######## multicycle_control ########
multicycle_control/layers.png
Scale bar: 20 um. Two of the layers only.
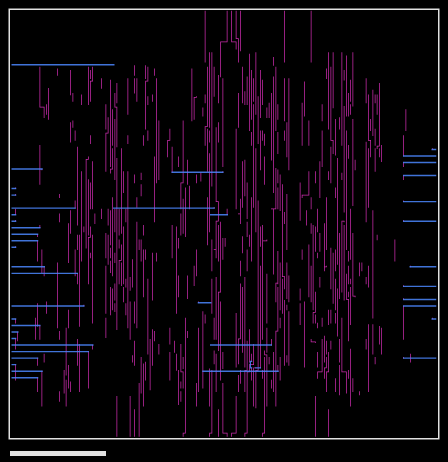
multicycle_control/ff_map.png
Scale bar: 20 um. Other cells in grey.
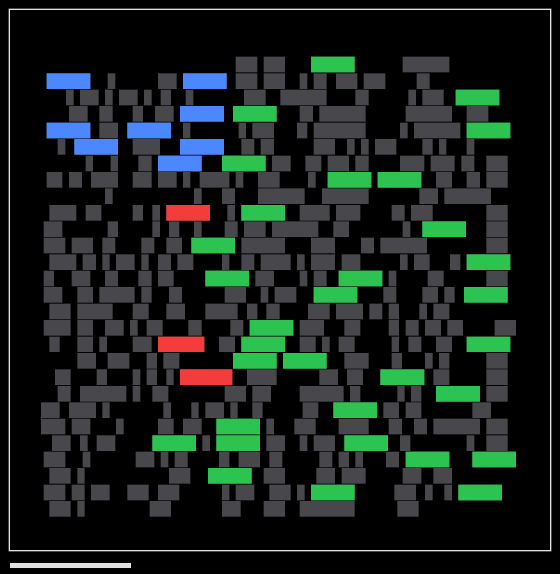
--- config.mk ---
export PLATFORM = sky130hd
export DESIGN_NAME = multicycle_control
export DESIGN_NICKNAME = d
export VERILOG_FILES = /design/src/rtl/multicycle_control.sv
export SDC_FILE = /design/constraint.sdc
export NUM_CORES = 1
export LEC_CHECK = 0
export ABC_CLOCK_PERIOD_IN_PS = 2900
export CELL_PAD_IN_SITES_DETAIL_PLACEMENT = 1
export CELL_PAD_IN_SITES_GLOBAL_PLACEMENT = 1
export CORE_MARGIN = 5
export CORE_UTILIZATION = 36
export DETAILED_ROUTE_END_ITERATION = 6
export GPL_TIMING_DRIVEN = 1
export PLACE_DENSITY_LB_ADDON = 0.05
export SETUP_SLACK_MARGIN = 0.3
export SLEW_MARGIN = 30
export SYNTH_ARGS = -nofsm -noshare
export SYNTH_HDL_FRONTEND = slang
export SYNTH_SLANG_ARGS = --single-unit
export TNS_END_PERCENT = 100
--- constraint.sdc ---
create_clock -name clk -period 2.9 [get_ports clk]
set_clock_uncertainty 0.2 [all_clocks]
set_input_delay 0.58 -clock clk [delete_from_list [all_inputs] [get_ports clk]]
set_output_delay 0.58 -clock clk [all_outputs]
set_load 0.02 [all_outputs]
--- src/rtl/multicycle_control.sv ---
// multicycle_control: multicycle CPU control FSM with memory handshake, timeout fault and retire counter
module multicycle_control #(
  parameter int MEM_TIMEOUT = 255
) (
  input  logic        clk,
  input  logic        rst_n,
  input  logic        dec_mem_write,
  input  logic        dec_reg_write,
  input  logic        dec_mem_to_reg,
  input  logic        dec_branch,
  input  logic        dec_jump,
  input  logic        dec_jump_reg,
  input  logic        alu_zero,
  input  logic        mem_ready,
  output logic        mem_req,
  output logic        mem_we,
  output logic        addr_sel,
  output logic        ir_write,
  output logic        pc_write,
  output logic [1:0]  pc_src,
  output logic        reg_write_en,
  output logic [1:0]  wb_sel,
  output logic        fault,
  output logic [2:0]  state,
  output logic [31:0] retired
);
  typedef enum logic [2:0] {FETCH = 3'd0, DECODE = 3'd1, EXEC = 3'd2, MEM = 3'd3, WB = 3'd4, FAULT = 3'd5} state_t;
  localparam logic [7:0] WAIT_LAST = 8'(MEM_TIMEOUT - 1);
  state_t      state_q, state_d;
  logic [7:0]  wait_q, wait_d;
  logic [31:0] retired_q, retired_d;
  logic        waiting, timeout, retire, to_mem;
  assign state   = state_q;
  assign retired = retired_q;
  // next state, wait counter, retire count and strobes; strobes held low while in reset
  always_comb begin
    state_d      = state_q;
    mem_req      = 1'b0;
    mem_we       = 1'b0;
    addr_sel     = 1'b0;
    ir_write     = 1'b0;
    pc_write     = 1'b0;
    pc_src       = 2'd0;
    reg_write_en = 1'b0;
    wb_sel       = 2'd0;
    fault        = 1'b0;
    retire       = 1'b0;
    to_mem       = dec_mem_write || dec_mem_to_reg;
    waiting      = (state_q == FETCH || state_q == MEM) && !mem_ready;
    timeout      = waiting && wait_q == WAIT_LAST;
    wait_d       = waiting ? wait_q + 8'd1 : 8'd0;
    case (state_q)
      FETCH: begin
        mem_req  = rst_n;
        ir_write = rst_n && mem_ready;
        state_d  = mem_ready ? DECODE : timeout ? FAULT : FETCH;
      end
      DECODE: state_d = EXEC;
      EXEC: begin
        pc_write = rst_n;
        pc_src   = dec_jump_reg ? 2'd3 : dec_jump ? 2'd2 : (dec_branch && alu_zero) ? 2'd1 : 2'd0;
        state_d  = to_mem ? MEM : dec_reg_write ? WB : FETCH;
        retire   = !to_mem && !dec_reg_write;
      end
      MEM: begin
        mem_req  = rst_n;
        addr_sel = rst_n;
        mem_we   = rst_n && dec_mem_write;
        state_d  = mem_ready ? (dec_mem_to_reg ? WB : FETCH) : timeout ? FAULT : MEM;
        retire   = mem_ready && !dec_mem_to_reg;
      end
      WB: begin
        reg_write_en = rst_n;
        wb_sel       = !rst_n ? 2'd0 : dec_mem_to_reg ? 2'd1 : (dec_jump || dec_jump_reg) ? 2'd2 : 2'd0;
        state_d      = FETCH;
        retire       = 1'b1;
      end
      FAULT: fault = rst_n;
      default: state_d = FETCH;
    endcase
    retired_d = retired_q + {31'd0, retire};
  end
  // state, wait counter and retire counter registers
  always_ff @(posedge clk) begin
    if (!rst_n) begin
      state_q   <= FETCH;
      wait_q    <= 8'd0;
      retired_q <= 32'd0;
    end else begin
      state_q   <= state_d;
      wait_q    <= wait_d;
      retired_q <= retired_d;
    end
  end
endmodule

==> flow_metrics.tcl <==
# implementation run metrics
set metrics [dict create \
    outcome "completed" \
    largest_area_cell "dfxtp_1" \
    min_to "retired[31]$_SDFF_PN0_" \
    yosysWarnings 0 \
    reg2reg_depth 10 \
    comb_power_mw 0.147 \
    syn_nets 273 \
    placementRows 28 \
    worstSkewPairLatency_ns 0.30 \
    arrival_ns 1.67 \
    fin_crit_sh 0.846 \
    holdPathStages 2 \
    relSlewSlack 0.565 \
    slew_viol_final 0 \
    r2r_slack_ns 0.46 \
    fin_tns_setup_ns 0 \
    seq_cell_count 43 \
    cp.required_ns 2.12 \
    synth_seq_share 0.381 \
    pre_cts_ws_ns -0.227 \
    synth_adder_area_share 0.0221 \
    worstHoldStart "retired[31]$_SDFF_PN0_" \
    fillerInstances 706 \
    post-cts-setup-buffers 1 \
    use_met2 0.284 \
    drive_gt1_frac 0.197 \
    ys.flop_type "dfxtp_1" \
    pwr.group.clock_mw 0.377 \
    path_clk_slew_ns 0.08 \
    syn_inst 259 \
    rsz0062_at_grt "false" \
    ys_top_logic_family "simple AND/OR/NAND/NOR gates" \
    drc_errors 0 \
    top_layer "met4" \
    maxPowerGroup "registers" \
    numCtsBuffers 5 \
]
## Picture notes: multicycle_control/layers.png
Magenta stands for M2, wire length 3130 um. Blue stands for M3, wire length 289 um.
WL final: 6.41 mm
WL/cell: 15.6 um
via count: 2135
GRT Util Overall: 0.167

## Picture notes: multicycle_control/ff_map.png
Blue stands for `wait_q`, flops 8. Green stands for `retired`, flops 32. Red stands for `state`, flops 3.
Sequential Power: 0.612 mW
FF/Latch Area: 866 um2
Layout Utilization: 0.551
sequential share of cell area: 0.261


######## ser_wr_shifter ########
ser_wr_shifter/clock_nets.png
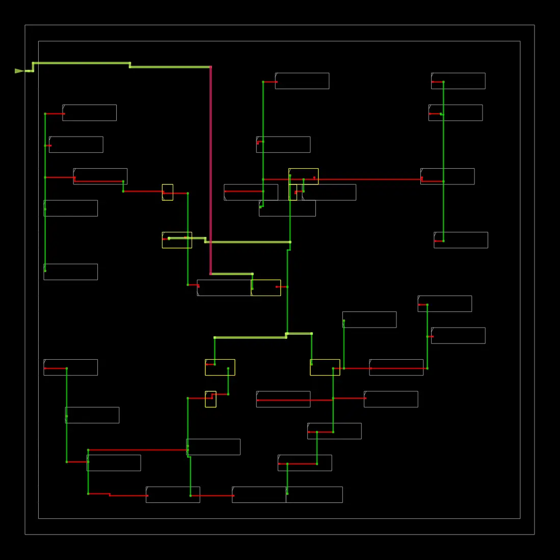
===== src/rtl/ser_wr_shifter.sv =====
// Bus-side serial writer: a CPU write to the serial window loads a word and
// shifts it out MSB- or LSB-first on sdwr/sclk_o, with a pollable busy/overrun status.
module ser_wr_shifter #(
  parameter int DATA_W  = 8,
  parameter int CLK_DIV = 4
) (
  input  logic              clk,
  input  logic              rst,
  input  logic              sser_n,
  input  logic              ba13,
  input  logic              ba12,
  input  logic [3:0]        ba7_4,
  input  logic              br_w,
  input  logic              wr_stb,
  input  logic [DATA_W-1:0] bd_in,
  output logic [7:0]        rd_data,
  output logic              rd_oe,
  output logic              sdwr,
  output logic              sclk_o,
  output logic              busy,
  output logic              done
);

  localparam int CNT_W = $clog2(DATA_W + 1);

  typedef enum logic [2:0] {IDLE, LOAD, LOW, HIGH, STOP} state_t;

  state_t            state_q;
  logic [DATA_W-1:0] shift_q;
  logic [DATA_W-1:0] shift_d;
  logic [CNT_W-1:0]  cnt_q;
  logic [7:0]        div_q;
  logic              sdwr_q;
  logic              sclk_q;
  logic              busy_q;
  logic              done_q;
  logic              ovr_q;
  logic              lsb_first_q;
  logic              dir_q;

  logic sel;
  logic bus_wr;
  logic bus_rd;
  logic data_wr;
  logic ctrl_wr;
  logic div_end;

  assign sel     = ~sser_n & ~ba13 & ba12;
  assign bus_wr  = sel & ~br_w & wr_stb;
  assign bus_rd  = sel & br_w;
  assign data_wr = bus_wr & (ba7_4 == 4'h0);
  assign ctrl_wr = bus_wr & (ba7_4 == 4'h8);

  assign rd_oe   = bus_rd;
  assign rd_data = (bus_rd && ba7_4 == 4'h0) ? {6'b0, ovr_q, busy_q} : 8'h00;

  assign div_end = (div_q == 8'd0);
  // Next word after the bit just sent on the sclk_o falling edge.
  assign shift_d = dir_q ? (shift_q >> 1) : (shift_q << 1);

  assign sdwr   = sdwr_q;
  assign sclk_o = sclk_q;
  assign busy   = busy_q;
  assign done   = done_q;

  always_ff @(posedge clk or posedge rst) begin
    if (rst) begin
      state_q     <= IDLE;
      shift_q     <= '0;
      cnt_q       <= '0;
      div_q       <= 8'd0;
      sdwr_q      <= 1'b1;
      sclk_q      <= 1'b0;
      busy_q      <= 1'b0;
      done_q      <= 1'b0;
      ovr_q       <= 1'b0;
      lsb_first_q <= 1'b0;
      dir_q       <= 1'b0;
    end else begin
      done_q <= 1'b0;

      // Overrun set comes first so a same-cycle clear takes priority.
      if (data_wr && busy_q) begin
        ovr_q <= 1'b1;
      end
      if (ctrl_wr) begin
        lsb_first_q <= bd_in[0];
        if (bd_in[1]) begin
          ovr_q <= 1'b0;
        end
      end

      case (state_q)
        IDLE: begin
          if (data_wr) begin
            shift_q <= bd_in;
            busy_q  <= 1'b1;
            state_q <= LOAD;
          end
        end
        LOAD: begin
          dir_q   <= lsb_first_q;
          sdwr_q  <= lsb_first_q ? shift_q[0] : shift_q[DATA_W-1];
          cnt_q   <= CNT_W'(DATA_W);
          div_q   <= 8'(CLK_DIV - 1);
          state_q <= LOW;
        end
        LOW: begin
          if (div_end) begin
            sclk_q  <= 1'b1;
            div_q   <= 8'(CLK_DIV - 1);
            state_q <= HIGH;
          end else begin
            div_q <= div_q - 8'd1;
          end
        end
        HIGH: begin
          if (div_end) begin
            sclk_q <= 1'b0;
            div_q  <= 8'(CLK_DIV - 1);
            cnt_q  <= cnt_q - CNT_W'(1);
            if (cnt_q == CNT_W'(1)) begin
              sdwr_q  <= 1'b1;
              state_q <= STOP;
            end else begin
              shift_q <= shift_d;
              sdwr_q  <= dir_q ? shift_d[0] : shift_d[DATA_W-1];
              state_q <= LOW;
            end
          end else begin
            div_q <= div_q - 8'd1;
          end
        end
        STOP: begin
          if (div_end) begin
            busy_q  <= 1'b0;
            done_q  <= 1'b1;
            state_q <= IDLE;
          end else begin
            div_q <= div_q - 8'd1;
          end
        end
        default: state_q <= IDLE;
      endcase
    end
  end

endmodule


===== config.mk =====
export PLATFORM = sky130hd
export DESIGN_NAME = ser_wr_shifter
export DESIGN_NICKNAME = d
export VERILOG_FILES = /design/src/rtl/ser_wr_shifter.sv
export SDC_FILE = /design/constraint.sdc
export NUM_CORES = 1
export LEC_CHECK = 0
export ABC_AREA = 1
export CELL_PAD_IN_SITES_DETAIL_PLACEMENT = 0
export CELL_PAD_IN_SITES_GLOBAL_PLACEMENT = 2
export CORE_MARGIN = 2
export CORE_UTILIZATION = 29
export CTS_CLUSTER_DIAMETER = 100
export CTS_CLUSTER_SIZE = 8
export DETAILED_ROUTE_END_ITERATION = 8
export PLACE_DENSITY_LB_ADDON = 0.2
export SYNTH_ARGS = -nofsm -noshare
export SYNTH_HDL_FRONTEND = slang
export SYNTH_SLANG_ARGS = --single-unit

===== constraint.sdc =====
create_clock -name clk -period 1.65 [get_ports clk]
set_clock_uncertainty 0.1 [all_clocks]
set_input_delay 0.495 -clock clk [delete_from_list [all_inputs] [get_ports clk]]
set_output_delay 0.495 -clock clk [all_outputs]
set_load 0.03 [all_outputs]

==> flow_metrics.tcl <==
# implementation run metrics
set metrics [dict create \
    largestRegisters "div_q: 8 flops, shift_q: 8 flops, cnt_q: 4 flops" \
    pg_seq_mw 1.21 \
    nMultiInputCombCells 208 \
    edf_count 0 \
    setup_viol 3 \
    hpwlAfterDp_mm 3.88 \
    layout_setup_ws_ns -0.170 \
    synth_seq_share 0.376 \
    pin_count 32 \
    finalCriticalPeriod_ns 1.82 \
    regArea_um2 753 \
    outcome "complete, but fails checks" \
    n_clock_buffer 6 \
    path_clk_slew_ns 0.06 \
    max-cap-violations 0 \
    violations "setup timing" \
    critPathMaxStageDelay_ns 0.13 \
    use_met2 0.279 \
]
## Picture notes: ser_wr_shifter/clock_nets.png
Clock group: 0.570 mW
worst skew pair latency: 0.28 ns
clock sink count: 30


######## wb_write_scheduler ########
File: config.mk
export PLATFORM = sky130hd
export DESIGN_NAME = wb_write_scheduler
export DESIGN_NICKNAME = d
export VERILOG_FILES = /design/src/rtl/wb_write_scheduler_pkg.sv /design/src/rtl/wb_write_scheduler_fifo.sv /design/src/rtl/wb_write_scheduler.sv
export SDC_FILE = /design/constraint.sdc
export NUM_CORES = 1
export LEC_CHECK = 0
export CORE_AREA = 8 8 189 191
export DETAILED_ROUTE_END_ITERATION = 8
export DIE_AREA = 0 0 197 199
export GPL_ROUTABILITY_DRIVEN = 1
export PLACE_DENSITY = 0.59
export SYNTH_ARGS = -nofsm -noshare
export SYNTH_HDL_FRONTEND = slang
export SYNTH_SLANG_ARGS = --single-unit
File: constraint.sdc
create_clock -name clk -period 7.6 [get_ports clk]
set_input_delay 1.9 -clock clk [delete_from_list [all_inputs] [get_ports clk]]
set_output_delay 1.9 -clock clk [all_outputs]
set_load 0.01 [all_outputs]
File: src/rtl/wb_write_scheduler_pkg.sv
// wb_write_scheduler_pkg: shared widths, writeback entry type and counter-width helper
package wb_write_scheduler_pkg;
  localparam int XLEN = 32;
  localparam int REG_ADDR_W = 5;
  typedef struct packed {
    logic [REG_ADDR_W-1:0] rd;
    logic [XLEN-1:0]       data;
  } wb_entry_t;
  function automatic int cnt_w(input int depth);
    return $clog2(depth + 1);
  endfunction
endpackage

File: src/rtl/wb_write_scheduler_fifo.sv
// wb_fifo: circular buffer with two ordered push ports, one pop port and exposed entries
module wb_fifo
  import wb_write_scheduler_pkg::*;
#(
  parameter int DEPTH = 4,
  localparam int PW = $clog2(DEPTH),
  localparam int CW = cnt_w(DEPTH)
) (
  input  logic            clk,
  input  logic            reset,
  input  logic            push0_en,
  input  wb_entry_t       push0,
  input  logic            push1_en,
  input  wb_entry_t       push1,
  input  logic            pop,
  output wb_entry_t       head_entry,
  output logic [PW-1:0]   head,
  output logic [CW-1:0]   count,
  output wb_entry_t       entries [DEPTH],
  output logic [DEPTH-1:0] valid
);
  wb_entry_t mem [DEPTH];
  logic [PW-1:0] tail;
  assign entries = mem;
  assign head_entry = mem[head];
  // pointers wrap naturally because DEPTH is a power of two
  always_ff @(posedge clk) begin
    if (reset) begin
      head  <= '0;
      tail  <= '0;
      count <= '0;
    end else begin
      head  <= head + PW'(pop);
      tail  <= tail + PW'(push0_en) + PW'(push1_en);
      count <= count + CW'(push0_en) + CW'(push1_en) - CW'(pop);
    end
  end
  // push0 lands first so it is older than push1
  always_ff @(posedge clk) begin
    if (push0_en) mem[tail] <= push0;
    if (push1_en) mem[push0_en ? tail + PW'(1) : tail] <= push1;
  end
  // an entry is live when its distance from head is below count
  always_comb begin
    for (int i = 0; i < DEPTH; i++) valid[i] = {1'b0, PW'(i) - head} < count;
  end
endmodule

File: src/rtl/wb_write_scheduler.sv
// wb_write_scheduler: queues ALU/LSU writebacks in order, one register-file write per cycle; WB_FWD_EN adds forwarding lookup
module wb_write_scheduler #(
  parameter int XLEN = wb_write_scheduler_pkg::XLEN,
  parameter int DEPTH = 4,
  localparam int CW = wb_write_scheduler_pkg::cnt_w(DEPTH)
) (
  input  logic            clk,
  input  logic            reset,
  input  logic            lsu_valid,
  output logic            lsu_ready,
  input  logic [4:0]      lsu_rd,
  input  logic [XLEN-1:0] lsu_data,
  input  logic            alu_valid,
  output logic            alu_ready,
  input  logic [4:0]      alu_rd,
  input  logic [XLEN-1:0] alu_data,
  output logic            rf_regWrite,
  output logic [4:0]      rf_rd,
  output logic [XLEN-1:0] rf_writeData,
  input  logic [4:0]      q_rs1,
  input  logic [4:0]      q_rs2,
  output logic            fwd1_hit,
  output logic            fwd2_hit,
  output logic [XLEN-1:0] fwd1_data,
  output logic [XLEN-1:0] fwd2_data,
  output logic [CW-1:0]   count,
  output logic            wb_idle
);
  import wb_write_scheduler_pkg::*;
  localparam int PW = $clog2(DEPTH);
  wb_entry_t head_entry;
  wb_entry_t entries [DEPTH];
  logic [DEPTH-1:0] fvalid;
  logic [PW-1:0] fhead;
  logic pop;
  assign lsu_ready = count < CW'(DEPTH);
  assign alu_ready = lsu_valid ? count < CW'(DEPTH - 1) : lsu_ready;
  assign pop = count != '0;
  assign wb_idle = !pop && !rf_regWrite;
  wb_fifo #(.DEPTH(DEPTH)) u_fifo (
    .clk       (clk),
    .reset     (reset),
    .push0_en  (lsu_valid && lsu_ready && lsu_rd != '0),
    .push0     ({lsu_rd, lsu_data}),
    .push1_en  (alu_valid && alu_ready && alu_rd != '0),
    .push1     ({alu_rd, alu_data}),
    .pop       (pop),
    .head_entry(head_entry),
    .head      (fhead),
    .count     (count),
    .entries   (entries),
    .valid     (fvalid)
  );
  // output register drains the queue head every cycle it is non-empty
  always_ff @(posedge clk) begin
    if (reset) begin
      rf_regWrite  <= 1'b0;
      rf_rd        <= '0;
      rf_writeData <= '0;
    end else begin
      rf_regWrite <= pop;
      if (pop) begin
        rf_rd        <= head_entry.rd;
        rf_writeData <= head_entry.data;
      end
    end
  end
`ifdef WB_FWD_EN
  function automatic logic [XLEN:0] lookup(input logic [4:0] q);
    lookup = (rf_regWrite && rf_rd == q) ? {1'b1, rf_writeData} : '0;
    for (int k = 0; k < DEPTH; k++)
      if (fvalid[fhead + PW'(k)] && entries[fhead + PW'(k)].rd == q)
        lookup = {1'b1, entries[fhead + PW'(k)].data};
    if (q == '0) lookup = '0;
  endfunction
  // scan oldest to youngest so the youngest match wins
  always_comb begin
    {fwd1_hit, fwd1_data} = lookup(q_rs1);
    {fwd2_hit, fwd2_data} = lookup(q_rs2);
  end
`else
  logic unused_fwd;
  assign fwd1_hit = 1'b0;
  assign fwd2_hit = 1'b0;
  assign fwd1_data = '0;
  assign fwd2_data = '0;
  // fold otherwise-dangling lookup inputs into a single sink
  always_comb begin
    unused_fwd = ^{q_rs1, q_rs2, fvalid, fhead};
    for (int i = 0; i < DEPTH; i++) unused_fwd = unused_fwd ^ (^entries[i]);
  end
`endif
endmodule

wb_write_scheduler/layers.png
Scale bar: 50 um. Two of the layers only.
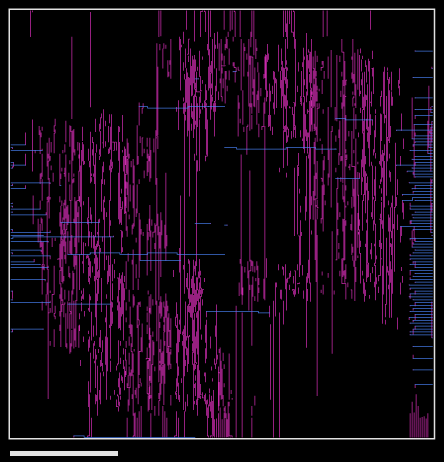
Magenta stands for M2, wire length 12600 um. Blue stands for M3, wire length 1390 um.
WL/cell: 18.3 um
WL final: 25.0 mm
GRT Util Overall: 0.128
via count: 6122

==> flow_metrics.tcl <==
# implementation run metrics
set metrics [dict create \
    outcome "completed" \
    hold_class "reg -> reg" \
    worstHoldStart "rf_writeData[12]$_SDFFE_PP0N_" \
    fillerInstances 3317 \
    post-cts-setup-buffers 0 \
    min_to "rf_writeData[12]$_SDFFE_PP0N_" \
    synthAoiAreaFrac 0.0217 \
    ant_nets 0 \
    power.switching_mw 1.68 \
    rsz0062_at_grt "false" \
    reg2reg_depth 6 \
    wl_met3_mm 1.39 \
    r2r_end "u_fifo.entries[125]$_DFF_P_" \
    synth_adder_area_share 0.0153 \
    relSlewSlack 0.368 \
    core_mm2 0.0329 \
    biggestCellCategory "multi-input combinational cells" \
    worst-path-buf-inv 2 \
    final-comb-area_mm2 0.00527 \
    cp_common_cell "clkdlybuf4s50_1" \
    cts_tree "done" \
    wl_met1_mm 10.8 \
    setup_viol 0 \
    root_buffer "clkbuf_16" \
    edf_count 0 \
    cp.required_ns 5.70 \
    p_sw_frac 0.321 \
    mux_share 0.436 \
    taps 448 \
]

######## morse_player ########
morse_player/layers.png
Scale bar: 20 um. Two of the layers only.
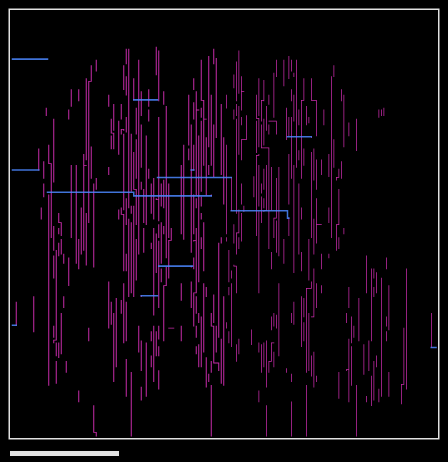
<file path="src/rtl/morse_pkg.sv">
// Shared types and timing constants for the Morse character player.
package morse_pkg;

    typedef enum logic [1:0] {
        ST_IDLE,
        ST_MARK,
        ST_GAP,
        ST_TAIL
    } state_e;

    localparam int DOT_UNITS      = 1;
    localparam int DASH_UNITS     = 3;
    localparam int ELEM_GAP_UNITS = 1;
    localparam int CHAR_GAP_UNITS = 3;
    localparam int ELEMS_PER_CHAR = 5;

endpackage

</file>
<file path="src/rtl/morse_unit_timer.sv">
// Down-counter for one FSM state: loaded with a 1-unit or 3-unit length,
// counts down to zero and holds there until reloaded.
module morse_unit_timer
    import morse_pkg::*;
#(
    parameter int UNIT_CYCLES = 10_000_000
) (
    input  logic clk,
    input  logic rst_n,
    input  logic load,       // start a new interval this cycle
    input  logic load_long,  // 1: three units (dash / tail), 0: one unit (dot / gap)
    output logic expired,    // current cycle is the last one of the interval
    output logic near_exp    // next cycle is the last one of the interval
);

    localparam int CNT_W = $clog2(DASH_UNITS * UNIT_CYCLES);
    localparam logic [CNT_W-1:0] LOAD_SHORT = CNT_W'(DOT_UNITS * UNIT_CYCLES - 1);
    localparam logic [CNT_W-1:0] LOAD_LONG  = CNT_W'(DASH_UNITS * UNIT_CYCLES - 1);

    logic [CNT_W-1:0] cnt_q, cnt_d;

    // Next count: reload on request, otherwise decrement and saturate at zero
    always_comb begin
        cnt_d = cnt_q;
        if (load) begin
            cnt_d = load_long ? LOAD_LONG : LOAD_SHORT;
        end else if (cnt_q != '0) begin
            cnt_d = cnt_q - 1'b1;
        end
    end

    // Counter register
    always_ff @(posedge clk) begin
        if (!rst_n) cnt_q <= '0;
        else        cnt_q <= cnt_d;
    end

    assign expired  = (cnt_q == '0);
    assign near_exp = (cnt_q == CNT_W'(1));

endmodule

</file>
<file path="src/rtl/morse_player.sv">
// Plays one five-element Morse character: marks of 1 or 3 units separated
// by 1-unit gaps, followed by a 3-unit tail. Outputs are registered and
// aligned with the state register.
module morse_player
    import morse_pkg::*;
#(
    parameter int UNIT_CYCLES = 10_000_000
) (
    input  logic       clk,
    input  logic       rst_n,
    input  logic       start,
    input  logic [4:0] morse_cord,
    output logic       busy,
    output logic       tone_out,
    output logic       done
);

    state_e     state_q, state_d;
    logic [2:0] idx_q, idx_d;
    logic [4:0] shreg_q, shreg_d;
    logic       tone_q, tone_d;
    logic       busy_q, busy_d;
    logic       done_q, done_d;

    logic tmr_load, tmr_long, tmr_exp, tmr_near;

    morse_unit_timer #(
        .UNIT_CYCLES(UNIT_CYCLES)
    ) u_timer (
        .clk       (clk),
        .rst_n     (rst_n),
        .load      (tmr_load),
        .load_long (tmr_long),
        .expired   (tmr_exp),
        .near_exp  (tmr_near)
    );

    // State, element bookkeeping and output registers
    always_ff @(posedge clk) begin
        if (!rst_n) begin
            state_q <= ST_IDLE;
            idx_q   <= '0;
            shreg_q <= '0;
            tone_q  <= 1'b0;
            busy_q  <= 1'b0;
            done_q  <= 1'b0;
        end else begin
            state_q <= state_d;
            idx_q   <= idx_d;
            shreg_q <= shreg_d;
            tone_q  <= tone_d;
            busy_q  <= busy_d;
            done_q  <= done_d;
        end
    end

    // Next state; the timer is reloaded on every state entry. shreg_q[4]
    // is always the element being played, so the next one is shreg_q[3].
    always_comb begin
        state_d  = state_q;
        idx_d    = idx_q;
        shreg_d  = shreg_q;
        tmr_load = 1'b0;
        tmr_long = 1'b0;
        unique case (state_q)
            ST_IDLE: begin
                if (start) begin
                    state_d  = ST_MARK;
                    idx_d    = '0;
                    shreg_d  = morse_cord;
                    tmr_load = 1'b1;
                    tmr_long = morse_cord[4];
                end
            end
            ST_MARK: begin
                if (tmr_exp) begin
                    tmr_load = 1'b1;
                    if (idx_q < 3'(ELEMS_PER_CHAR - 1)) begin
                        state_d  = ST_GAP;
                        tmr_long = (ELEM_GAP_UNITS == DASH_UNITS);
                    end else begin
                        state_d  = ST_TAIL;
                        tmr_long = (CHAR_GAP_UNITS == DASH_UNITS);
                    end
                end
            end
            ST_GAP: begin
                if (tmr_exp) begin
                    state_d  = ST_MARK;
                    idx_d    = idx_q + 1'b1;
                    shreg_d  = {shreg_q[3:0], 1'b0};
                    tmr_load = 1'b1;
                    tmr_long = shreg_q[3];
                end
            end
            ST_TAIL: begin
                if (tmr_exp) state_d = ST_IDLE;
            end
            default: state_d = ST_IDLE;
        endcase
    end

    // Registered outputs track the next state; done is raised so that it
    // lands on the final TAIL cycle.
    always_comb begin
        tone_d = (state_d == ST_MARK);
        busy_d = (state_d != ST_IDLE);
        done_d = (state_q == ST_TAIL) && tmr_near;
    end

    assign tone_out = tone_q;
    assign busy     = busy_q;
    assign done     = done_q;

endmodule

</file>
<file path="config.mk">
export PLATFORM = sky130hd
export DESIGN_NAME = morse_player
export DESIGN_NICKNAME = d
export VERILOG_FILES = /design/src/rtl/morse_pkg.sv /design/src/rtl/morse_unit_timer.sv /design/src/rtl/morse_player.sv
export SDC_FILE = /design/constraint.sdc
export NUM_CORES = 1
export LEC_CHECK = 0
export CAP_MARGIN = 25
export CELL_PAD_IN_SITES_DETAIL_PLACEMENT = 1
export CELL_PAD_IN_SITES_GLOBAL_PLACEMENT = 2
export CORE_MARGIN = 3
export CORE_UTILIZATION = 40
export DETAILED_ROUTE_END_ITERATION = 6
export PLACE_DENSITY = 0.86
export SYNTH_ARGS = -nofsm -noshare
export SYNTH_HDL_FRONTEND = slang
export SYNTH_HIERARCHICAL = 1
export SYNTH_SLANG_ARGS = --single-unit
</file>
<file path="constraint.sdc">
create_clock -name clk -period 5 [get_ports clk]
set_input_delay 0.75 -clock clk [delete_from_list [all_inputs] [get_ports clk]]
set_output_delay 0.75 -clock clk [all_outputs]
set_load 0.05 [all_outputs]
</file>
==> flow_metrics.tcl <==
# implementation run metrics
set metrics [dict create \
    ant_nets 0 \
    maxPowerGroup "registers" \
    seq_share 0.321 \
    wl_met2_mm 2.30 \
    numPlacedInstances 306 \
    seq_cell_count 37 \
    pin_count 11 \
    core_mm2 0.00491 \
    syn_nets 259 \
    outcome "completed" \
    critPathMaxStageDelay_ns 0.71 \
    final-comb-area_mm2 0.00125 \
    ys_top_logic_family "AND-OR/OR-AND gates" \
    synth.distinct_cells 51 \
    fin_crit_sh 0.674 \
    syn_area_per_cell_um2 8.82 \
    setup_viol 0 \
    slew_viol_final 0 \
    p_clk_frac 0.282 \
    drc_errors 0 \
    cp-start-kind "flip-flop" \
    clock_cell_area_share 0.0347 \
    end_kind "flip-flop" \
    syn_inst 240 \
    largest_area_cell "dfxtp_1" \
    nonClkBufAreaFrac 0.0498 \
    crit_fanout 16 \
    arrival_ns 3.52 \
    nMultiInputCombCells 180 \
    relSlewSlack 0.499 \
    post-cts-setup-buffers 0 \
    min_to "shreg_q[0]$_SDFFE_PN0P_" \
    layout_top_cell "dfxtp_1" \
    fillerInstances 614 \
    synth_flops 37 \
    holdWs_ns 0.492 \
]
## Picture notes: morse_player/layers.png
Blue stands for M3, wire length 87.3 um. Magenta stands for M2, wire length 2300 um.
WL final: 5.22 mm
via count: 1739
GRT Util Overall: 0.188
WL/cell: 16.6 um


######## gt_readout_ctrl_flat ########
`config.mk`:
```
export PLATFORM = sky130hd
export DESIGN_NAME = gt_readout_ctrl_flat
export DESIGN_NICKNAME = d
export VERILOG_FILES = /design/src/rtl/gt_readout_ctrl_if.sv /design/src/rtl/gt_readout_ctrl.sv /design/src/flat_wrapper.sv
export SDC_FILE = /design/constraint.sdc
export NUM_CORES = 1
export LEC_CHECK = 0
export CAP_MARGIN = 20
export CELL_PAD_IN_SITES_DETAIL_PLACEMENT = 1
export CELL_PAD_IN_SITES_GLOBAL_PLACEMENT = 1
export CORE_UTILIZATION = 34
export CTS_CLUSTER_DIAMETER = 120
export DETAILED_ROUTE_END_ITERATION = 10
export GPL_ROUTABILITY_DRIVEN = 0
export HOLD_SLACK_MARGIN = 0.02
export PLACE_DENSITY = 0.95
export SYNTH_ARGS = -nofsm -noshare
export SYNTH_HDL_FRONTEND = slang
export SYNTH_SLANG_ARGS = --single-unit
```
`constraint.sdc`:
```
create_clock -name clk -period 4.5 [get_ports clk]
set_input_delay 0.675 -clock clk [delete_from_list [all_inputs] [get_ports clk]]
set_output_delay 0.675 -clock clk [all_outputs]
set_load 0.03 [all_outputs]
```
`src/rtl/gt_readout_ctrl_if.sv`:
```
// gt_readout_ctrl_if
//   Bundles the GarbledTables read port and the outgoing row stream of the
//   readout controller.
//   rd_addr   : GarbledTables read address (driven by the controller)
//   rd_data   : row read back, combinational from rd_addr
//   out_data  : row payload presented to the host
//   out_valid : payload valid
//   out_ready : host accepts; a transfer occurs when out_valid & out_ready
//   out_last  : marks the final row of a readout
//   master = controller side, slave = memory/host side.
interface gt_readout_ctrl_if #(
    parameter int unsigned S = 20,
    parameter int unsigned K = 128
);
    logic [S-1:0] rd_addr;
    logic [K-1:0] rd_data;
    logic [K-1:0] out_data;
    logic         out_valid;
    logic         out_ready;
    logic         out_last;

    modport master (
        output rd_addr,
        input  rd_data,
        output out_data,
        output out_valid,
        output out_last,
        input  out_ready
    );

    modport slave (
        input  rd_addr,
        output rd_data,
        input  out_data,
        input  out_valid,
        input  out_last,
        output out_ready
    );
endinterface

```
`src/rtl/gt_readout_ctrl.sv`:
```
// gt_readout_ctrl
//   Streams garbled-table rows out of the GarbledTables DPRAM to the host.
//   Each non-XOR gate owns two rows (2g: t0, 2g+1: t1), so a readout covers
//   2*gt_count rows, one per cycle while the host keeps out_ready high.
//   clk      : rising-edge clock
//   rst      : asynchronous active-low reset
//   start    : begin a readout (sampled in IDLE only)
//   abort    : synchronous cancel, back to IDLE without a done pulse
//   gt_count : number of garbled tables, latched on start
//   bus      : read port + row stream (see gt_readout_ctrl_if)
//   busy     : high whenever the controller is not IDLE
//   done     : one-cycle pulse when a readout completes
module gt_readout_ctrl #(
    parameter int unsigned S = 20,
    parameter int unsigned K = 128
) (
    input  logic                clk,
    input  logic                rst,
    input  logic                start,
    input  logic                abort,
    input  logic [S-1:0]        gt_count,
    gt_readout_ctrl_if.master   bus,
    output logic                busy,
    output logic                done
);

    typedef enum logic [1:0] {
        IDLE,
        READ,
        DONE
    } state_t;

    state_t       state;
    logic [S-1:0] rows;
    logic [S-1:0] r;
    logic [S-1:0] r_next;
    logic [S-1:0] rows_in;
    logic         load;
    logic         xfer;

    // Two rows per table; the top bit of gt_count falls off (wraps) by design.
    assign rows_in = gt_count << 1;
    assign r_next  = r + 1'b1;

    // r only moves on a load, so the address stays put while the sink stalls.
    assign bus.rd_addr = (state == READ) ? r : '0;

    assign xfer = bus.out_valid & bus.out_ready;
    assign load = (state == READ) & (~bus.out_valid | bus.out_ready) & (r < rows);

    always_ff @(posedge clk or negedge rst) begin
        if (!rst) begin
            state         <= IDLE;
            rows          <= '0;
            r             <= '0;
            bus.out_data  <= '0;
            bus.out_valid <= 1'b0;
            bus.out_last  <= 1'b0;
            busy          <= 1'b0;
            done          <= 1'b0;
        end else begin
            done <= 1'b0;
            case (state)
                IDLE: begin
                    if (start && !abort) begin
                        rows <= rows_in;
                        r    <= '0;
                        busy <= 1'b1;
                        if (rows_in == '0) begin
                            state <= DONE;
                            done  <= 1'b1;
                        end else begin
                            state <= READ;
                        end
                    end
                end

                READ: begin
                    if (abort) begin
                        state         <= IDLE;
                        bus.out_valid <= 1'b0;
                        bus.out_last  <= 1'b0;
                        busy          <= 1'b0;
                    end else begin
                        if (load) begin
                            bus.out_data  <= bus.rd_data;
                            bus.out_valid <= 1'b1;
                            // r < rows holds here, so r+1 == rows marks the final row.
                            bus.out_last  <= (r_next == rows);
                            r             <= r_next;
                        end else if (xfer) begin
                            bus.out_valid <= 1'b0;
                            bus.out_last  <= 1'b0;
                        end
                        if (xfer && bus.out_last) begin
                            state <= DONE;
                            done  <= 1'b1;
                        end
                    end
                end

                DONE: begin
                    state         <= IDLE;
                    bus.out_valid <= 1'b0;
                    bus.out_last  <= 1'b0;
                    busy          <= 1'b0;
                end

                default: begin
                    state         <= IDLE;
                    bus.out_valid <= 1'b0;
                    bus.out_last  <= 1'b0;
                    busy          <= 1'b0;
                end
            endcase
        end
    end

endmodule

```
`src/flat_wrapper.sv`:
```
// flat-port wrapper written by rule: the top's interface ports become plain ports
module gt_readout_ctrl_flat 
#(
    parameter int unsigned S = 20,
    parameter int unsigned K = 128
)
  (clk, rst, start, abort, gt_count, busy, done, bus_rd_addr, bus_rd_data, bus_out_data, bus_out_valid, bus_out_last, bus_out_ready);
  gt_readout_ctrl_if #(.S(S), .K(K)) bus_i ();
  input  logic clk;
  input  logic rst;
  input  logic start;
  input  logic abort;
  input  logic [S-1:0] gt_count;
  output logic busy;
  output logic done;
  output wire logic [$bits(bus_i.rd_addr)-1:0] bus_rd_addr;
  input wire logic [$bits(bus_i.rd_data)-1:0] bus_rd_data;
  output wire logic [$bits(bus_i.out_data)-1:0] bus_out_data;
  output wire logic [$bits(bus_i.out_valid)-1:0] bus_out_valid;
  output wire logic [$bits(bus_i.out_last)-1:0] bus_out_last;
  input wire logic [$bits(bus_i.out_ready)-1:0] bus_out_ready;
  assign bus_rd_addr = bus_i.rd_addr;
  assign bus_i.rd_data = bus_rd_data;
  assign bus_out_data = bus_i.out_data;
  assign bus_out_valid = bus_i.out_valid;
  assign bus_out_last = bus_i.out_last;
  assign bus_i.out_ready = bus_out_ready;
  gt_readout_ctrl #(.S(S), .K(K)) u_core (.clk(clk), .rst(rst), .start(start), .abort(abort), .gt_count(gt_count), .bus(bus_i), .busy(busy), .done(done));
endmodule
```
gt_readout_ctrl_flat/clock_nets.png
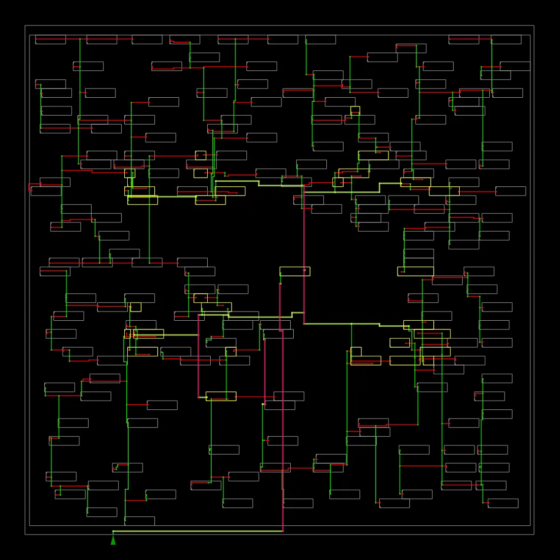
TritonCTS buffer count: 17
clock sink count: 173
Clock group: 1.53 mW
worst skew pair latency: 0.43 ns

==> flow_metrics.tcl <==
# implementation run metrics
set metrics [dict create \
    outcome "completed" \
    largest_reg_flops 128 \
    seq_share 0.364 \
    worst-path-buf-inv 2 \
    drive_gt1_frac 0.0453 \
    cp-startpoint "u_core.state[0]$_DFFE_PN0P_" \
    ctsResizeCount 0 \
    ctsHoldBuffers 0 \
    holdWs_ns 0.158 \
    wl_met3_mm 1.62 \
    slew_viol_final 0 \
    async_flop_share 1.00 \
    path_clk_slew_ns 0.08 \
    power.switching_mw 2.40 \
    combinationalPowerShare 0.392 \
    pin_count 305 \
    finalNonFillerCells 1529 \
    die_x_um 155 \
    synthTopCellsByCount "nand2_1, dfrtp_1, o21ai_0" \
    fin_crit_sh 0.700 \
    port_buffers 303 \
    synthAoiAreaFrac 0.0759 \
    p_sw_frac 0.388 \
    numPlacedInstances 1495 \
    die_y_um 155 \
    use_met1 0.263 \
    diodes 1 \
    top_register "u_core.bus.out_data" \
    mostFrequentLayoutCells "nand2_1, clkdlybuf4s50_1, dfrtp_1" \
    finalCriticalPeriod_ns 3.15 \
    core_mm2 0.0228 \
    worstSetupPathDepth 4 \
    mux_share 0.00141 \
]

######## dot_acc_8 ########
dot_acc_8/class_map.png
Fill, decap, tap and diode cells in grey.
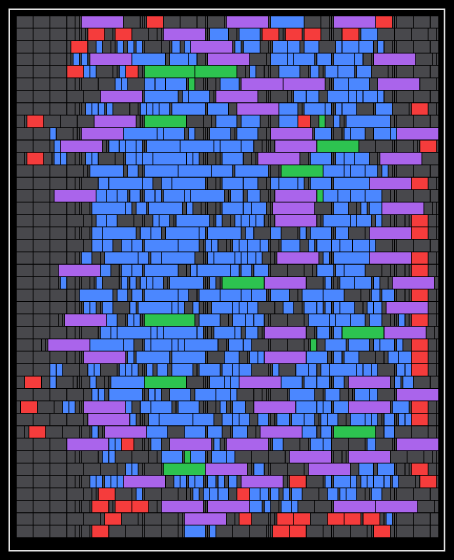
### config.mk
export PLATFORM = sky130hd
export DESIGN_NAME = dot_acc_8
export DESIGN_NICKNAME = d
export VERILOG_FILES = /design/src/rtl/dot_acc_8.sv
export SDC_FILE = /design/constraint.sdc
export NUM_CORES = 1
export LEC_CHECK = 0
export CORE_ASPECT_RATIO = 1.25
export CORE_UTILIZATION = 50
export CTS_BUF_LIST = sky130_fd_sc_hd__clkbuf_16
export DETAILED_ROUTE_END_ITERATION = 6
export GPL_ROUTABILITY_DRIVEN = 0
export HOLD_SLACK_MARGIN = 0.08
export PLACE_DENSITY_LB_ADDON = 0.3
export SLEW_MARGIN = 20
export SYNTH_ARGS = -nofsm -noshare
export SYNTH_HDL_FRONTEND = slang
export SYNTH_SLANG_ARGS = --single-unit
### constraint.sdc
create_clock -name clk -period 4.8 [get_ports clk]
set_clock_uncertainty 0.1 [all_clocks]
set_input_delay 1.2 -clock clk [delete_from_list [all_inputs] [get_ports clk]]
set_output_delay 1.2 -clock clk [all_outputs]
set_load 0.05 [all_outputs]
### src/rtl/dot_acc_8.sv
// dot_acc_8: streaming 8x8 unsigned dot-product accumulator (dadda_8 multiply, valid/ready in/out).
// Ports: clk, rst (async, active high); in_valid/in_ready with operands a, b;
//        out_valid/out_ready with acc_out (ACC_W bits) and out_ovf (sticky overflow for the vector).
// Optional feature: define DOT_ACC_SAT_EN to clamp the accumulator to all ones on overflow
// instead of wrapping modulo 2^ACC_W.

module dadda_8 (
   input  logic [7:0]  a,
   input  logic [7:0]  b,
   output logic [15:0] p
);
   always_comb begin
      p = '0;
      for (int i = 0; i < 8; i++) p = p + (b[i] ? ({8'b0, a} << i) : 16'b0);
   end
endmodule

module dot_acc_8 #(
   parameter int N_TERMS = 16,
   parameter int ACC_W   = 24
) (
   input  logic             clk,
   input  logic             rst,
   input  logic             in_valid,
   output logic             in_ready,
   input  logic [7:0]       a,
   input  logic [7:0]       b,
   output logic             out_valid,
   input  logic             out_ready,
   output logic [ACC_W-1:0] acc_out,
   output logic             out_ovf
);
   localparam int CW = (N_TERMS > 1) ? $clog2(N_TERMS) : 1;
   typedef enum logic [1:0] {ACC, DRAIN, OUT} state_t;
   state_t state_q, state_d;
   logic [CW-1:0] cnt_q, cnt_d;
   logic [7:0] a_q, a_d, b_q, b_d;
   logic v1_q, v1_d, v2_q, v2_d;
   logic [15:0] p_q, p_d, prod;
   logic [ACC_W-1:0] acc_q, acc_d;
   logic ovf_q, ovf_d;
   logic [ACC_W:0] sum;
   logic in_xfer, out_xfer, last;
   dadda_8 u_mul (.a(a_q), .b(b_q), .p(prod));
   always_comb begin
      in_ready  = state_q == ACC;
      out_valid = state_q == OUT;
      acc_out   = acc_q;
      out_ovf   = ovf_q;
      in_xfer   = in_valid && in_ready;
      out_xfer  = out_valid && out_ready;
      last      = cnt_q == CW'(N_TERMS - 1);
      sum       = {1'b0, acc_q} + (ACC_W+1)'(p_q);
      a_d  = in_xfer ? a : a_q;
      b_d  = in_xfer ? b : b_q;
      v1_d = in_xfer;
      v2_d = v1_q;
      p_d  = v1_q ? prod : p_q;
      cnt_d = in_xfer ? (last ? '0 : cnt_q + CW'(1)) : cnt_q;
      ovf_d = ovf_q | (v2_q & sum[ACC_W]);
`ifdef DOT_ACC_SAT_EN
      acc_d = !v2_q ? acc_q : ((sum[ACC_W] || ovf_q) ? '1 : sum[ACC_W-1:0]);
`else
      acc_d = v2_q ? sum[ACC_W-1:0] : acc_q;
`endif
      state_d = state_q;
      if (state_q == ACC && in_xfer && last) state_d = DRAIN;
      // The last term is in p_q and nothing is behind it: it lands in acc on this edge.
      if (state_q == DRAIN && v2_q && !v1_q) state_d = OUT;
      if (out_xfer) begin
         state_d = ACC;
         acc_d   = '0;
         ovf_d   = 1'b0;
         cnt_d   = '0;
      end
   end
   always_ff @(posedge clk or posedge rst) begin
      if (rst) begin
         state_q <= ACC;
         cnt_q   <= '0;
         a_q     <= '0;
         b_q     <= '0;
         v1_q    <= 1'b0;
         v2_q    <= 1'b0;
         p_q     <= '0;
         acc_q   <= '0;
         ovf_q   <= 1'b0;
      end else begin
         state_q <= state_d;
         cnt_q   <= cnt_d;
         a_q     <= a_d;
         b_q     <= b_d;
         v1_q    <= v1_d;
         v2_q    <= v2_d;
         p_q     <= p_d;
         acc_q   <= acc_d;
         ovf_q   <= ovf_d;
      end
   end
endmodule

==> flow_metrics.tcl <==
# implementation run metrics
set metrics [dict create \
    outcome "completed" \
    wl_met1_mm 4.58 \
    syn2layout_area_growth_pct 16.4 \
    yosys.area.top_type_share 0.301 \
    grt_pass1_wl_mm 18.4 \
    wl_met3_um 245 \
    diodes 0 \
    end_kind "flip-flop" \
    finalCriticalPeriod_ns 4.57 \
    cts_tree "done" \
    drc_errors 0 \
    crit_path_end "p_q[12]$_DFFE_PP0P_" \
    place_area_mm2 0.00598 \
    ys_top_logic_family "adder cells" \
    hpwlAfterDp_mm 8.30 \
    arrival_ns 4.69 \
    ctsResizeCount 0 \
    rsz0062_at_grt "false" \
    ys_cells 565 \
    pin_count 47 \
    reg2reg_depth 15 \
]
Notes on dot_acc_8/class_map.png above:
Blue stands for remaining logic cells, cells 480, share of their area 60%. Green stands for clock drivers and dummy loads, cells 16, share of their area 5.0%. Red stands for remaining buffers and delay cells, cells 51, share of their area 8.1%. Purple stands for registers, cells 65, share of their area 27%.
Layout Utilization: 0.595
FP Rows: 42
final instance area: 0.00629 mm2
Core ar.: 0.0106 mm2
sequential share of cell area: 0.259


######## req_source ########
req_source/clock_nets.png
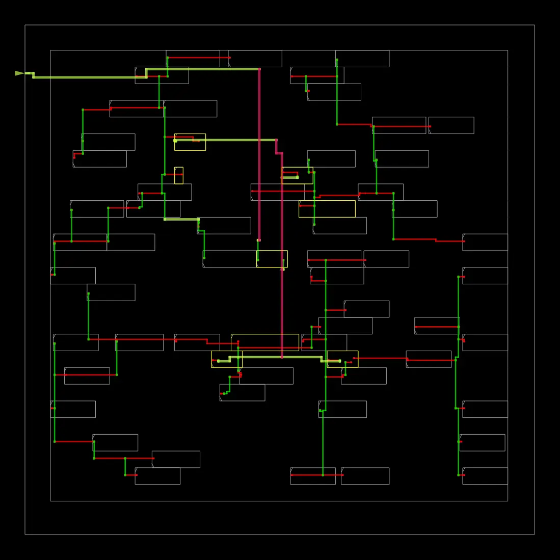
req_source/layers.png
Scale bar: 20 um. Two of the layers only.
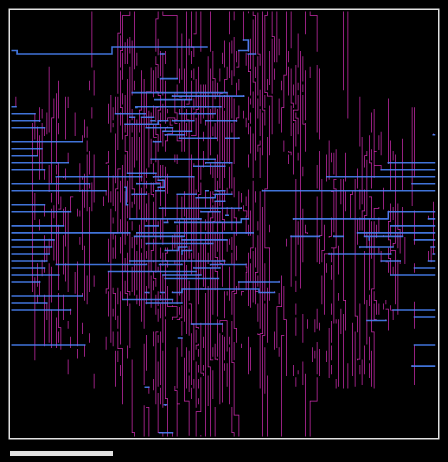
<file path="config.mk">
export PLATFORM = sky130hd
export DESIGN_NAME = req_source
export DESIGN_NICKNAME = d
export VERILOG_FILES = /design/src/rtl/req_source_pkg.sv /design/src/rtl/sat_counter.sv /design/src/rtl/req_source.sv
export SDC_FILE = /design/constraint.sdc
export NUM_CORES = 1
export LEC_CHECK = 0
export CORE_MARGIN = 4
export CORE_UTILIZATION = 57
export DETAILED_ROUTE_END_ITERATION = 12
export DONT_BUFFER_PORTS = 1
export GPL_TIMING_DRIVEN = 0
export PLACE_DENSITY = 0.86
export SLEW_MARGIN = 5
export SYNTH_ARGS = -nofsm -noshare
export SYNTH_HDL_FRONTEND = slang
export SYNTH_HIERARCHICAL = 1
export SYNTH_SLANG_ARGS = --single-unit
</file>
<file path="constraint.sdc">
create_clock -name clock -period 2.1 [get_ports clock]
set_input_delay 0.42 -clock clock [delete_from_list [all_inputs] [get_ports clock]]
set_output_delay 0.42 -clock clock [all_outputs]
set_load 0.05 [all_outputs]
</file>
<file path="src/rtl/req_source_pkg.sv">
// Shared state encoding and default parameter values for the req_source burst generator.
// The ERR state exists only when REQ_SOURCE_TIMEOUT_EN is defined.
package req_source_pkg;

    localparam int DEF_DATA_W  = 32;
    localparam int DEF_NUM_REQ = 16;
    localparam int DEF_TIMEOUT = 8;
    localparam int STALL_W     = 16;

`ifdef REQ_SOURCE_TIMEOUT_EN
    typedef enum logic [1:0] {
        S_IDLE = 2'd0,
        S_SEND = 2'd1,
        S_DONE = 2'd2,
        S_ERR  = 2'd3
    } state_e;
`else
    typedef enum logic [1:0] {
        S_IDLE = 2'd0,
        S_SEND = 2'd1,
        S_DONE = 2'd2
    } state_e;
`endif

endpackage

</file>
<file path="src/rtl/sat_counter.sv">
// Up-counter that clears on demand and sticks at all-ones instead of wrapping.
module sat_counter #(
    parameter int WIDTH = 16
) (
    input  logic             clock,
    input  logic             reset,
    input  logic             clear,
    input  logic             inc,
    output logic [WIDTH-1:0] count
);

    logic [WIDTH-1:0] count_q;
    logic [WIDTH-1:0] count_d;

    always_comb begin
        count_d = count_q;
        if (clear) begin
            count_d = '0;
        end else if (inc && (count_q != {WIDTH{1'b1}})) begin
            count_d = count_q + WIDTH'(1);
        end
    end

    always_ff @(posedge clock) begin
        if (reset) begin
            count_q <= '0;
        end else begin
            count_q <= count_d;
        end
    end

    assign count = count_q;

endmodule

</file>
<file path="src/rtl/req_source.sv">
// Burst source: on start, offers NUM_REQ incrementing beats on a valid/ready port.
// Define REQ_SOURCE_TIMEOUT_EN to abort into ERR after TIMEOUT consecutive stall cycles.
module req_source
    import req_source_pkg::*;
#(
    parameter int DATA_W  = DEF_DATA_W,
    parameter int NUM_REQ = DEF_NUM_REQ,
    parameter int TIMEOUT = DEF_TIMEOUT
) (
    input  logic                         clock,
    input  logic                         reset,
    input  logic                         start,
    input  logic [DATA_W-1:0]            start_data,
    output logic                         valid,
    input  logic                         ready,
    output logic [DATA_W-1:0]            data,
    output logic                         busy,
    output logic                         done,
    output logic [$clog2(NUM_REQ+1)-1:0] sent_count,
`ifdef REQ_SOURCE_TIMEOUT_EN
    output logic                         timeout,
`endif
    output logic [STALL_W-1:0]           stall_cycles
);

    localparam int SC_W = $clog2(NUM_REQ + 1);

    state_e            state_q, state_d;
    logic [DATA_W-1:0] data_q, data_d;
    logic [SC_W-1:0]   sent_count_q, sent_count_d;
    logic              start_ok;
    logic              handshake;
    logic              stalling;
    logic              last_beat;

    assign valid     = (state_q == S_SEND);
    assign busy      = (state_q == S_SEND);
    assign done      = (state_q == S_DONE);
    assign handshake = valid && ready;
    assign stalling  = valid && !ready;
    assign last_beat = (sent_count_q == SC_W'(NUM_REQ - 1));

`ifdef REQ_SOURCE_TIMEOUT_EN
    localparam int TO_W = $clog2(TIMEOUT + 1);

    logic [TO_W-1:0] consec_stall;
    logic            timeout_hit;
    logic            timeout_q, timeout_d;

    // This stall cycle is the TIMEOUT-th in a row, so the burst aborts at this edge.
    assign timeout_hit = stalling && (consec_stall == TO_W'(TIMEOUT - 1));

    sat_counter #(.WIDTH(TO_W)) u_consec_cnt (
        .clock (clock),
        .reset (reset),
        .clear (start_ok || handshake),
        .inc   (stalling),
        .count (consec_stall)
    );

    always_comb begin
        timeout_d = timeout_q;
        if (start_ok) begin
            timeout_d = 1'b0;
        end else if (timeout_hit) begin
            timeout_d = 1'b1;
        end
    end

    always_ff @(posedge clock) begin
        if (reset) begin
            timeout_q <= 1'b0;
        end else begin
            timeout_q <= timeout_d;
        end
    end

    assign timeout = timeout_q;
`endif

    always_comb begin
        state_d      = state_q;
        data_d       = data_q;
        sent_count_d = sent_count_q;
        start_ok     = 1'b0;
        case (state_q)
            S_IDLE: start_ok = start;
            S_SEND: begin
                if (handshake) begin
                    data_d       = data_q + DATA_W'(1);
                    sent_count_d = sent_count_q + SC_W'(1);
                    if (last_beat) begin
                        state_d = S_DONE;
                    end
                end
`ifdef REQ_SOURCE_TIMEOUT_EN
                else if (timeout_hit) begin
                    state_d = S_ERR;
                end
`endif
            end
            S_DONE: state_d = S_IDLE;
`ifdef REQ_SOURCE_TIMEOUT_EN
            S_ERR:  start_ok = start;
`endif
            default: state_d = S_IDLE;
        endcase
        // A fresh burst overrides everything above; only reachable from IDLE/ERR.
        if (start_ok) begin
            state_d      = S_SEND;
            data_d       = start_data;
            sent_count_d = '0;
        end
    end

    always_ff @(posedge clock) begin
        if (reset) begin
            state_q      <= S_IDLE;
            data_q       <= '0;
            sent_count_q <= '0;
        end else begin
            state_q      <= state_d;
            data_q       <= data_d;
            sent_count_q <= sent_count_d;
        end
    end

    sat_counter #(.WIDTH(STALL_W)) u_stall_cnt (
        .clock (clock),
        .reset (reset),
        .clear (start_ok),
        .inc   (stalling),
        .count (stall_cycles)
    );

    assign data       = data_q;
    assign sent_count = sent_count_q;

endmodule

</file>
==> flow_metrics.tcl <==
# implementation run metrics
set metrics [dict create \
    finalNonFillerCells 477 \
    comb-cell-share 0.561 \
    place_area_mm2 0.00337 \
    die_area_mm2 0.00689 \
    pre_cts_ws_ns -0.422 \
    syn_area_per_cell_um2 8.12 \
    use_met1 0.308 \
    wl_met1_mm 3.63 \
    ant_nets 0 \
    use_met2 0.433 \
    layout_setup_ws_ns -0.0865 \
    pin_count 92 \
    nonClkBufAreaFrac 0.0464 \
    diodes 0 \
    setup_viol 2 \
    synth_seq_share 0.343 \
    drt-initial-drc-count 274 \
    hold_viol 0 \
    cp-startpoint "data[3]$_SDFFE_PP0P_" \
    drt_first_pass_iters 5 \
    synthTopCellsByCount "dfxtp_1, nand2_1, a21oi_1, nor2_1, nand3_1" \
    combinationalPowerShare 0.120 \
    r2r_slack_ns -0.09 \
    hold_class "in -> reg" \
    clockBufferDepth 2 \
    n_clock_buffer 7 \
    worstPathCellList "nand4_1, or4_4, or2_4, or4_1, o211ai_1" \
    worstHoldStart "start_data[12]" \
    critical_path_class "reg -> reg" \
    die_x_um 83.0 \
    final_area_mm2 0.00370 \
    fmax_ghz 0.457 \
    rsz0062_at_grt "true" \
    reg2reg_depth 5 \
    violations "setup timing" \
    port_buffers 0 \
    outcome "complete, but fails checks" \
    fin_worst_skew_ns 0.00588 \
    p_per_area_mw_per_mm2 664 \
    final-comb-area_mm2 0.00208 \
    drc_errors 0 \
    nMultiInputCombCells 307 \
]
## Picture notes: req_source/clock_nets.png
Flops: 55
Clock group: 0.774 mW
TritonCTS buffer count: 5
worst skew pair latency: 0.31 ns

## Picture notes: req_source/layers.png
Magenta stands for M2, wire length 4510 um. Blue stands for M3, wire length 956 um.
GRT Util Overall: 0.260
WL/cell: 19.6 um
WL final: 9.35 mm
via count: 3271


######## spec_op_ctrl ########
spec_op_ctrl/layers.png
Scale bar: 20 um. Two of the layers only.
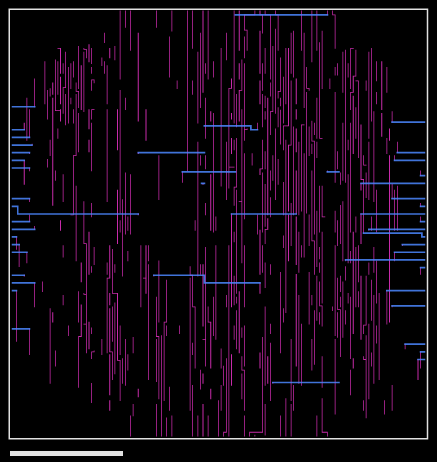
spec_op_ctrl/ff_map.png
Scale bar: 20 um. Other sequential cells in the stronger grey, the rest of the logic in the fainter grey.
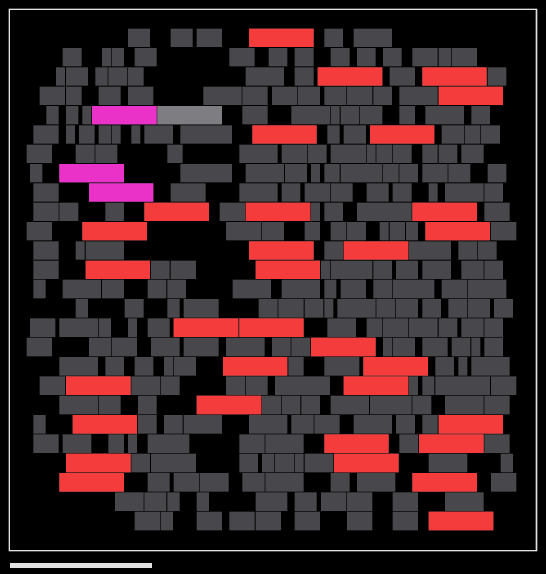
spec_op_ctrl/clock_nets.png
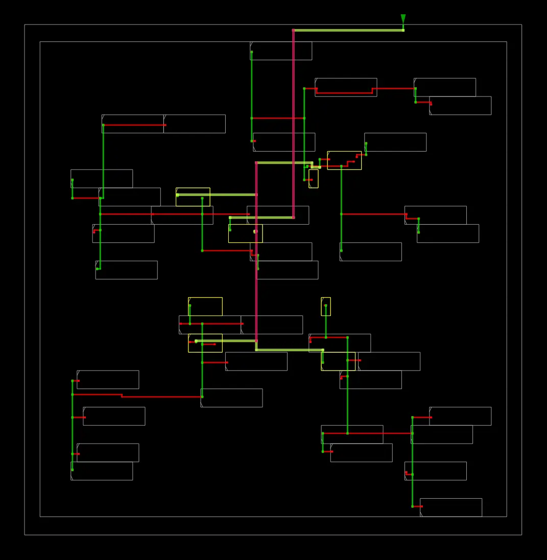
<file path="config.mk">
export PLATFORM = sky130hd
export DESIGN_NAME = spec_op_ctrl
export DESIGN_NICKNAME = d
export VERILOG_FILES = /design/src/rtl/spec_op_ctrl_pkg.sv /design/src/rtl/spec_op_watchdog.sv /design/src/rtl/spec_op_ctrl.sv
export SDC_FILE = /design/constraint.sdc
export NUM_CORES = 1
export LEC_CHECK = 0
export ABC_CLOCK_PERIOD_IN_PS = 2400
export CAP_MARGIN = 20
export CORE_AREA = 2 2 72 74
export CTS_BUF_LIST = sky130_fd_sc_hd__clkbuf_8
export DETAILED_ROUTE_END_ITERATION = 7
export DIE_AREA = 0 0 74 76
export PLACE_DENSITY = 0.8
export SLEW_MARGIN = 20
export SYNTH_ARGS = -nofsm -noshare
export SYNTH_HDL_FRONTEND = slang
export SYNTH_HIERARCHICAL = 1
export SYNTH_SLANG_ARGS = --single-unit
</file>
<file path="constraint.sdc">
create_clock -name aclk -period 2.4 [get_ports aclk]
set_clock_uncertainty 0.1 [all_clocks]
set_input_delay 0.6 -clock aclk [delete_from_list [all_inputs] [get_ports aclk]]
set_output_delay 0.6 -clock aclk [all_outputs]
set_load 0.02 [all_outputs]
</file>
<file path="src/rtl/spec_op_ctrl_pkg.sv">
// spec_op_ctrl_pkg: shared instruction-class and spec-op controller state definitions.
package spec_op_ctrl_pkg;
  typedef enum logic [2:0] {
    OP_ALU,
    OP_CSR,
    OP_TLB,
    OP_CACHE,
    OP_IDLE
  } optype_t;
  typedef enum logic [2:0] {
    S_IDLE,
    S_DRAIN,
    S_ISSUE,
    S_WAIT,
    S_FLUSH,
    S_SLEEP
  } spec_state_t;
  localparam logic [31:0] PC_STEP = 32'd4;
  function automatic logic [31:0] refetch_of(input logic [31:0] pc);
    return pc + PC_STEP;
  endfunction
endpackage

</file>
<file path="src/rtl/spec_op_watchdog.sv">
// spec_op_watchdog: WAIT-state cycle counter; built only with SPEC_OP_TIMEOUT_EN defined.
`ifdef SPEC_OP_TIMEOUT_EN
module spec_op_watchdog #(
  parameter int unsigned TIMEOUT_CYCLES = 256
) (
  input  logic aclk,
  input  logic aresetn,
  input  logic clear_i,
  input  logic enable_i,
  output logic expire_o
);
  logic [15:0] cnt_q, cnt_d;
  assign cnt_d = clear_i ? '0 : enable_i ? cnt_q + 16'd1 : cnt_q;
  always_ff @(posedge aclk or negedge aresetn) begin
    if (!aresetn) cnt_q <= '0;
    else cnt_q <= cnt_d;
  end
  // Count starts at 0 in the first WAIT cycle, so expiry lands in WAIT cycle TIMEOUT_CYCLES.
  assign expire_o = enable_i & (cnt_q == 16'(TIMEOUT_CYCLES - 1));
endmodule
`endif

</file>
<file path="src/rtl/spec_op_ctrl.sv">
// spec_op_ctrl: serialises special ops (CSR/TLB/cache/IDLE) and requests a refetch afterwards.
// Optional WAIT watchdog with timeout_o when SPEC_OP_TIMEOUT_EN is defined.
module spec_op_ctrl
  import spec_op_ctrl_pkg::*;
#(
  parameter int unsigned TIMEOUT_CYCLES = 256
) (
  input  logic        aclk,
  input  logic        aresetn,
  input  logic        id_valid,
  input  logic        id_is_spec,
  input  logic        id_is_idle,
  input  logic        id_excp,
  input  logic [31:0] id_pc,
  input  logic        pipe_empty,
  input  logic        op_done,
  input  logic        intr,
  input  logic        excp_flush,
  output logic        id_ready,
  output logic        issue_fire,
  output logic        flush_req,
  output logic [31:0] refetch_pc,
  output logic        busy
`ifdef SPEC_OP_TIMEOUT_EN
  ,
  output logic        timeout_o
`endif
);
  spec_state_t state_q, state_d;
  logic [31:0] pc_q, pc_d;
  logic        idle_q, idle_d;
  logic        spec_hit, done;
  assign spec_hit = id_valid & id_is_spec & ~id_excp;
`ifdef SPEC_OP_TIMEOUT_EN
  logic wd_expire;
  spec_op_watchdog #(.TIMEOUT_CYCLES(TIMEOUT_CYCLES)) u_watchdog (
    .aclk    (aclk),
    .aresetn (aresetn),
    .clear_i (state_q != S_WAIT),
    .enable_i(state_q == S_WAIT),
    .expire_o(wd_expire)
  );
  assign done      = op_done | wd_expire;
  assign timeout_o = wd_expire & ~excp_flush;
`else
  logic [31:0] unused_timeout;
  assign unused_timeout = TIMEOUT_CYCLES;
  assign done = op_done;
`endif
  always_comb begin
    state_d    = state_q;
    pc_d       = pc_q;
    idle_d     = idle_q;
    id_ready   = 1'b0;
    issue_fire = 1'b0;
    flush_req  = 1'b0;
    case (state_q)
      S_IDLE: begin
        id_ready = ~spec_hit;
        if (spec_hit) begin
          state_d = S_DRAIN;
          pc_d    = id_pc;
          idle_d  = id_is_idle;
        end
      end
      S_DRAIN: state_d = pipe_empty ? S_ISSUE : S_DRAIN;
      S_ISSUE: begin
        id_ready   = 1'b1;
        issue_fire = 1'b1;
        state_d    = S_WAIT;
      end
      S_WAIT:  state_d = done ? (idle_q ? S_SLEEP : S_FLUSH) : S_WAIT;
      S_SLEEP: state_d = intr ? S_FLUSH : S_SLEEP;
      S_FLUSH: begin
        flush_req = 1'b1;
        state_d   = S_IDLE;
      end
      default: state_d = S_IDLE;
    endcase
    // A commit-stage flush overrides everything, including a same-cycle completion.
    if (excp_flush) begin
      state_d    = S_IDLE;
      issue_fire = 1'b0;
      flush_req  = 1'b0;
    end
  end
  always_ff @(posedge aclk or negedge aresetn) begin
    if (!aresetn) begin
      state_q <= S_IDLE;
      pc_q    <= '0;
      idle_q  <= 1'b0;
    end else begin
      state_q <= state_d;
      pc_q    <= pc_d;
      idle_q  <= idle_d;
    end
  end
  assign refetch_pc = refetch_of(pc_q);
  assign busy       = state_q != S_IDLE;
endmodule

</file>
==> flow_metrics.tcl <==
# implementation run metrics
set metrics [dict create \
    power.switching_mw 0.825 \
    layout_setup_ws_ns -0.0950 \
    numPlacedInstances 366 \
    warning_count 28 \
    largestRegisters "pc_q: 32 flops, state_q: 3 flops, idle_q: 1 flops" \
    syn_nets 230 \
    cp.required_ns 1.70 \
    ctsHoldBuffers 0 \
    numCtsBuffers 5 \
    outcome "complete, but fails checks" \
    violations "setup timing" \
    combinationalPowerShare 0.491 \
    path_clk_slew_ns 0.07 \
    critical_path_class "reg -> out" \
    fmax_ghz 0.401 \
    placementRows 26 \
    wl_met2_mm 2.97 \
    cp-startpoint "pc_q[3]$_DFFE_PN0P_" \
    netlist_area_mm2 0.00217 \
    synth_adder_area_share 0.00576 \
    grt_pass1_vias 1886 \
    setup_viol 18 \
]
## Picture notes: spec_op_ctrl/layers.png
Blue stands for M3, wire length 271 um. Magenta stands for M2, wire length 2970 um.
WL final: 5.52 mm
GRT Util Overall: 0.199

## Picture notes: spec_op_ctrl/ff_map.png
Magenta stands for `state_q`, flops 3. Red stands for `pc_q`, flops 32, where all over the die.
Sequential Power: 0.818 mW
sequential share of cell area: 0.257
Layout Utilization: 0.712
FF/Latch Area: 901 um2

## Picture notes: spec_op_ctrl/clock_nets.png
Clock group: 0.425 mW
clock sink count: 36


######## serial_add_ctrl ########
serial_add_ctrl/clock_nets.png
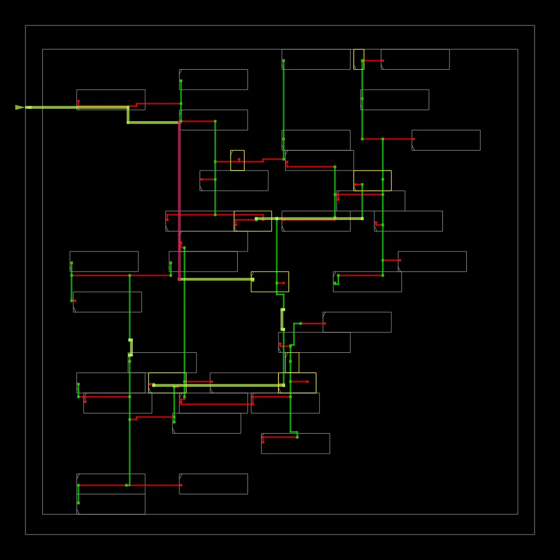
serial_add_ctrl/class_map.png
Fill, decap, tap and diode cells in grey.
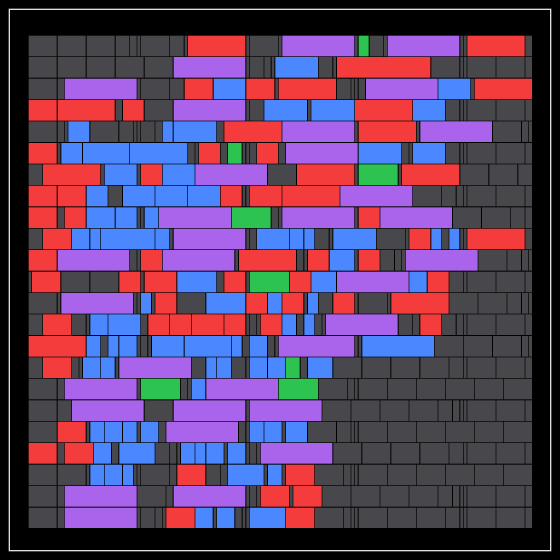
serial_add_ctrl/layers.png
Scale bar: 20 um. Two of the layers only.
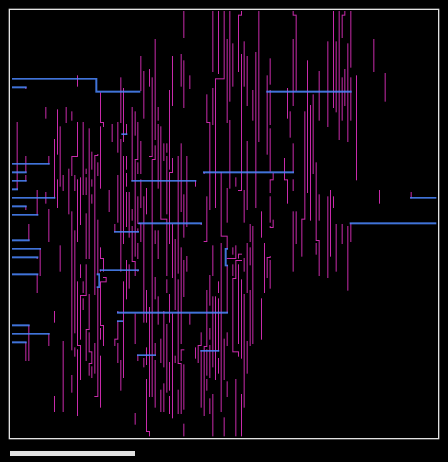
--- config.mk ---
export PLATFORM = sky130hd
export DESIGN_NAME = serial_add_ctrl
export DESIGN_NICKNAME = d
export VERILOG_FILES = /design/src/rtl/serial_add_ctrl.sv
export SDC_FILE = /design/constraint.sdc
export NUM_CORES = 1
export LEC_CHECK = 0
export CAP_MARGIN = 5
export CORE_MARGIN = 2
export CORE_UTILIZATION = 35
export CTS_CLUSTER_SIZE = 24
export DETAILED_ROUTE_END_ITERATION = 12
export PLACE_DENSITY = 0.66
export SKIP_LAST_GASP = 1
export SLEW_MARGIN = 30
export SYNTH_ARGS = -nofsm -noshare
export SYNTH_HDL_FRONTEND = slang
export SYNTH_SLANG_ARGS = --single-unit
--- constraint.sdc ---
create_clock -name clk -period 1.4 [get_ports clk]
set_clock_uncertainty 0.15 [all_clocks]
set_input_delay 0.35 -clock clk [delete_from_list [all_inputs] [get_ports clk]]
set_output_delay 0.35 -clock clk [all_outputs]
set_load 0.05 [all_outputs]
--- src/rtl/serial_add_ctrl.sv ---
`default_nettype none
// ============================================================================
// Module      : serial_add_ctrl
// Description : Bit-serial adder controller. Presents one operand bit pair
//               plus running carry per cycle to an external combinational
//               1-bit full adder, LSB first, and assembles the WIDTH-bit sum
//               and final carry-out. Latency is WIDTH RUN cycles plus a
//               single DONE cycle that carries the done pulse.
// Revision    : 1.0 - initial release
// ============================================================================
module serial_add_ctrl #(
    parameter int WIDTH = 8
) (
    input  logic             clk,
    input  logic             rst_n,
    input  logic             start,
    input  logic [WIDTH-1:0] a,
    input  logic [WIDTH-1:0] b,
    input  logic             cin,
    output logic             fa_a,
    output logic             fa_b,
    output logic             fa_ci,
    input  logic             fa_s,
    input  logic             fa_co,
    output logic             busy,
    output logic             done,
    output logic [WIDTH-1:0] sum,
    output logic             cout
);

    localparam int                 c_CNT_W = (WIDTH > 1) ? $clog2(WIDTH) : 1;
    localparam logic [c_CNT_W-1:0] c_LAST  = c_CNT_W'(WIDTH - 1);

    localparam logic [1:0] c_IDLE = 2'd0;
    localparam logic [1:0] c_RUN  = 2'd1;
    localparam logic [1:0] c_DONE = 2'd2;

    logic [1:0]         r_state;
    logic [WIDTH-1:0]   r_a;
    logic [WIDTH-1:0]   r_b;
    logic               r_carry;
    logic [c_CNT_W-1:0] r_cnt;
    logic [WIDTH-1:0]   r_sum;
    logic               r_cout;
    logic               r_busy;
    logic               r_done;
    logic               w_run;

    // The adder only sees live operand bits while RUN; otherwise it sees zeros.
    assign w_run = (r_state == c_RUN);
    assign fa_a  = w_run & r_a[0];
    assign fa_b  = w_run & r_b[0];
    assign fa_ci = w_run & r_carry;

    assign busy = r_busy;
    assign done = r_done;
    assign sum  = r_sum;
    assign cout = r_cout;

    // Sequencer: capture operands, shift one bit per RUN cycle, then pulse done.
    always_ff @(posedge clk or negedge rst_n) begin
        if (!rst_n) begin
            r_state <= c_IDLE;
            r_a     <= '0;
            r_b     <= '0;
            r_carry <= 1'b0;
            r_cnt   <= '0;
            r_sum   <= '0;
            r_cout  <= 1'b0;
            r_busy  <= 1'b0;
            r_done  <= 1'b0;
        end else begin
            case (r_state)
                c_IDLE: begin
                    r_done <= 1'b0;
                    if (start) begin
                        r_a     <= a;
                        r_b     <= b;
                        r_carry <= cin;
                        r_cnt   <= '0;
                        r_busy  <= 1'b1;
                        r_state <= c_RUN;
                    end
                end
                c_RUN: begin
                    // Sum bits enter at the MSB so that after WIDTH shifts
                    // the first (LSB) result bit has reached position 0.
                    r_sum   <= {fa_s, r_sum[WIDTH-1:1]};
                    r_a     <= {1'b0, r_a[WIDTH-1:1]};
                    r_b     <= {1'b0, r_b[WIDTH-1:1]};
                    r_carry <= fa_co;
                    r_cnt   <= r_cnt + c_CNT_W'(1);
                    if (r_cnt == c_LAST) begin
                        r_cout  <= fa_co;
                        r_busy  <= 1'b0;
                        r_done  <= 1'b1;
                        r_state <= c_DONE;
                    end
                end
                c_DONE: begin
                    // Start is deliberately ignored here; a held start is
                    // picked up on the following IDLE cycle.
                    r_done  <= 1'b0;
                    r_state <= c_IDLE;
                end
                default: begin
                    r_busy  <= 1'b0;
                    r_done  <= 1'b0;
                    r_state <= c_IDLE;
                end
            endcase
        end
    end

endmodule
`default_nettype wire

==> flow_metrics.tcl <==
# implementation run metrics
set metrics [dict create \
    maxPowerGroup "combinational logic" \
    rsz0062_at_grt "true" \
    syn_area_per_cell_um2 11.8 \
    outcome "complete, but fails checks" \
    clock_cell_area_share 0.0338 \
    cts_tree "done" \
    p_total_mw 6.36 \
    hold_viol 0 \
    slew_viol_final 0 \
    place_area_mm2 0.00210 \
    ant_nets 0 \
    ir_drop_v 0.00160 \
    worst_pin_slew_ns 0.398 \
    ys_top_logic_family "AND-OR/OR-AND gates" \
    path_clk_slew_ns 0.07 \
    top_cell "dfrtp_1" \
    htree_levels 2 \
    ys_cells 123 \
    diodes 0 \
    max-cap-violations 0 \
    relSlewSlack 0.735 \
    drt-initial-drc-count 31 \
    grt_pass1_vias 1307 \
    arrival_ns 1.11 \
    crit_fanout 4 \
    grt_max_degree 34 \
    topCellsByArea "dfrtp_1, o22ai_1, a21oi_1" \
    fp-utilization 0.364 \
    cp-start-kind "flip-flop" \
    final-comb-area_um2 677 \
    hpwlAfterDp_mm 2.49 \
    place.gp.congestion 0.806 \
    syn_nets 147 \
    grt-ovfl-total 0 \
    synth_flops 33 \
    layout_setup_ws_ns -0.207 \
    violations "setup timing" \
    fillerInstances 295 \
    critical_path_class "reg -> out" \
    setup_viol 26 \
    grt_pass1_wl_mm 6.09 \
    p_clk_frac 0.109 \
    critPathMaxStageDelay_ns 0.41 \
    numPlacedInstances 216 \
]
## Picture notes: serial_add_ctrl/clock_nets.png
clk_buf instances: 6
Flops: 33
Clock group: 0.693 mW
worst skew pair latency: 0.28 ns
TritonCTS buffer count: 5

## Picture notes: serial_add_ctrl/class_map.png
Blue stands for remaining logic cells, cells 82, share of their area 29%. Green stands for clock drivers and dummy loads, cells 8, share of their area 3.5%. Purple stands for registers, cells 33, share of their area 35%. Red stands for remaining buffers and delay cells, cells 65, share of their area 33%.
Core ar.: 0.00400 mm2
Layout Utilization: 0.610

## Picture notes: serial_add_ctrl/layers.png
Blue stands for M3, wire length 177 um. Magenta stands for M2, wire length 2030 um.
GRT Util Overall: 0.182
WL/cell: 15.8 um
via count: 1226


######## ita_scan_decoder ########
==> config.mk <==
export PLATFORM = sky130hd
export DESIGN_NAME = ita_scan_decoder
export DESIGN_NICKNAME = d
export VERILOG_FILES = /design/src/rtl/ita_scan_decoder.sv
export SDC_FILE = /design/constraint.sdc
export NUM_CORES = 1
export LEC_CHECK = 0
export ABC_AREA = 1
export CORE_MARGIN = 3
export CORE_UTILIZATION = 40
export CTS_CLUSTER_SIZE = 14
export DETAILED_ROUTE_END_ITERATION = 10
export PLACE_DENSITY = 0.63
export SLEW_MARGIN = 10
export SYNTH_ARGS = -nofsm -noshare
export SYNTH_HDL_FRONTEND = slang
export SYNTH_SLANG_ARGS = --single-unit
==> constraint.sdc <==
create_clock -name clk -period 6.9 [get_ports clk]
set_input_delay 0.69 -clock clk [delete_from_list [all_inputs] [get_ports clk]]
set_output_delay 0.69 -clock clk [all_outputs]
set_load 0.02 [all_outputs]
==> src/rtl/ita_scan_decoder.sv <==
// Loopback decoder for the 12-digit 14-segment display driver: locks onto the
// scan sequence, decodes glyphs to ASCII and streams each frame over valid/ready.
module ita_scan_decoder #(
    parameter logic [7:0] GLYPH_UNKNOWN = 8'h3F
) (
    input  logic        clk,
    input  logic        rst,
    input  logic [11:0] sel,
    input  logic [13:0] segm,
    input  logic        out_ready,
    input  logic        err_clr,
    output logic        out_valid,
    output logic [7:0]  out_char,
    output logic [3:0]  out_pos,
    output logic        out_last,
    output logic        locked,
    output logic [2:0]  err_flags
);

    typedef enum logic {SYNC, CAPTURE} state_t;

    state_t      state;
    logic [11:0] sel_q;
    logic [13:0] segm_q;
    logic [3:0]  exp_idx;
    logic [7:0]  cap_buf [12];
    logic [7:0]  out_buf [12];

    logic [7:0]  glyph;
    logic        glyph_known;
    logic        sel_onehot;
    logic [3:0]  sel_idx;
    logic [3:0]  prev_idx;
    logic        capture_en;
    logic        commit_req;
    logic        seq_err;
    logic        last_xfer;
    logic        commit_ok;

    always_comb begin
        glyph_known = 1'b1;
        case (segm_q)
            14'b11101111000000: glyph = 8'h41;
            14'b10011100000000: glyph = 8'h43;
            14'b10011110000000: glyph = 8'h45;
            14'b10010000010010: glyph = 8'h49;
            14'b01101100101000: glyph = 8'h4D;
            14'b01101100100100: glyph = 8'h4E;
            14'b10000000010010: glyph = 8'h54;
            14'b00000000000000: glyph = 8'h20;
            default: begin
                glyph       = GLYPH_UNKNOWN;
                glyph_known = 1'b0;
            end
        endcase
    end

    always_comb begin
        sel_onehot = (sel_q != 12'h000) && ((sel_q & (sel_q - 12'd1)) == 12'h000);
        sel_idx    = 4'd0;
        for (int k = 0; k < 12; k++) begin
            if (sel_q[k]) sel_idx = 4'(k);
        end
        prev_idx = (exp_idx == 4'd0) ? 4'd11 : exp_idx - 4'd1;
    end

    // A repeat of the previously captured digit is the driver holding a digit
    // for more than one clock and is not an error.
    always_comb begin
        capture_en = 1'b0;
        commit_req = 1'b0;
        seq_err    = 1'b0;
        if (state == SYNC) begin
            capture_en = (sel_q == 12'h001);
        end else if (sel_onehot && sel_idx == exp_idx) begin
            capture_en = 1'b1;
            commit_req = (exp_idx == 4'd11);
        end else if (!(sel_onehot && sel_idx == prev_idx)) begin
            seq_err = 1'b1;
        end
    end

    assign last_xfer = out_valid && out_ready && (out_pos == 4'd11);
    assign commit_ok = commit_req && (!out_valid || last_xfer);

    always_ff @(posedge clk or posedge rst) begin
        if (rst) begin
            state     <= SYNC;
            sel_q     <= '0;
            segm_q    <= '0;
            exp_idx   <= '0;
            locked    <= 1'b0;
            out_valid <= 1'b0;
            out_pos   <= '0;
            err_flags <= '0;
            for (int k = 0; k < 12; k++) begin
                cap_buf[k] <= '0;
                out_buf[k] <= '0;
            end
        end else begin
            sel_q  <= sel;
            segm_q <= segm;

            if (capture_en) cap_buf[exp_idx] <= glyph;

            case (state)
                SYNC: begin
                    if (capture_en) begin
                        exp_idx <= 4'd1;
                        state   <= CAPTURE;
                        locked  <= 1'b1;
                    end
                end
                CAPTURE: begin
                    if (seq_err) begin
                        exp_idx <= 4'd0;
                        state   <= SYNC;
                        locked  <= 1'b0;
                    end else if (capture_en) begin
                        exp_idx <= commit_req ? 4'd0 : exp_idx + 4'd1;
                    end
                end
                default: state <= SYNC;
            endcase

            // Position 11 is written into the buffer in this same cycle, so
            // the commit takes it straight from the decoder.
            if (commit_ok) begin
                for (int k = 0; k < 12; k++) begin
                    out_buf[k] <= (k == 11) ? glyph : cap_buf[k];
                end
                out_valid <= 1'b1;
                out_pos   <= 4'd0;
            end else if (out_valid && out_ready) begin
                if (out_pos == 4'd11) begin
                    out_valid <= 1'b0;
                    out_pos   <= 4'd0;
                end else begin
                    out_pos <= out_pos + 4'd1;
                end
            end

            err_flags <= (err_clr ? 3'b000 : err_flags)
                       | {commit_req && !commit_ok, capture_en && !glyph_known, seq_err};
        end
    end

    assign out_char = out_buf[out_pos];
    assign out_last = (out_pos == 4'd11);

endmodule

ita_scan_decoder/clock_wires.png
Scale bar: 50 um.
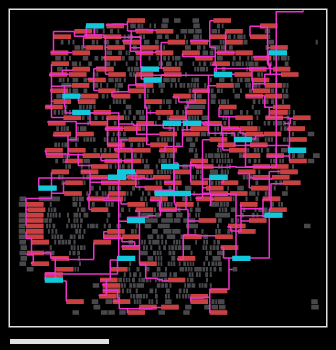
Red stands for flip-flops, count 201. Cyan stands for clock-net drivers, count 23. Magenta stands for clock wires, length 2660 um.
Position of the flops: all over the die.
clk_skew: 0.0229 ns
Clock group: 1.24 mW

ita_scan_decoder/clock_nets.png
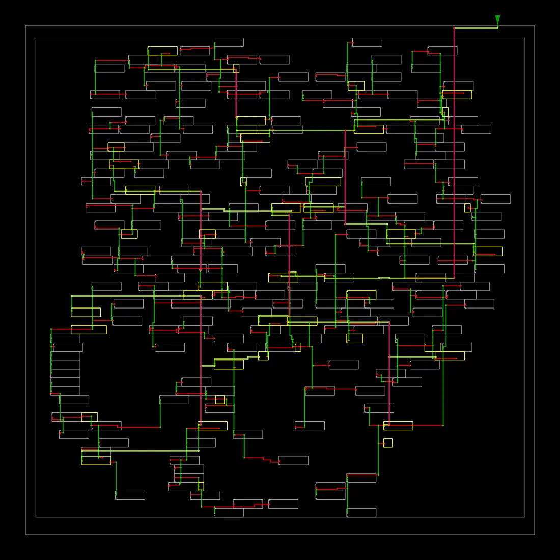
Flops: 201
TritonCTS buffer count: 23

==> flow_metrics.tcl <==
# implementation run metrics
set metrics [dict create \
    worstHoldStart "cap_buf[14]$_DFFE_PP0P_" \
    port_buffers 46 \
    clock_sink_count 201 \
    critPathMaxStageDelay_ns 0.75 \
    grt_max_degree 131 \
    inv_count 130 \
    wl_met2_mm 9.25 \
    holdPathStages 2 \
    drt_first_pass_iters 5 \
    r2r_end "out_buf[45]$_DFFE_PP0N_" \
    outcome "completed" \
    yosys.area.top_type_share 0.538 \
    taps 313 \
    ys_cells 1048 \
    yosys.area_share.simple 0.203 \
    reg2reg_depth 8 \
]
ita_scan_decoder/layers.png
Scale bar: 50 um. Two of the layers only.
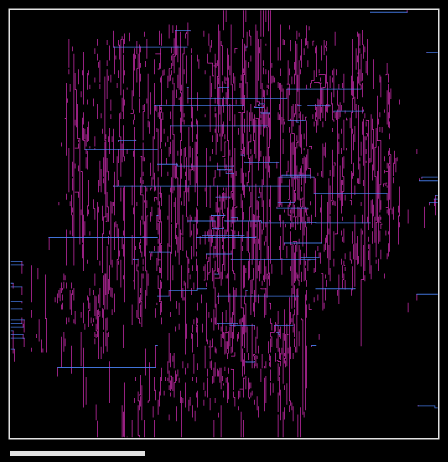
Magenta stands for M2, wire length 9250 um. Blue stands for M3, wire length 882 um.
GRT Util Overall: 0.167
WL/cell: 14.8 um


######## huff_stream_feeder ########
huff_stream_feeder/layers.png
Scale bar: 50 um. Two of the layers only.
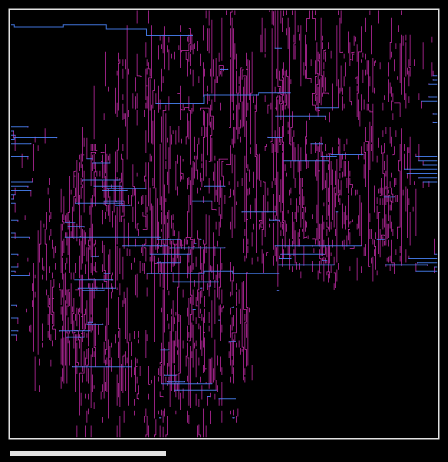
huff_stream_feeder/ff_map.png
Scale bar: 50 um. Other sequential cells in the stronger grey, the rest of the logic in the fainter grey.
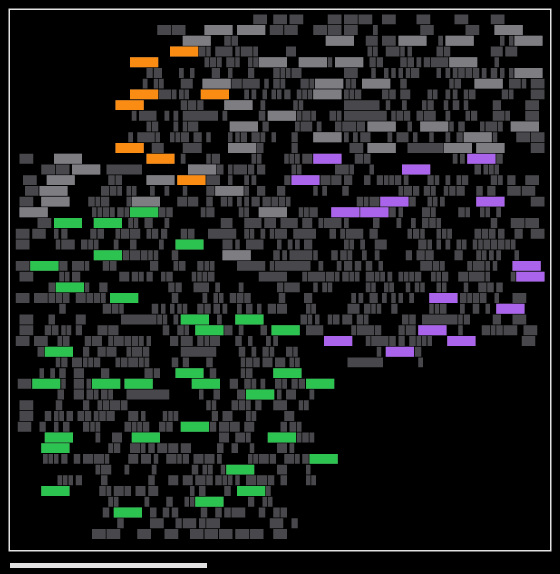
$ cat config.mk
export PLATFORM = sky130hd
export DESIGN_NAME = huff_stream_feeder
export DESIGN_NICKNAME = d
export VERILOG_FILES = /design/src/rtl/huff_pkg.sv /design/src/rtl/huff_chunk_slicer.sv /design/src/rtl/huff_stream_feeder.sv
export SDC_FILE = /design/constraint.sdc
export NUM_CORES = 1
export LEC_CHECK = 0
export ABC_AREA = 1
export CAP_MARGIN = 20
export CORE_UTILIZATION = 35
export CTS_CLUSTER_DIAMETER = 80
export CTS_CLUSTER_SIZE = 12
export DETAILED_ROUTE_END_ITERATION = 8
export SYNTH_ARGS = -nofsm -noshare
export SYNTH_HDL_FRONTEND = slang
export SYNTH_SLANG_ARGS = --single-unit
$ cat constraint.sdc
create_clock -name clk -period 3.5 [get_ports clk]
set_input_delay 0.7 -clock clk [delete_from_list [all_inputs] [get_ports clk]]
set_output_delay 0.7 -clock clk [all_outputs]
set_load 0.05 [all_outputs]
$ cat src/rtl/huff_pkg.sv
// Shared widths, timing constants and FSM state encoding for the Huffman stream feeder.
package huff_pkg;

  localparam int WORD_W      = 32;
  localparam int CHUNK_W     = 4;
  localparam int LEN_W       = 3;
  localparam int CNT_W       = 16;
  localparam int DRAIN_CYC   = 16;
  localparam int TIMEOUT_CYC = 255;

  localparam int WB_W    = $clog2(WORD_W + 1);
  localparam int QUIET_W = $clog2(DRAIN_CYC + 1);
  localparam int STALL_W = $clog2(TIMEOUT_CYC + 1);

  typedef enum logic [2:0] {
    S_IDLE  = 3'd0,
    S_FETCH = 3'd1,
    S_FEED  = 3'd2,
    S_GAP   = 3'd3,
    S_DRAIN = 3'd4,
    S_DONE  = 3'd5
  } state_e;

endpackage

$ cat src/rtl/huff_chunk_slicer.sv
// Picks the next chunk length (bounded by chunk width, buffered bits and stream remainder)
// and right-aligns the top bits of the word buffer.
module huff_chunk_slicer
  import huff_pkg::*;
(
  input  logic [WORD_W-1:0]  wbuf,
  input  logic [WB_W-1:0]    wbits,
  input  logic [CNT_W-1:0]   rem,
  output logic [LEN_W-1:0]   len,
  output logic [CHUNK_W-1:0] bits
);

  logic [CNT_W-1:0]   lim_wb;
  logic [CNT_W-1:0]   lim;
  logic [CHUNK_W-1:0] top;

  always_comb begin
    lim_wb = (CNT_W'(wbits) < CNT_W'(CHUNK_W)) ? CNT_W'(wbits) : CNT_W'(CHUNK_W);
    lim    = (rem < lim_wb) ? rem : lim_wb;
    len    = LEN_W'(lim);
    top    = wbuf[WORD_W-1 -: CHUNK_W];
    // Shift the unused low bits out so the first stream bit lands at bits[len-1].
    bits   = top >> (LEN_W'(CHUNK_W) - len);
  end

endmodule

$ cat src/rtl/huff_stream_feeder.sv
// Fetches packed bitstream words, paces 1..CHUNK_W-bit chunks into the Huffman decoder,
// counts decoded symbols, drains the decoder and reports done or a stall error.
module huff_stream_feeder
  import huff_pkg::*;
(
  input  logic               clk,
  input  logic               reset,
  input  logic               start,
  input  logic [CNT_W-1:0]   total_bits,
  input  logic [WORD_W-1:0]  word_data,
  input  logic               word_valid,
  output logic               word_ready,
  input  logic               dec_ready,
  output logic               sValid,
  output logic [CHUNK_W-1:0] in_bits,
  output logic [LEN_W-1:0]   in_len,
  input  logic               tvalid,
  output logic [CNT_W-1:0]   sym_count,
  output logic               busy,
  output logic               done,
  output logic               err
);

  state_e              state_q, state_d;
  logic [CNT_W-1:0]    rem_q, rem_d;
  logic [WORD_W-1:0]   wbuf_q, wbuf_d;
  logic [WB_W-1:0]     wbits_q, wbits_d;
  logic [QUIET_W-1:0]  quiet_q, quiet_d;
  logic [STALL_W-1:0]  stall_q, stall_d;
  logic                word_ready_q, word_ready_d;
  logic                svalid_q, svalid_d;
  logic [CHUNK_W-1:0]  in_bits_q, in_bits_d;
  logic [LEN_W-1:0]    in_len_q, in_len_d;
  logic [CNT_W-1:0]    sym_count_q, sym_count_d;
  logic                busy_q, busy_d, done_q, done_d, err_q, err_d;
  logic [LEN_W-1:0]    sl_len;
  logic [CHUNK_W-1:0]  sl_bits;

  huff_chunk_slicer u_slicer (
    .wbuf  (wbuf_q),
    .wbits (wbits_q),
    .rem   (rem_q),
    .len   (sl_len),
    .bits  (sl_bits)
  );

  always_comb begin
    state_d     = state_q;
    rem_d       = rem_q;
    wbuf_d      = wbuf_q;
    wbits_d     = wbits_q;
    quiet_d     = quiet_q;
    stall_d     = {STALL_W{1'b0}};
    svalid_d    = 1'b0;
    in_bits_d   = {CHUNK_W{1'b0}};
    in_len_d    = {LEN_W{1'b0}};
    done_d      = 1'b0;
    err_d       = err_q;
    if (busy_q && tvalid && (sym_count_q != {CNT_W{1'b1}})) begin
      sym_count_d = sym_count_q + CNT_W'(1);
    end else begin
      sym_count_d = sym_count_q;
    end
    case (state_q)
      S_IDLE: begin
        if (start) begin
          rem_d       = total_bits;
          sym_count_d = {CNT_W{1'b0}};
          err_d       = 1'b0;
          state_d     = (total_bits == {CNT_W{1'b0}}) ? S_DONE : S_FETCH;
        end else begin
          state_d = S_IDLE;
        end
      end
      S_FETCH: begin
        if (word_valid && word_ready_q) begin
          wbuf_d  = word_data;
          wbits_d = WB_W'(WORD_W);
          state_d = S_FEED;
        end else begin
          state_d = S_FETCH;
        end
      end
      S_FEED: begin
        if (dec_ready) begin
          svalid_d  = 1'b1;
          in_bits_d = sl_bits;
          in_len_d  = sl_len;
          wbuf_d    = wbuf_q << sl_len;
          wbits_d   = wbits_q - WB_W'(sl_len);
          rem_d     = rem_q - CNT_W'(sl_len);
          state_d   = S_GAP;
        end else if (stall_q == STALL_W'(TIMEOUT_CYC - 1)) begin
          err_d   = 1'b1;
          state_d = S_DONE;
        end else begin
          stall_d = stall_q + STALL_W'(1);
        end
      end
      // One dead cycle lets the decoder refresh dec_ready before the next chunk.
      S_GAP: begin
        quiet_d = {QUIET_W{1'b0}};
        if (rem_q == {CNT_W{1'b0}}) begin
          state_d = S_DRAIN;
        end else if (wbits_q == {WB_W{1'b0}}) begin
          state_d = S_FETCH;
        end else begin
          state_d = S_FEED;
        end
      end
      S_DRAIN: begin
        if (tvalid) begin
          quiet_d = {QUIET_W{1'b0}};
        end else if (quiet_q == QUIET_W'(DRAIN_CYC - 1)) begin
          state_d = S_DONE;
        end else begin
          quiet_d = quiet_q + QUIET_W'(1);
        end
      end
      S_DONE: begin
        done_d  = 1'b1;
        state_d = S_IDLE;
      end
      default: begin
        state_d = S_IDLE;
      end
    endcase
    word_ready_d = (state_d == S_FETCH);
    busy_d       = (state_d != S_IDLE);
  end

  always_ff @(posedge clk) begin
    if (reset) begin
      state_q      <= S_IDLE;
      rem_q        <= {CNT_W{1'b0}};
      wbuf_q       <= {WORD_W{1'b0}};
      wbits_q      <= {WB_W{1'b0}};
      quiet_q      <= {QUIET_W{1'b0}};
      stall_q      <= {STALL_W{1'b0}};
      word_ready_q <= 1'b0;
      svalid_q     <= 1'b0;
      in_bits_q    <= {CHUNK_W{1'b0}};
      in_len_q     <= {LEN_W{1'b0}};
      sym_count_q  <= {CNT_W{1'b0}};
      busy_q       <= 1'b0;
      done_q       <= 1'b0;
      err_q        <= 1'b0;
    end else begin
      state_q      <= state_d;
      rem_q        <= rem_d;
      wbuf_q       <= wbuf_d;
      wbits_q      <= wbits_d;
      quiet_q      <= quiet_d;
      stall_q      <= stall_d;
      word_ready_q <= word_ready_d;
      svalid_q     <= svalid_d;
      in_bits_q    <= in_bits_d;
      in_len_q     <= in_len_d;
      sym_count_q  <= sym_count_d;
      busy_q       <= busy_d;
      done_q       <= done_d;
      err_q        <= err_d;
    end
  end

  assign word_ready = word_ready_q;
  assign sValid     = svalid_q;
  assign in_bits    = in_bits_q;
  assign in_len     = in_len_q;
  assign sym_count  = sym_count_q;
  assign busy       = busy_q;
  assign done       = done_q;
  assign err        = err_q;

endmodule

==> flow_metrics.tcl <==
# implementation run metrics
set metrics [dict create \
    outcome "completed" \
    xor_area_frac 0.0192 \
    power.internal_mw 2.13 \
    p_total_mw 3.20 \
    grt_pass1_wl_mm 29.2 \
    relSlewSlack 0.455 \
    ir_drop_v 0.000321 \
    ant_nets 0 \
    antenna_found_initial 0 \
    ys_cells 991 \
    top_layer "met4" \
    yosys.area_share.simple 0.329 \
    wl_met2_mm 7.64 \
    power.switching_mw 1.08 \
    p_per_area_mw_per_mm2 415 \
    ys_top_logic_family "simple AND/OR/NAND/NOR gates" \
    critical_path_class "reg -> reg" \
    seqPwrFrac 0.382 \
    syn_inst 991 \
    rsz0062_at_grt "false" \
    comb_power_mw 0.863 \
    synth_seq_share 0.308 \
]
About huff_stream_feeder/layers.png:
Blue stands for M3, wire length 807 um. Magenta stands for M2, wire length 7640 um.
WL/cell: 13.6 um
WL final: 17.5 mm
via count: 6612

About huff_stream_feeder/ff_map.png:
Purple stands for `rem_q`, flops 16. Orange stands for `stall_q`, flops 8, where top left. Green stands for `wbuf_q`, flops 32.
Another 42 sequential cells are not coloured.
Sequential Power: 1.22 mW
Layout Utilization: 0.432
FF/Latch Area: 0.00196 mm2


######## i2c_slave_byte_ctrl ########
i2c_slave_byte_ctrl/clock_nets.png
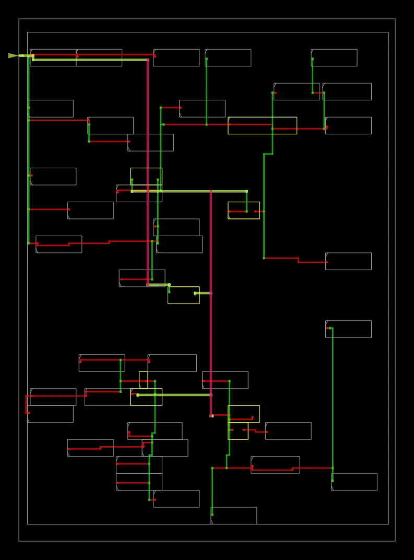
i2c_slave_byte_ctrl/class_map.png
Fill, decap, tap and diode cells in grey.
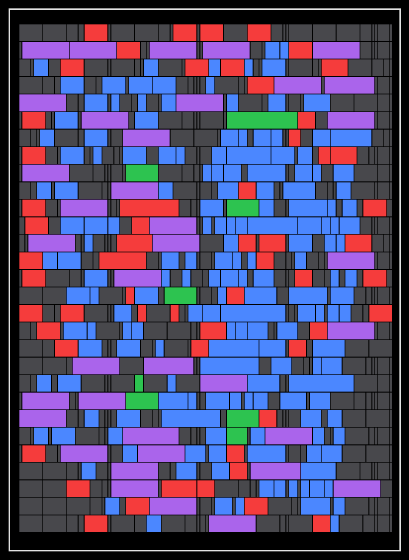
i2c_slave_byte_ctrl/layers.png
Scale bar: 20 um. Two of the layers only.
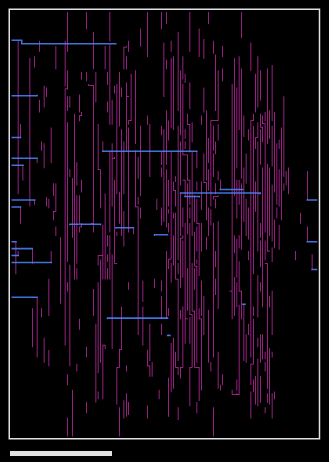
## src/rtl/i2c_slave_byte_ctrl.sv

```systemverilog
// Byte-level I2C slave: synchronises SCL/SDA, detects START/STOP,
// matches a 7-bit address and moves bytes with ACK handling.
module i2c_slave_byte_ctrl #(
  parameter logic [6:0] SLAVE_ADDR = 7'h50
) (
  input  logic       Clk,
  input  logic       Rst_n,
  input  logic       Scl_i,
  input  logic       Sda_i,
  output logic       Sda_oen,
  output logic [7:0] Rx_data,
  output logic       Rx_valid,
  input  logic       Rx_nack,
  input  logic [7:0] Tx_data,
  output logic       Tx_req,
  output logic       Tx_nack,
  output logic       Addr_match,
  output logic       Rw,
  output logic       Busy
);

  typedef enum logic [2:0] {
    S_IDLE, S_ADDR, S_ADDR_ACK, S_RX, S_RX_ACK, S_TX, S_TX_ACK
  } state_t;

  state_t state_q, state_d;

  logic [2:0] scl_sync_q, sda_sync_q;
  logic [2:0] cnt_q, cnt_d;
  logic       done_q, done_d;
  logic [7:0] shift_q, shift_d;
  logic       oen_q, oen_d;
  logic [7:0] rx_data_q, rx_data_d;
  logic       rx_valid_q, rx_valid_d;
  logic       tx_req_q, tx_req_d;
  logic       tx_nack_q, tx_nack_d;
  logic       match_q, match_d;
  logic       rw_q, rw_d;
  logic       busy_q, busy_d;
  logic       nack_q, nack_d;

  logic scl_s, scl_h, sda_s, sda_h;
  logic scl_rise, scl_fall, start, stop;

  // [0],[1] synchronise; [2] is history for edge detection
  always_ff @(posedge Clk) begin
    if (!Rst_n) begin
      scl_sync_q <= 3'b111;
      sda_sync_q <= 3'b111;
    end else begin
      scl_sync_q <= {scl_sync_q[1:0], Scl_i};
      sda_sync_q <= {sda_sync_q[1:0], Sda_i};
    end
  end

  assign scl_s    = scl_sync_q[1];
  assign scl_h    = scl_sync_q[2];
  assign sda_s    = sda_sync_q[1];
  assign sda_h    = sda_sync_q[2];
  assign scl_rise = scl_s & ~scl_h;
  assign scl_fall = ~scl_s & scl_h;
  assign start    = scl_s & scl_h & ~sda_s & sda_h;
  assign stop     = scl_s & scl_h & sda_s & ~sda_h;

  always_comb begin
    state_d    = state_q;
    cnt_d      = cnt_q;
    done_d     = done_q;
    shift_d    = shift_q;
    oen_d      = oen_q;
    rx_data_d  = rx_data_q;
    rx_valid_d = 1'b0;
    tx_req_d   = 1'b0;
    tx_nack_d  = 1'b0;
    match_d    = match_q;
    rw_d       = rw_q;
    busy_d     = busy_q;
    nack_d     = nack_q;
    if (start) begin
      state_d = S_ADDR;
      cnt_d   = 3'd7;
      done_d  = 1'b0;
      oen_d   = 1'b1;
      busy_d  = 1'b1;
      match_d = 1'b0;
    end else if (stop) begin
      state_d = S_IDLE;
      oen_d   = 1'b1;
      busy_d  = 1'b0;
      match_d = 1'b0;
    end else begin
      unique case (state_q)
        S_IDLE: oen_d = 1'b1;
        S_ADDR: begin
          if (scl_rise && !done_q) begin
            shift_d = {shift_q[6:0], sda_s};
            if (cnt_q == 3'd0) done_d = 1'b1;
            else cnt_d = cnt_q - 3'd1;
          end else if (scl_fall && done_q) begin
            done_d = 1'b0;
            if (shift_q[7:1] == SLAVE_ADDR) begin
              rw_d    = shift_q[0];
              oen_d   = 1'b0;
              match_d = 1'b1;
              state_d = S_ADDR_ACK;
            end else begin
              state_d = S_IDLE;
            end
          end
        end
        S_ADDR_ACK: begin
          if (scl_rise) begin
            tx_req_d = rw_q;
          end else if (scl_fall) begin
            cnt_d = 3'd7;
            if (rw_q) begin
              shift_d = Tx_data;
              oen_d   = Tx_data[7];
              state_d = S_TX;
            end else begin
              oen_d   = 1'b1;
              state_d = S_RX;
            end
          end
        end
        S_RX: begin
          if (scl_rise && !done_q) begin
            shift_d = {shift_q[6:0], sda_s};
            if (cnt_q == 3'd0) begin
              done_d     = 1'b1;
              rx_data_d  = {shift_q[6:0], sda_s};
              rx_valid_d = 1'b1;
            end else begin
              cnt_d = cnt_q - 3'd1;
            end
          end else if (scl_fall && done_q) begin
            done_d  = 1'b0;
            oen_d   = Rx_nack;
            nack_d  = Rx_nack;
            state_d = S_RX_ACK;
          end
        end
        S_RX_ACK: begin
          if (scl_fall) begin
            oen_d   = 1'b1;
            cnt_d   = 3'd7;
            state_d = nack_q ? S_IDLE : S_RX;
          end
        end
        S_TX: begin
          if (scl_fall) begin
            if (cnt_q == 3'd0) begin
              oen_d   = 1'b1;
              state_d = S_TX_ACK;
            end else begin
              cnt_d   = cnt_q - 3'd1;
              shift_d = {shift_q[6:0], 1'b0};
              oen_d   = shift_q[6];
            end
          end
        end
        S_TX_ACK: begin
          if (scl_rise) begin
            if (sda_s) begin
              tx_nack_d = 1'b1;
              state_d   = S_IDLE;
            end else begin
              tx_req_d = 1'b1;
            end
          end else if (scl_fall) begin
            shift_d = Tx_data;
            oen_d   = Tx_data[7];
            cnt_d   = 3'd7;
            state_d = S_TX;
          end
        end
        default: state_d = S_IDLE;
      endcase
    end
  end

  always_ff @(posedge Clk) begin
    if (!Rst_n) begin
      state_q    <= S_IDLE;
      cnt_q      <= 3'd7;
      done_q     <= 1'b0;
      shift_q    <= 8'h00;
      oen_q      <= 1'b1;
      rx_data_q  <= 8'h00;
      rx_valid_q <= 1'b0;
      tx_req_q   <= 1'b0;
      tx_nack_q  <= 1'b0;
      match_q    <= 1'b0;
      rw_q       <= 1'b0;
      busy_q     <= 1'b0;
      nack_q     <= 1'b0;
    end else begin
      state_q    <= state_d;
      cnt_q      <= cnt_d;
      done_q     <= done_d;
      shift_q    <= shift_d;
      oen_q      <= oen_d;
      rx_data_q  <= rx_data_d;
      rx_valid_q <= rx_valid_d;
      tx_req_q   <= tx_req_d;
      tx_nack_q  <= tx_nack_d;
      match_q    <= match_d;
      rw_q       <= rw_d;
      busy_q     <= busy_d;
      nack_q     <= nack_d;
    end
  end

  assign Sda_oen    = oen_q;
  assign Rx_data    = rx_data_q;
  assign Rx_valid   = rx_valid_q;
  assign Tx_req     = tx_req_q;
  assign Tx_nack    = tx_nack_q;
  assign Addr_match = match_q;
  assign Rw         = rw_q;
  assign Busy       = busy_q;

endmodule

```

## config.mk

```make
export PLATFORM = sky130hd
export DESIGN_NAME = i2c_slave_byte_ctrl
export DESIGN_NICKNAME = d
export VERILOG_FILES = /design/src/rtl/i2c_slave_byte_ctrl.sv
export SDC_FILE = /design/constraint.sdc
export NUM_CORES = 1
export LEC_CHECK = 0
export CAP_MARGIN = 25
export CORE_ASPECT_RATIO = 1.4
export CORE_UTILIZATION = 42
export DETAILED_ROUTE_END_ITERATION = 10
export GPL_TIMING_DRIVEN = 0
export SETUP_SLACK_MARGIN = 0.3
export SLEW_MARGIN = 30
export SYNTH_ARGS = -nofsm -noshare
export SYNTH_HDL_FRONTEND = slang
export SYNTH_SLANG_ARGS = --single-unit
```

## constraint.sdc

```tcl
create_clock -name Clk -period 2 [get_ports Clk]
set_input_delay 0.3 -clock Clk [delete_from_list [all_inputs] [get_ports Clk]]
set_output_delay 0.3 -clock Clk [all_outputs]
set_load 0.02 [all_outputs]
```

==> flow_metrics.tcl <==
# implementation run metrics
set metrics [dict create \
    outcome "completed" \
    grt-ovfl-total 0 \
    largest_area_cell "dfxtp_1" \
    hold_class "reg -> reg" \
    topCellsByArea "dfxtp_1, mux2i_1, nor2b_1" \
    yosysWarnings 0 \
    end_kind "flip-flop" \
    finalCriticalPeriod_ns 1.76 \
    comb-cell-share 0.464 \
    antenna_found_initial 0 \
    fmax_ghz 0.567 \
    grt_max_degree 13 \
    biggestCellCategory "multi-input combinational cells" \
    syn2layout_area_growth_pct 41.9 \
    maxPowerGroup "registers" \
    syn_area_per_cell_um2 9.03 \
    layout_top_cell "dfxtp_1" \
    synth.distinct_cells 50 \
    synthAoiAreaFrac 0.181 \
    syn_nets 240 \
    post-cts-setup-buffers 10 \
    worstReg2RegStart "state_q[0]$_SDFFE_PN0P_" \
    wl_met3_um 128 \
    pg_seq_mw 0.751 \
    yosys.area_share.simple 0.262 \
    taps 62 \
    cts_tree "done" \
    p_leak_nw 1.14 \
    cp-startpoint "state_q[0]$_SDFFE_PN0P_" \
    yosys_area_mm2 0.00201 \
    wl_met2_mm 2.64 \
    ctsHoldBuffers 0 \
    drt-initial-drc-count 95 \
    netlist_area_mm2 0.00201 \
    r2r_end "cnt_q[2]$_SDFFE_PP1P_" \
]
Notes on i2c_slave_byte_ctrl/clock_nets.png above:
worst skew pair latency: 0.30 ns
Clock group: 0.664 mW
clk_buf instances: 6

Notes on i2c_slave_byte_ctrl/class_map.png above:
Purple stands for registers, cells 37, share of their area 27%. Red stands for remaining buffers and delay cells, cells 57, share of their area 20%. Green stands for clock drivers and dummy loads, cells 8, share of their area 4.0%. Blue stands for remaining logic cells, cells 172, share of their area 49%.
sequential share of cell area: 0.263
Core ar.: 0.00457 mm2
Layout Utilization: 0.622
final instance area: 0.00285 mm2

Notes on i2c_slave_byte_ctrl/layers.png above:
Magenta stands for M2, wire length 2640 um. Blue stands for M3, wire length 128 um.
GRT Util Overall: 0.218
via count: 1730


######## mem_stage ########
mem_stage/layers.png
Scale bar: 50 um. Two of the layers only.
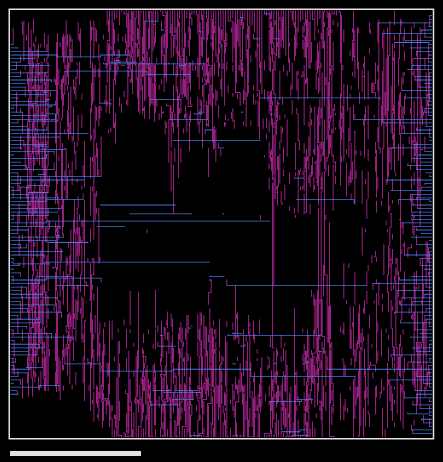
mem_stage/class_map.png
Fill, decap, tap and diode cells in grey.
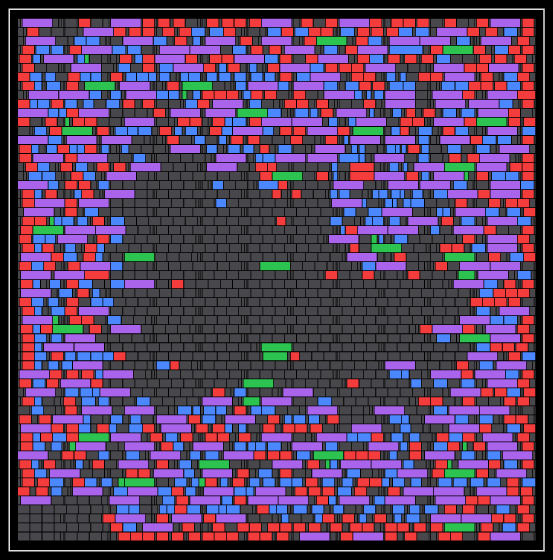
[src/rtl/cpu_pkg.sv]
// Shared CPU definitions: datapath widths, MEM-stage FSM encoding and ALU control codes.
package cpu_pkg;

    localparam int CPU_DATA_W      = 64;
    localparam int CPU_REG_W       = 5;
    localparam int ADDR_ALIGN_BITS = 3;

    typedef enum logic [0:0] {
        ST_IDLE = 1'b0,
        ST_BUSY = 1'b1
    } mem_state_e;

    typedef enum logic [3:0] {
        ALU_ADD  = 4'd0,
        ALU_SUB  = 4'd1,
        ALU_AND  = 4'd2,
        ALU_OR   = 4'd3,
        ALU_XOR  = 4'd4,
        ALU_SLL  = 4'd5,
        ALU_SRL  = 4'd6,
        ALU_SRA  = 4'd7,
        ALU_SLT  = 4'd8,
        ALU_SLTU = 4'd9
    } alu_op_e;

    function automatic logic is_dword_aligned(input logic [ADDR_ALIGN_BITS-1:0] low_bits);
        return (low_bits == '0);
    endfunction

endpackage

[src/rtl/mem_stage.sv]
// Pipeline MEM stage: issues aligned loads/stores to data memory, waits for ack,
// and emits a one-cycle write-back pulse; misaligned ops are reported without a bus request.
module mem_stage
    import cpu_pkg::*;
#(
    parameter int DATA_W = CPU_DATA_W,
    parameter int REG_W  = CPU_REG_W
) (
    input  logic              i_clk,
    input  logic              i_rst_n,
    input  logic              i_valid,
    output logic              o_ready,
    input  logic [DATA_W-1:0] i_alu_result,
    input  logic [DATA_W-1:0] i_store_data,
    input  logic              i_mem_read,
    input  logic              i_mem_write,
    input  logic              i_reg_write,
    input  logic [REG_W-1:0]  i_rd,
    input  logic              i_flush,
    output logic              o_mem_req,
    output logic              o_mem_we,
    output logic [DATA_W-1:0] o_mem_addr,
    output logic [DATA_W-1:0] o_mem_wdata,
    input  logic              i_mem_ack,
    input  logic [DATA_W-1:0] i_mem_rdata,
    output logic              o_valid,
    output logic [DATA_W-1:0] o_wb_data,
    output logic [REG_W-1:0]  o_rd,
    output logic              o_reg_write,
    output logic              o_misaligned
);

    mem_state_e        state_q, state_d;
    logic              mem_req_q, mem_req_d;
    logic              mem_we_q, mem_we_d;
    logic [DATA_W-1:0] mem_addr_q, mem_addr_d;
    logic [DATA_W-1:0] mem_wdata_q, mem_wdata_d;
    logic              valid_q, valid_d;
    logic              misaligned_q, misaligned_d;
    logic              reg_write_q, reg_write_d;
    logic [DATA_W-1:0] wb_data_q, wb_data_d;
    logic [REG_W-1:0]  rd_q, rd_d;
    // Write-back fields of the outstanding memory op, held off the outputs until ack
    logic [REG_W-1:0]  pend_rd_q, pend_rd_d;
    logic              pend_rw_q, pend_rw_d;
    logic              pend_load_q, pend_load_d;
    logic              flush_pend_q, flush_pend_d;

    logic xfer;
    logic mem_op;

    assign xfer   = i_valid && (state_q == ST_IDLE);
    assign mem_op = i_mem_read || i_mem_write;

    always_comb begin
        state_d      = state_q;
        mem_req_d    = mem_req_q;
        mem_we_d     = mem_we_q;
        mem_addr_d   = mem_addr_q;
        mem_wdata_d  = mem_wdata_q;
        valid_d      = 1'b0;
        misaligned_d = 1'b0;
        reg_write_d  = 1'b0;
        wb_data_d    = wb_data_q;
        rd_d         = rd_q;
        pend_rd_d    = pend_rd_q;
        pend_rw_d    = pend_rw_q;
        pend_load_d  = pend_load_q;
        flush_pend_d = flush_pend_q;

        case (state_q)
            ST_IDLE: begin
                if (xfer && !i_flush) begin
                    if (!mem_op) begin
                        valid_d     = 1'b1;
                        wb_data_d   = i_alu_result;
                        rd_d        = i_rd;
                        reg_write_d = i_reg_write && (i_rd != '0);
                    end else if (!is_dword_aligned(i_alu_result[ADDR_ALIGN_BITS-1:0])) begin
                        valid_d      = 1'b1;
                        misaligned_d = 1'b1;
                        wb_data_d    = i_alu_result;
                        rd_d         = i_rd;
                    end else begin
                        // Read+write together is a store
                        state_d      = ST_BUSY;
                        mem_req_d    = 1'b1;
                        mem_we_d     = i_mem_write;
                        mem_addr_d   = i_alu_result;
                        mem_wdata_d  = i_store_data;
                        pend_rd_d    = i_rd;
                        pend_rw_d    = i_reg_write && !i_mem_write && (i_rd != '0);
                        pend_load_d  = !i_mem_write;
                        flush_pend_d = 1'b0;
                    end
                end
            end
            ST_BUSY: begin
                if (i_mem_ack) begin
                    state_d      = ST_IDLE;
                    mem_req_d    = 1'b0;
                    mem_we_d     = 1'b0;
                    flush_pend_d = 1'b0;
                    if (!(flush_pend_q || i_flush)) begin
                        valid_d     = 1'b1;
                        rd_d        = pend_rd_q;
                        reg_write_d = pend_rw_q;
                        if (pend_load_q) begin
                            wb_data_d = i_mem_rdata;
                        end
                    end
                end else if (i_flush) begin
                    // No bus abort: keep the request up, just drop its result
                    flush_pend_d = 1'b1;
                end
            end
            default: state_d = ST_IDLE;
        endcase
    end

    always_ff @(posedge i_clk or negedge i_rst_n) begin
        if (!i_rst_n) begin
            state_q      <= ST_IDLE;
            mem_req_q    <= 1'b0;
            mem_we_q     <= 1'b0;
            mem_addr_q   <= '0;
            mem_wdata_q  <= '0;
            valid_q      <= 1'b0;
            misaligned_q <= 1'b0;
            reg_write_q  <= 1'b0;
            wb_data_q    <= '0;
            rd_q         <= '0;
            pend_rd_q    <= '0;
            pend_rw_q    <= 1'b0;
            pend_load_q  <= 1'b0;
            flush_pend_q <= 1'b0;
        end else begin
            state_q      <= state_d;
            mem_req_q    <= mem_req_d;
            mem_we_q     <= mem_we_d;
            mem_addr_q   <= mem_addr_d;
            mem_wdata_q  <= mem_wdata_d;
            valid_q      <= valid_d;
            misaligned_q <= misaligned_d;
            reg_write_q  <= reg_write_d;
            wb_data_q    <= wb_data_d;
            rd_q         <= rd_d;
            pend_rd_q    <= pend_rd_d;
            pend_rw_q    <= pend_rw_d;
            pend_load_q  <= pend_load_d;
            flush_pend_q <= flush_pend_d;
        end
    end

    assign o_ready      = (state_q == ST_IDLE);
    assign o_mem_req    = mem_req_q;
    assign o_mem_we     = mem_we_q;
    assign o_mem_addr   = mem_addr_q;
    assign o_mem_wdata  = mem_wdata_q;
    assign o_valid      = valid_q;
    assign o_misaligned = misaligned_q;
    assign o_reg_write  = reg_write_q;
    assign o_wb_data    = wb_data_q;
    assign o_rd         = rd_q;

endmodule

[config.mk]
export PLATFORM = sky130hd
export DESIGN_NAME = mem_stage
export DESIGN_NICKNAME = d
export VERILOG_FILES = /design/src/rtl/cpu_pkg.sv /design/src/rtl/mem_stage.sv
export SDC_FILE = /design/constraint.sdc
export NUM_CORES = 1
export LEC_CHECK = 0
export CORE_AREA = 2 2 159 161
export CTS_CLUSTER_SIZE = 20
export DETAILED_ROUTE_END_ITERATION = 6
export DIE_AREA = 0 0 161 163
export GPL_ROUTABILITY_DRIVEN = 0
export HOLD_SLACK_MARGIN = 0.1
export PLACE_DENSITY = 0.78
export SLEW_MARGIN = 0
export SYNTH_ARGS = -nofsm -noshare
export SYNTH_HDL_FRONTEND = slang
export SYNTH_SLANG_ARGS = --single-unit
[constraint.sdc]
create_clock -name i_clk -period 4.3 [get_ports i_clk]
set_input_delay 0.86 -clock i_clk [delete_from_list [all_inputs] [get_ports i_clk]]
set_output_delay 0.86 -clock i_clk [all_outputs]
set_load 0.01 [all_outputs]
==> flow_metrics.tcl <==
# implementation run metrics
set metrics [dict create \
    max-cap-violations 0 \
    worstSetupPathDepth 5 \
    pin_count 408 \
    outcome "completed" \
    reg2reg_depth 4 \
    nonClkBufAreaFrac 0.299 \
    p_total_mw 6.43 \
    comb_power_mw 1.86 \
    ys_cells 653 \
    crit_fanout 76 \
    relSlewSlack 0.439 \
    topCellsByArea "dfrtp_1, mux2_1, o311a_1" \
    syn_area_per_cell_um2 13.9 \
    cpLargestDelayFamily "simple AND/OR/NAND/NOR gates" \
    layout_setup_ws_ns 1.50 \
    critical_path_class "in -> reg" \
    crit_path_end "o_mem_addr[38]$_DFFE_PN0P_" \
    xor_area_frac 0 \
    power.switching_mw 1.78 \
    fin_worst_skew_ns 0.0106 \
    post-cts-setup-buffers 0 \
    synth_flops 211 \
    port_buffers 407 \
    synth_seq_share 0.581 \
    wl_met1_mm 11.7 \
    synthTopCellsByCount "dfrtp_1, mux2_1, or3_1" \
    inv_count 3 \
]
About mem_stage/layers.png:
Blue stands for M3, wire length 2660 um. Magenta stands for M2, wire length 14400 um.
WL/cell: 21.5 um
via count: 7342
WL final: 29.7 mm
GRT Util Overall: 0.218

About mem_stage/class_map.png:
Blue stands for remaining logic cells, cells 377, share of their area 25%. Green stands for clock drivers and dummy loads, cells 41, share of their area 5.3%. Red stands for remaining buffers and delay cells, cells 421, share of their area 31%. Purple stands for registers, cells 211, share of their area 39%.
sequential share of cell area: 0.374
Layout Utilization: 0.572


######## fetch_instr_queue ########
fetch_instr_queue/layers.png
Scale bar: 50 um. Two of the layers only.
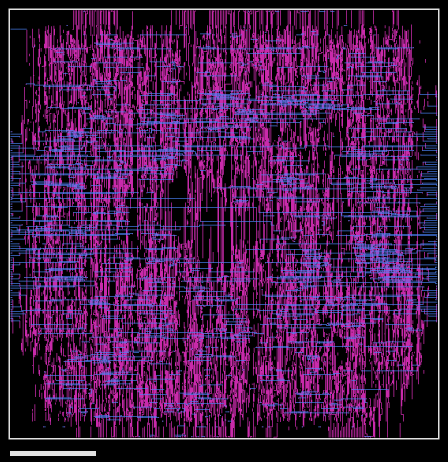
fetch_instr_queue/clock_nets.png
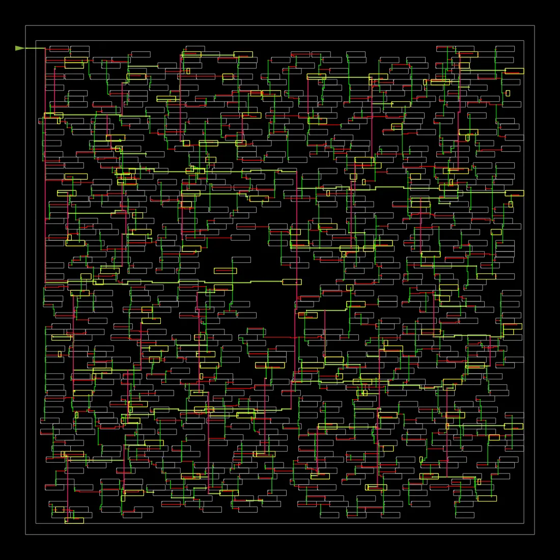
fetch_instr_queue/class_map.png
Fill, decap, tap and diode cells in grey.
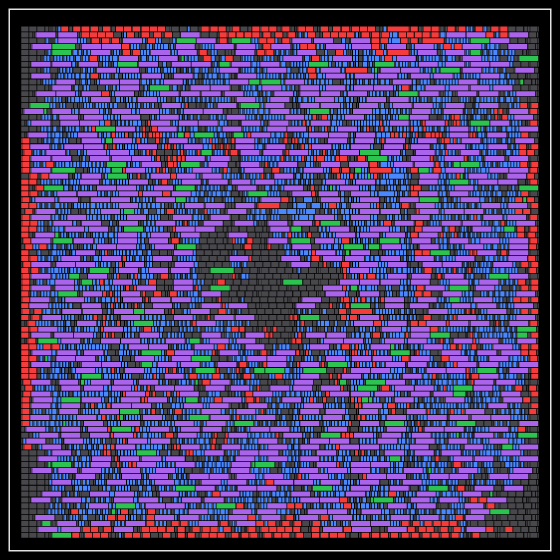
**src/rtl/op_pkg.sv**
```systemverilog
// Shared front-end widths used as defaults by the fetch/decode blocks.
package op_pkg;

  localparam int unsigned SUPER_SCALAR_WIDTH = 4;
  localparam int unsigned INSTRUCTION_WIDTH  = 32;

endpackage

```
**src/rtl/fetch_instr_queue.sv**
```systemverilog
// Bundle FIFO between fetch and decode with one-cycle flush and a per-lane valid mask.
// Optional macro FETCH_IQ_NOP_SQUASH_EN: also invalidate lanes holding the fetch NOP filler.
module fetch_instr_queue #(
  parameter int unsigned SUPER_SCALAR_WIDTH = op_pkg::SUPER_SCALAR_WIDTH,
  parameter int unsigned INSTRUCTION_WIDTH  = op_pkg::INSTRUCTION_WIDTH,
  parameter int unsigned CACHE_LINE_WIDTH   = 64,
  parameter int unsigned DEPTH              = 4
) (
  input  logic                                                  clk_in,
  input  logic                                                  rst_in,
  input  logic                                                  flush_in,
  input  logic                                                  enq_valid,
  input  logic [SUPER_SCALAR_WIDTH-1:0][INSTRUCTION_WIDTH-1:0]  enq_instrs,
  input  logic [63:0]                                           enq_pc,
  output logic                                                  enq_ready,
  output logic                                                  deq_valid,
  output logic [SUPER_SCALAR_WIDTH-1:0][INSTRUCTION_WIDTH-1:0]  deq_instrs,
  output logic [63:0]                                           deq_pc,
  output logic [SUPER_SCALAR_WIDTH-1:0]                         deq_lane_mask,
  input  logic                                                  deq_ready,
  output logic [$clog2(DEPTH+1)-1:0]                            count_out
);

  localparam int unsigned PTR_W = $clog2(DEPTH);
  localparam int unsigned CNT_W = $clog2(DEPTH + 1);
  localparam int unsigned OFF_W = $clog2(CACHE_LINE_WIDTH);
  localparam int unsigned SUM_W = OFF_W + $clog2(SUPER_SCALAR_WIDTH) + 3;
  localparam logic [31:0] NOP_INSTR = 32'hD503201F;

  typedef struct packed {
    logic [SUPER_SCALAR_WIDTH-1:0][INSTRUCTION_WIDTH-1:0] instrs;
    logic [63:0]                                          pc;
    logic [SUPER_SCALAR_WIDTH-1:0]                        lane_mask;
  } entry_t;

  entry_t             entries [DEPTH];
  logic [PTR_W-1:0]   head_ptr;
  logic [PTR_W-1:0]   tail_ptr;
  logic [CNT_W-1:0]   count;
  logic [OFF_W-1:0]   line_off;
  logic [SUM_W-1:0]   lane_end;
  logic [SUPER_SCALAR_WIDTH-1:0] enq_lane_mask;
  logic               enq_fire;
  logic               deq_fire;

  assign enq_ready = !rst_in && (count < CNT_W'(DEPTH));
  assign deq_valid = (count != '0);
  assign count_out = count;
  assign enq_fire  = enq_valid && enq_ready && !flush_in;
  assign deq_fire  = deq_valid && deq_ready && !flush_in;

  assign deq_instrs    = entries[head_ptr].instrs;
  assign deq_pc        = entries[head_ptr].pc;
  assign deq_lane_mask = entries[head_ptr].lane_mask;

  assign line_off = enq_pc[OFF_W-1:0];

  // A lane is valid only if its whole 4-byte instruction lies inside the current line.
  always_comb begin
    enq_lane_mask = '0;
    lane_end      = '0;
    for (int unsigned i = 0; i < SUPER_SCALAR_WIDTH; i++) begin
      lane_end = SUM_W'(line_off) + SUM_W'(4 * i) + SUM_W'(3);
      enq_lane_mask[i] = (lane_end < SUM_W'(CACHE_LINE_WIDTH));
`ifdef FETCH_IQ_NOP_SQUASH_EN
      if (enq_instrs[i] == INSTRUCTION_WIDTH'(NOP_INSTR)) begin
        enq_lane_mask[i] = 1'b0;
      end
`endif
    end
  end

  // Entry storage; contents are cleared on reset so the idle head reads as zero.
  always_ff @(posedge clk_in or posedge rst_in) begin
    if (rst_in) begin
      for (int unsigned i = 0; i < DEPTH; i++) begin
        entries[i] <= '0;
      end
    end else if (enq_fire) begin
      entries[tail_ptr] <= '{instrs: enq_instrs, pc: enq_pc, lane_mask: enq_lane_mask};
    end
  end

  // Pointers and occupancy; flush wins over any same-cycle enqueue or dequeue.
  always_ff @(posedge clk_in or posedge rst_in) begin
    if (rst_in) begin
      head_ptr <= '0;
      tail_ptr <= '0;
      count    <= '0;
    end else if (flush_in) begin
      head_ptr <= '0;
      tail_ptr <= '0;
      count    <= '0;
    end else begin
      if (enq_fire) begin
        tail_ptr <= tail_ptr + PTR_W'(1);
      end
      if (deq_fire) begin
        head_ptr <= head_ptr + PTR_W'(1);
      end
      case ({enq_fire, deq_fire})
        2'b10:   count <= count + CNT_W'(1);
        2'b01:   count <= count - CNT_W'(1);
        default: count <= count;
      endcase
    end
  end

endmodule

```
**config.mk**
```make
export PLATFORM = sky130hd
export DESIGN_NAME = fetch_instr_queue
export DESIGN_NICKNAME = d
export VERILOG_FILES = /design/src/rtl/op_pkg.sv /design/src/rtl/fetch_instr_queue.sv
export SDC_FILE = /design/constraint.sdc
export NUM_CORES = 1
export LEC_CHECK = 0
export ABC_AREA = 1
export CORE_MARGIN = 5
export CORE_UTILIZATION = 61
export DETAILED_ROUTE_END_ITERATION = 8
export GPL_TIMING_DRIVEN = 0
export PLACE_DENSITY = 0.84
export SYNTH_ARGS = -nofsm -noshare
export SYNTH_HDL_FRONTEND = slang
export SYNTH_SLANG_ARGS = --single-unit
```
**constraint.sdc**
```tcl
create_clock -name clk_in -period 57.7 [get_ports clk_in]
set_input_delay 11.54 -clock clk_in [delete_from_list [all_inputs] [get_ports clk_in]]
set_output_delay 11.54 -clock clk_in [all_outputs]
set_load 0.005 [all_outputs]
```
==> flow_metrics.tcl <==
# implementation run metrics
set metrics [dict create \
    finalNetCount 5172 \
    syn_nets 4686 \
    viasPerCell 5.83 \
    power.switching_mw 0.494 \
    crit_fanout 3 \
    taps 756 \
    clock_sink_count 791 \
    seq_cell_count 791 \
    worst-path-buf-inv 2 \
    critical_path_class "in -> out" \
    yosys.area_share.simple 0.298 \
    pre_cts_ws_ns 33.29 \
    grt_pass1_wl_mm 181 \
    mostFrequentLayoutCells "nand2_1, dfrtp_1, nor2_1" \
    drt_first_pass_iters 6 \
    ctsHoldBuffers 0 \
    outcome "completed" \
    clock_cell_area_share 0.0626 \
    die_x_um 249 \
    cp.required_ns 46.16 \
    warning_count 41 \
    crit_path_end "enq_ready" \
    fp-utilization 0.618 \
    worstPathCellList "clkdlybuf4s50_1, nor2_2, clkdlybuf4s50_1" \
    drive_gt1_frac 0.0541 \
    numPlacedInstances 5643 \
    seqPwrFrac 0.436 \
    worst_pin_slew_ns 1.21 \
    ys_top_logic_family "simple AND/OR/NAND/NOR gates" \
    p_clk_frac 0.325 \
    finalCriticalPeriod_ns 24.42 \
    hold_class "reg -> reg" \
    synth_flops 791 \
    layout_top_cell "nand2_1" \
    cp-start-kind "primary input" \
    ys_cells 4484 \
    xor_area_frac 0.000250 \
    final-comb-area_mm2 0.0138 \
    htree_levels 3 \
    grt_max_degree 131 \
    comb-cell-share 0.322 \
]
Notes on fetch_instr_queue/layers.png above:
Magenta stands for M2, wire length 52.5 mm. Blue stands for M3, wire length 13200 um.
GRT Util Overall: 0.364
WL/cell: 20.1 um
via count: 33849
WL final: 117 mm

Notes on fetch_instr_queue/clock_nets.png above:
worst skew pair latency: 0.64 ns
TritonCTS buffer count: 81
clk_skew: 0.0135 ns

Notes on fetch_instr_queue/class_map.png above:
Green stands for clock drivers and dummy loads, cells 144, share of their area 6.4%. Red stands for remaining buffers and delay cells, cells 701, share of their area 13%. Purple stands for registers, cells 791, share of their area 47%. Blue stands for remaining logic cells, cells 3395, share of their area 33%.
FP Rows: 87
sequential share of cell area: 0.462
Layout Utilization: 0.756



==> layout pictures side by side <==
Clock wires, drivers and flops.
(a)
Scale bar: 50 um.
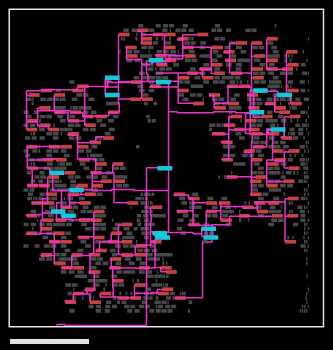
(b)
Scale bar: 50 um.
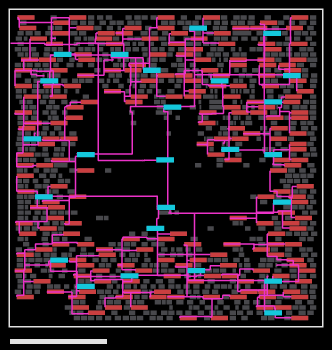
(c)
Scale bar: 20 um.
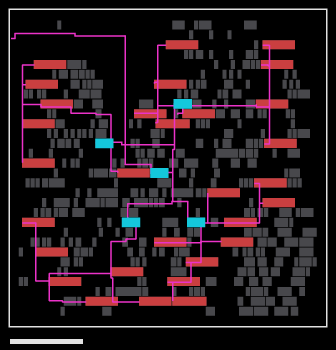
(d)
Scale bar: 20 um.
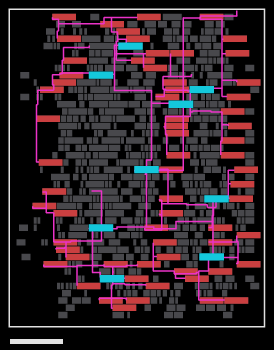
(e)
Scale bar: 50 um.
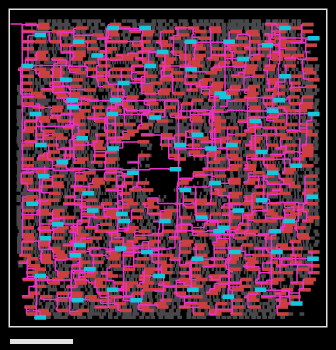
(f)
Scale bar: 20 um.
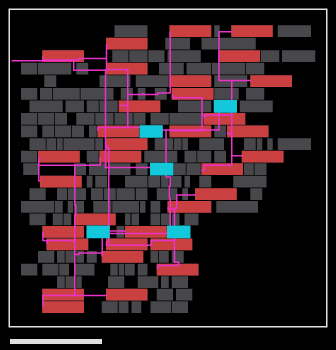
Of these, smallest die: (f)
Of these, largest die: (e)
dot_acc_8 -> (d)
mem_stage -> (b)
fetch_instr_queue -> (e)
wb_write_scheduler -> (a)
ser_wr_shifter -> (c)
serial_add_ctrl -> (f)

Key to (a):
Red stands for flip-flops, count 193. Cyan stands for clock-net drivers, count 17. Magenta stands for clock wires, length 2870 um.
There are 18 routed clock nets. Position of the flops: all over the die.


==> gallery <==
Wiring by layer.
panel A
Scale bar: 20 um. Two of the layers only.
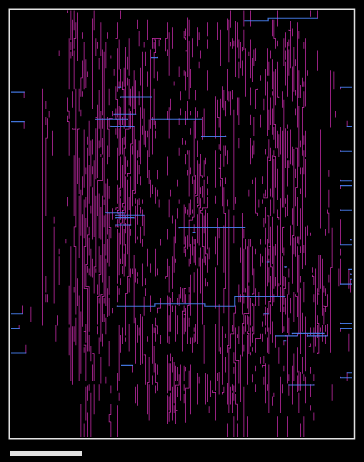
panel B
Scale bar: 20 um. Two of the layers only.
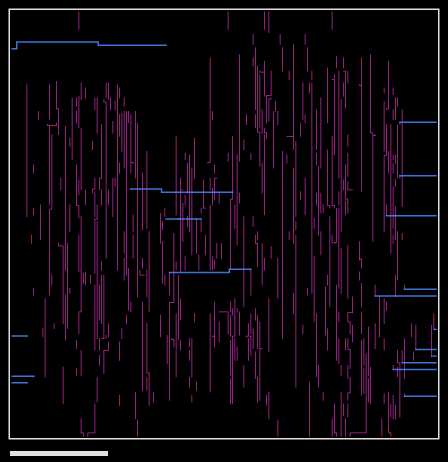
panel C
Scale bar: 50 um. Two of the layers only.
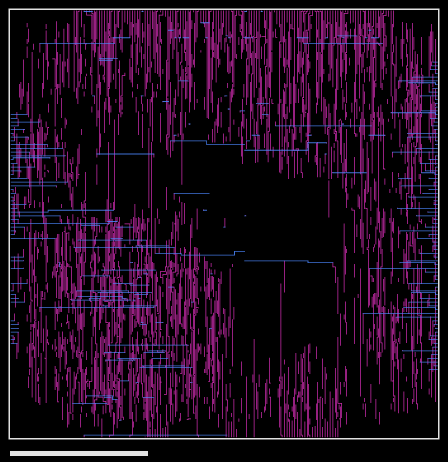
panel C -> gt_readout_ctrl_flat
panel A -> dot_acc_8
panel B -> ser_wr_shifter
Of these, largest die: panel C

No activity file was given, so power comes from the tool's default toggle rates.
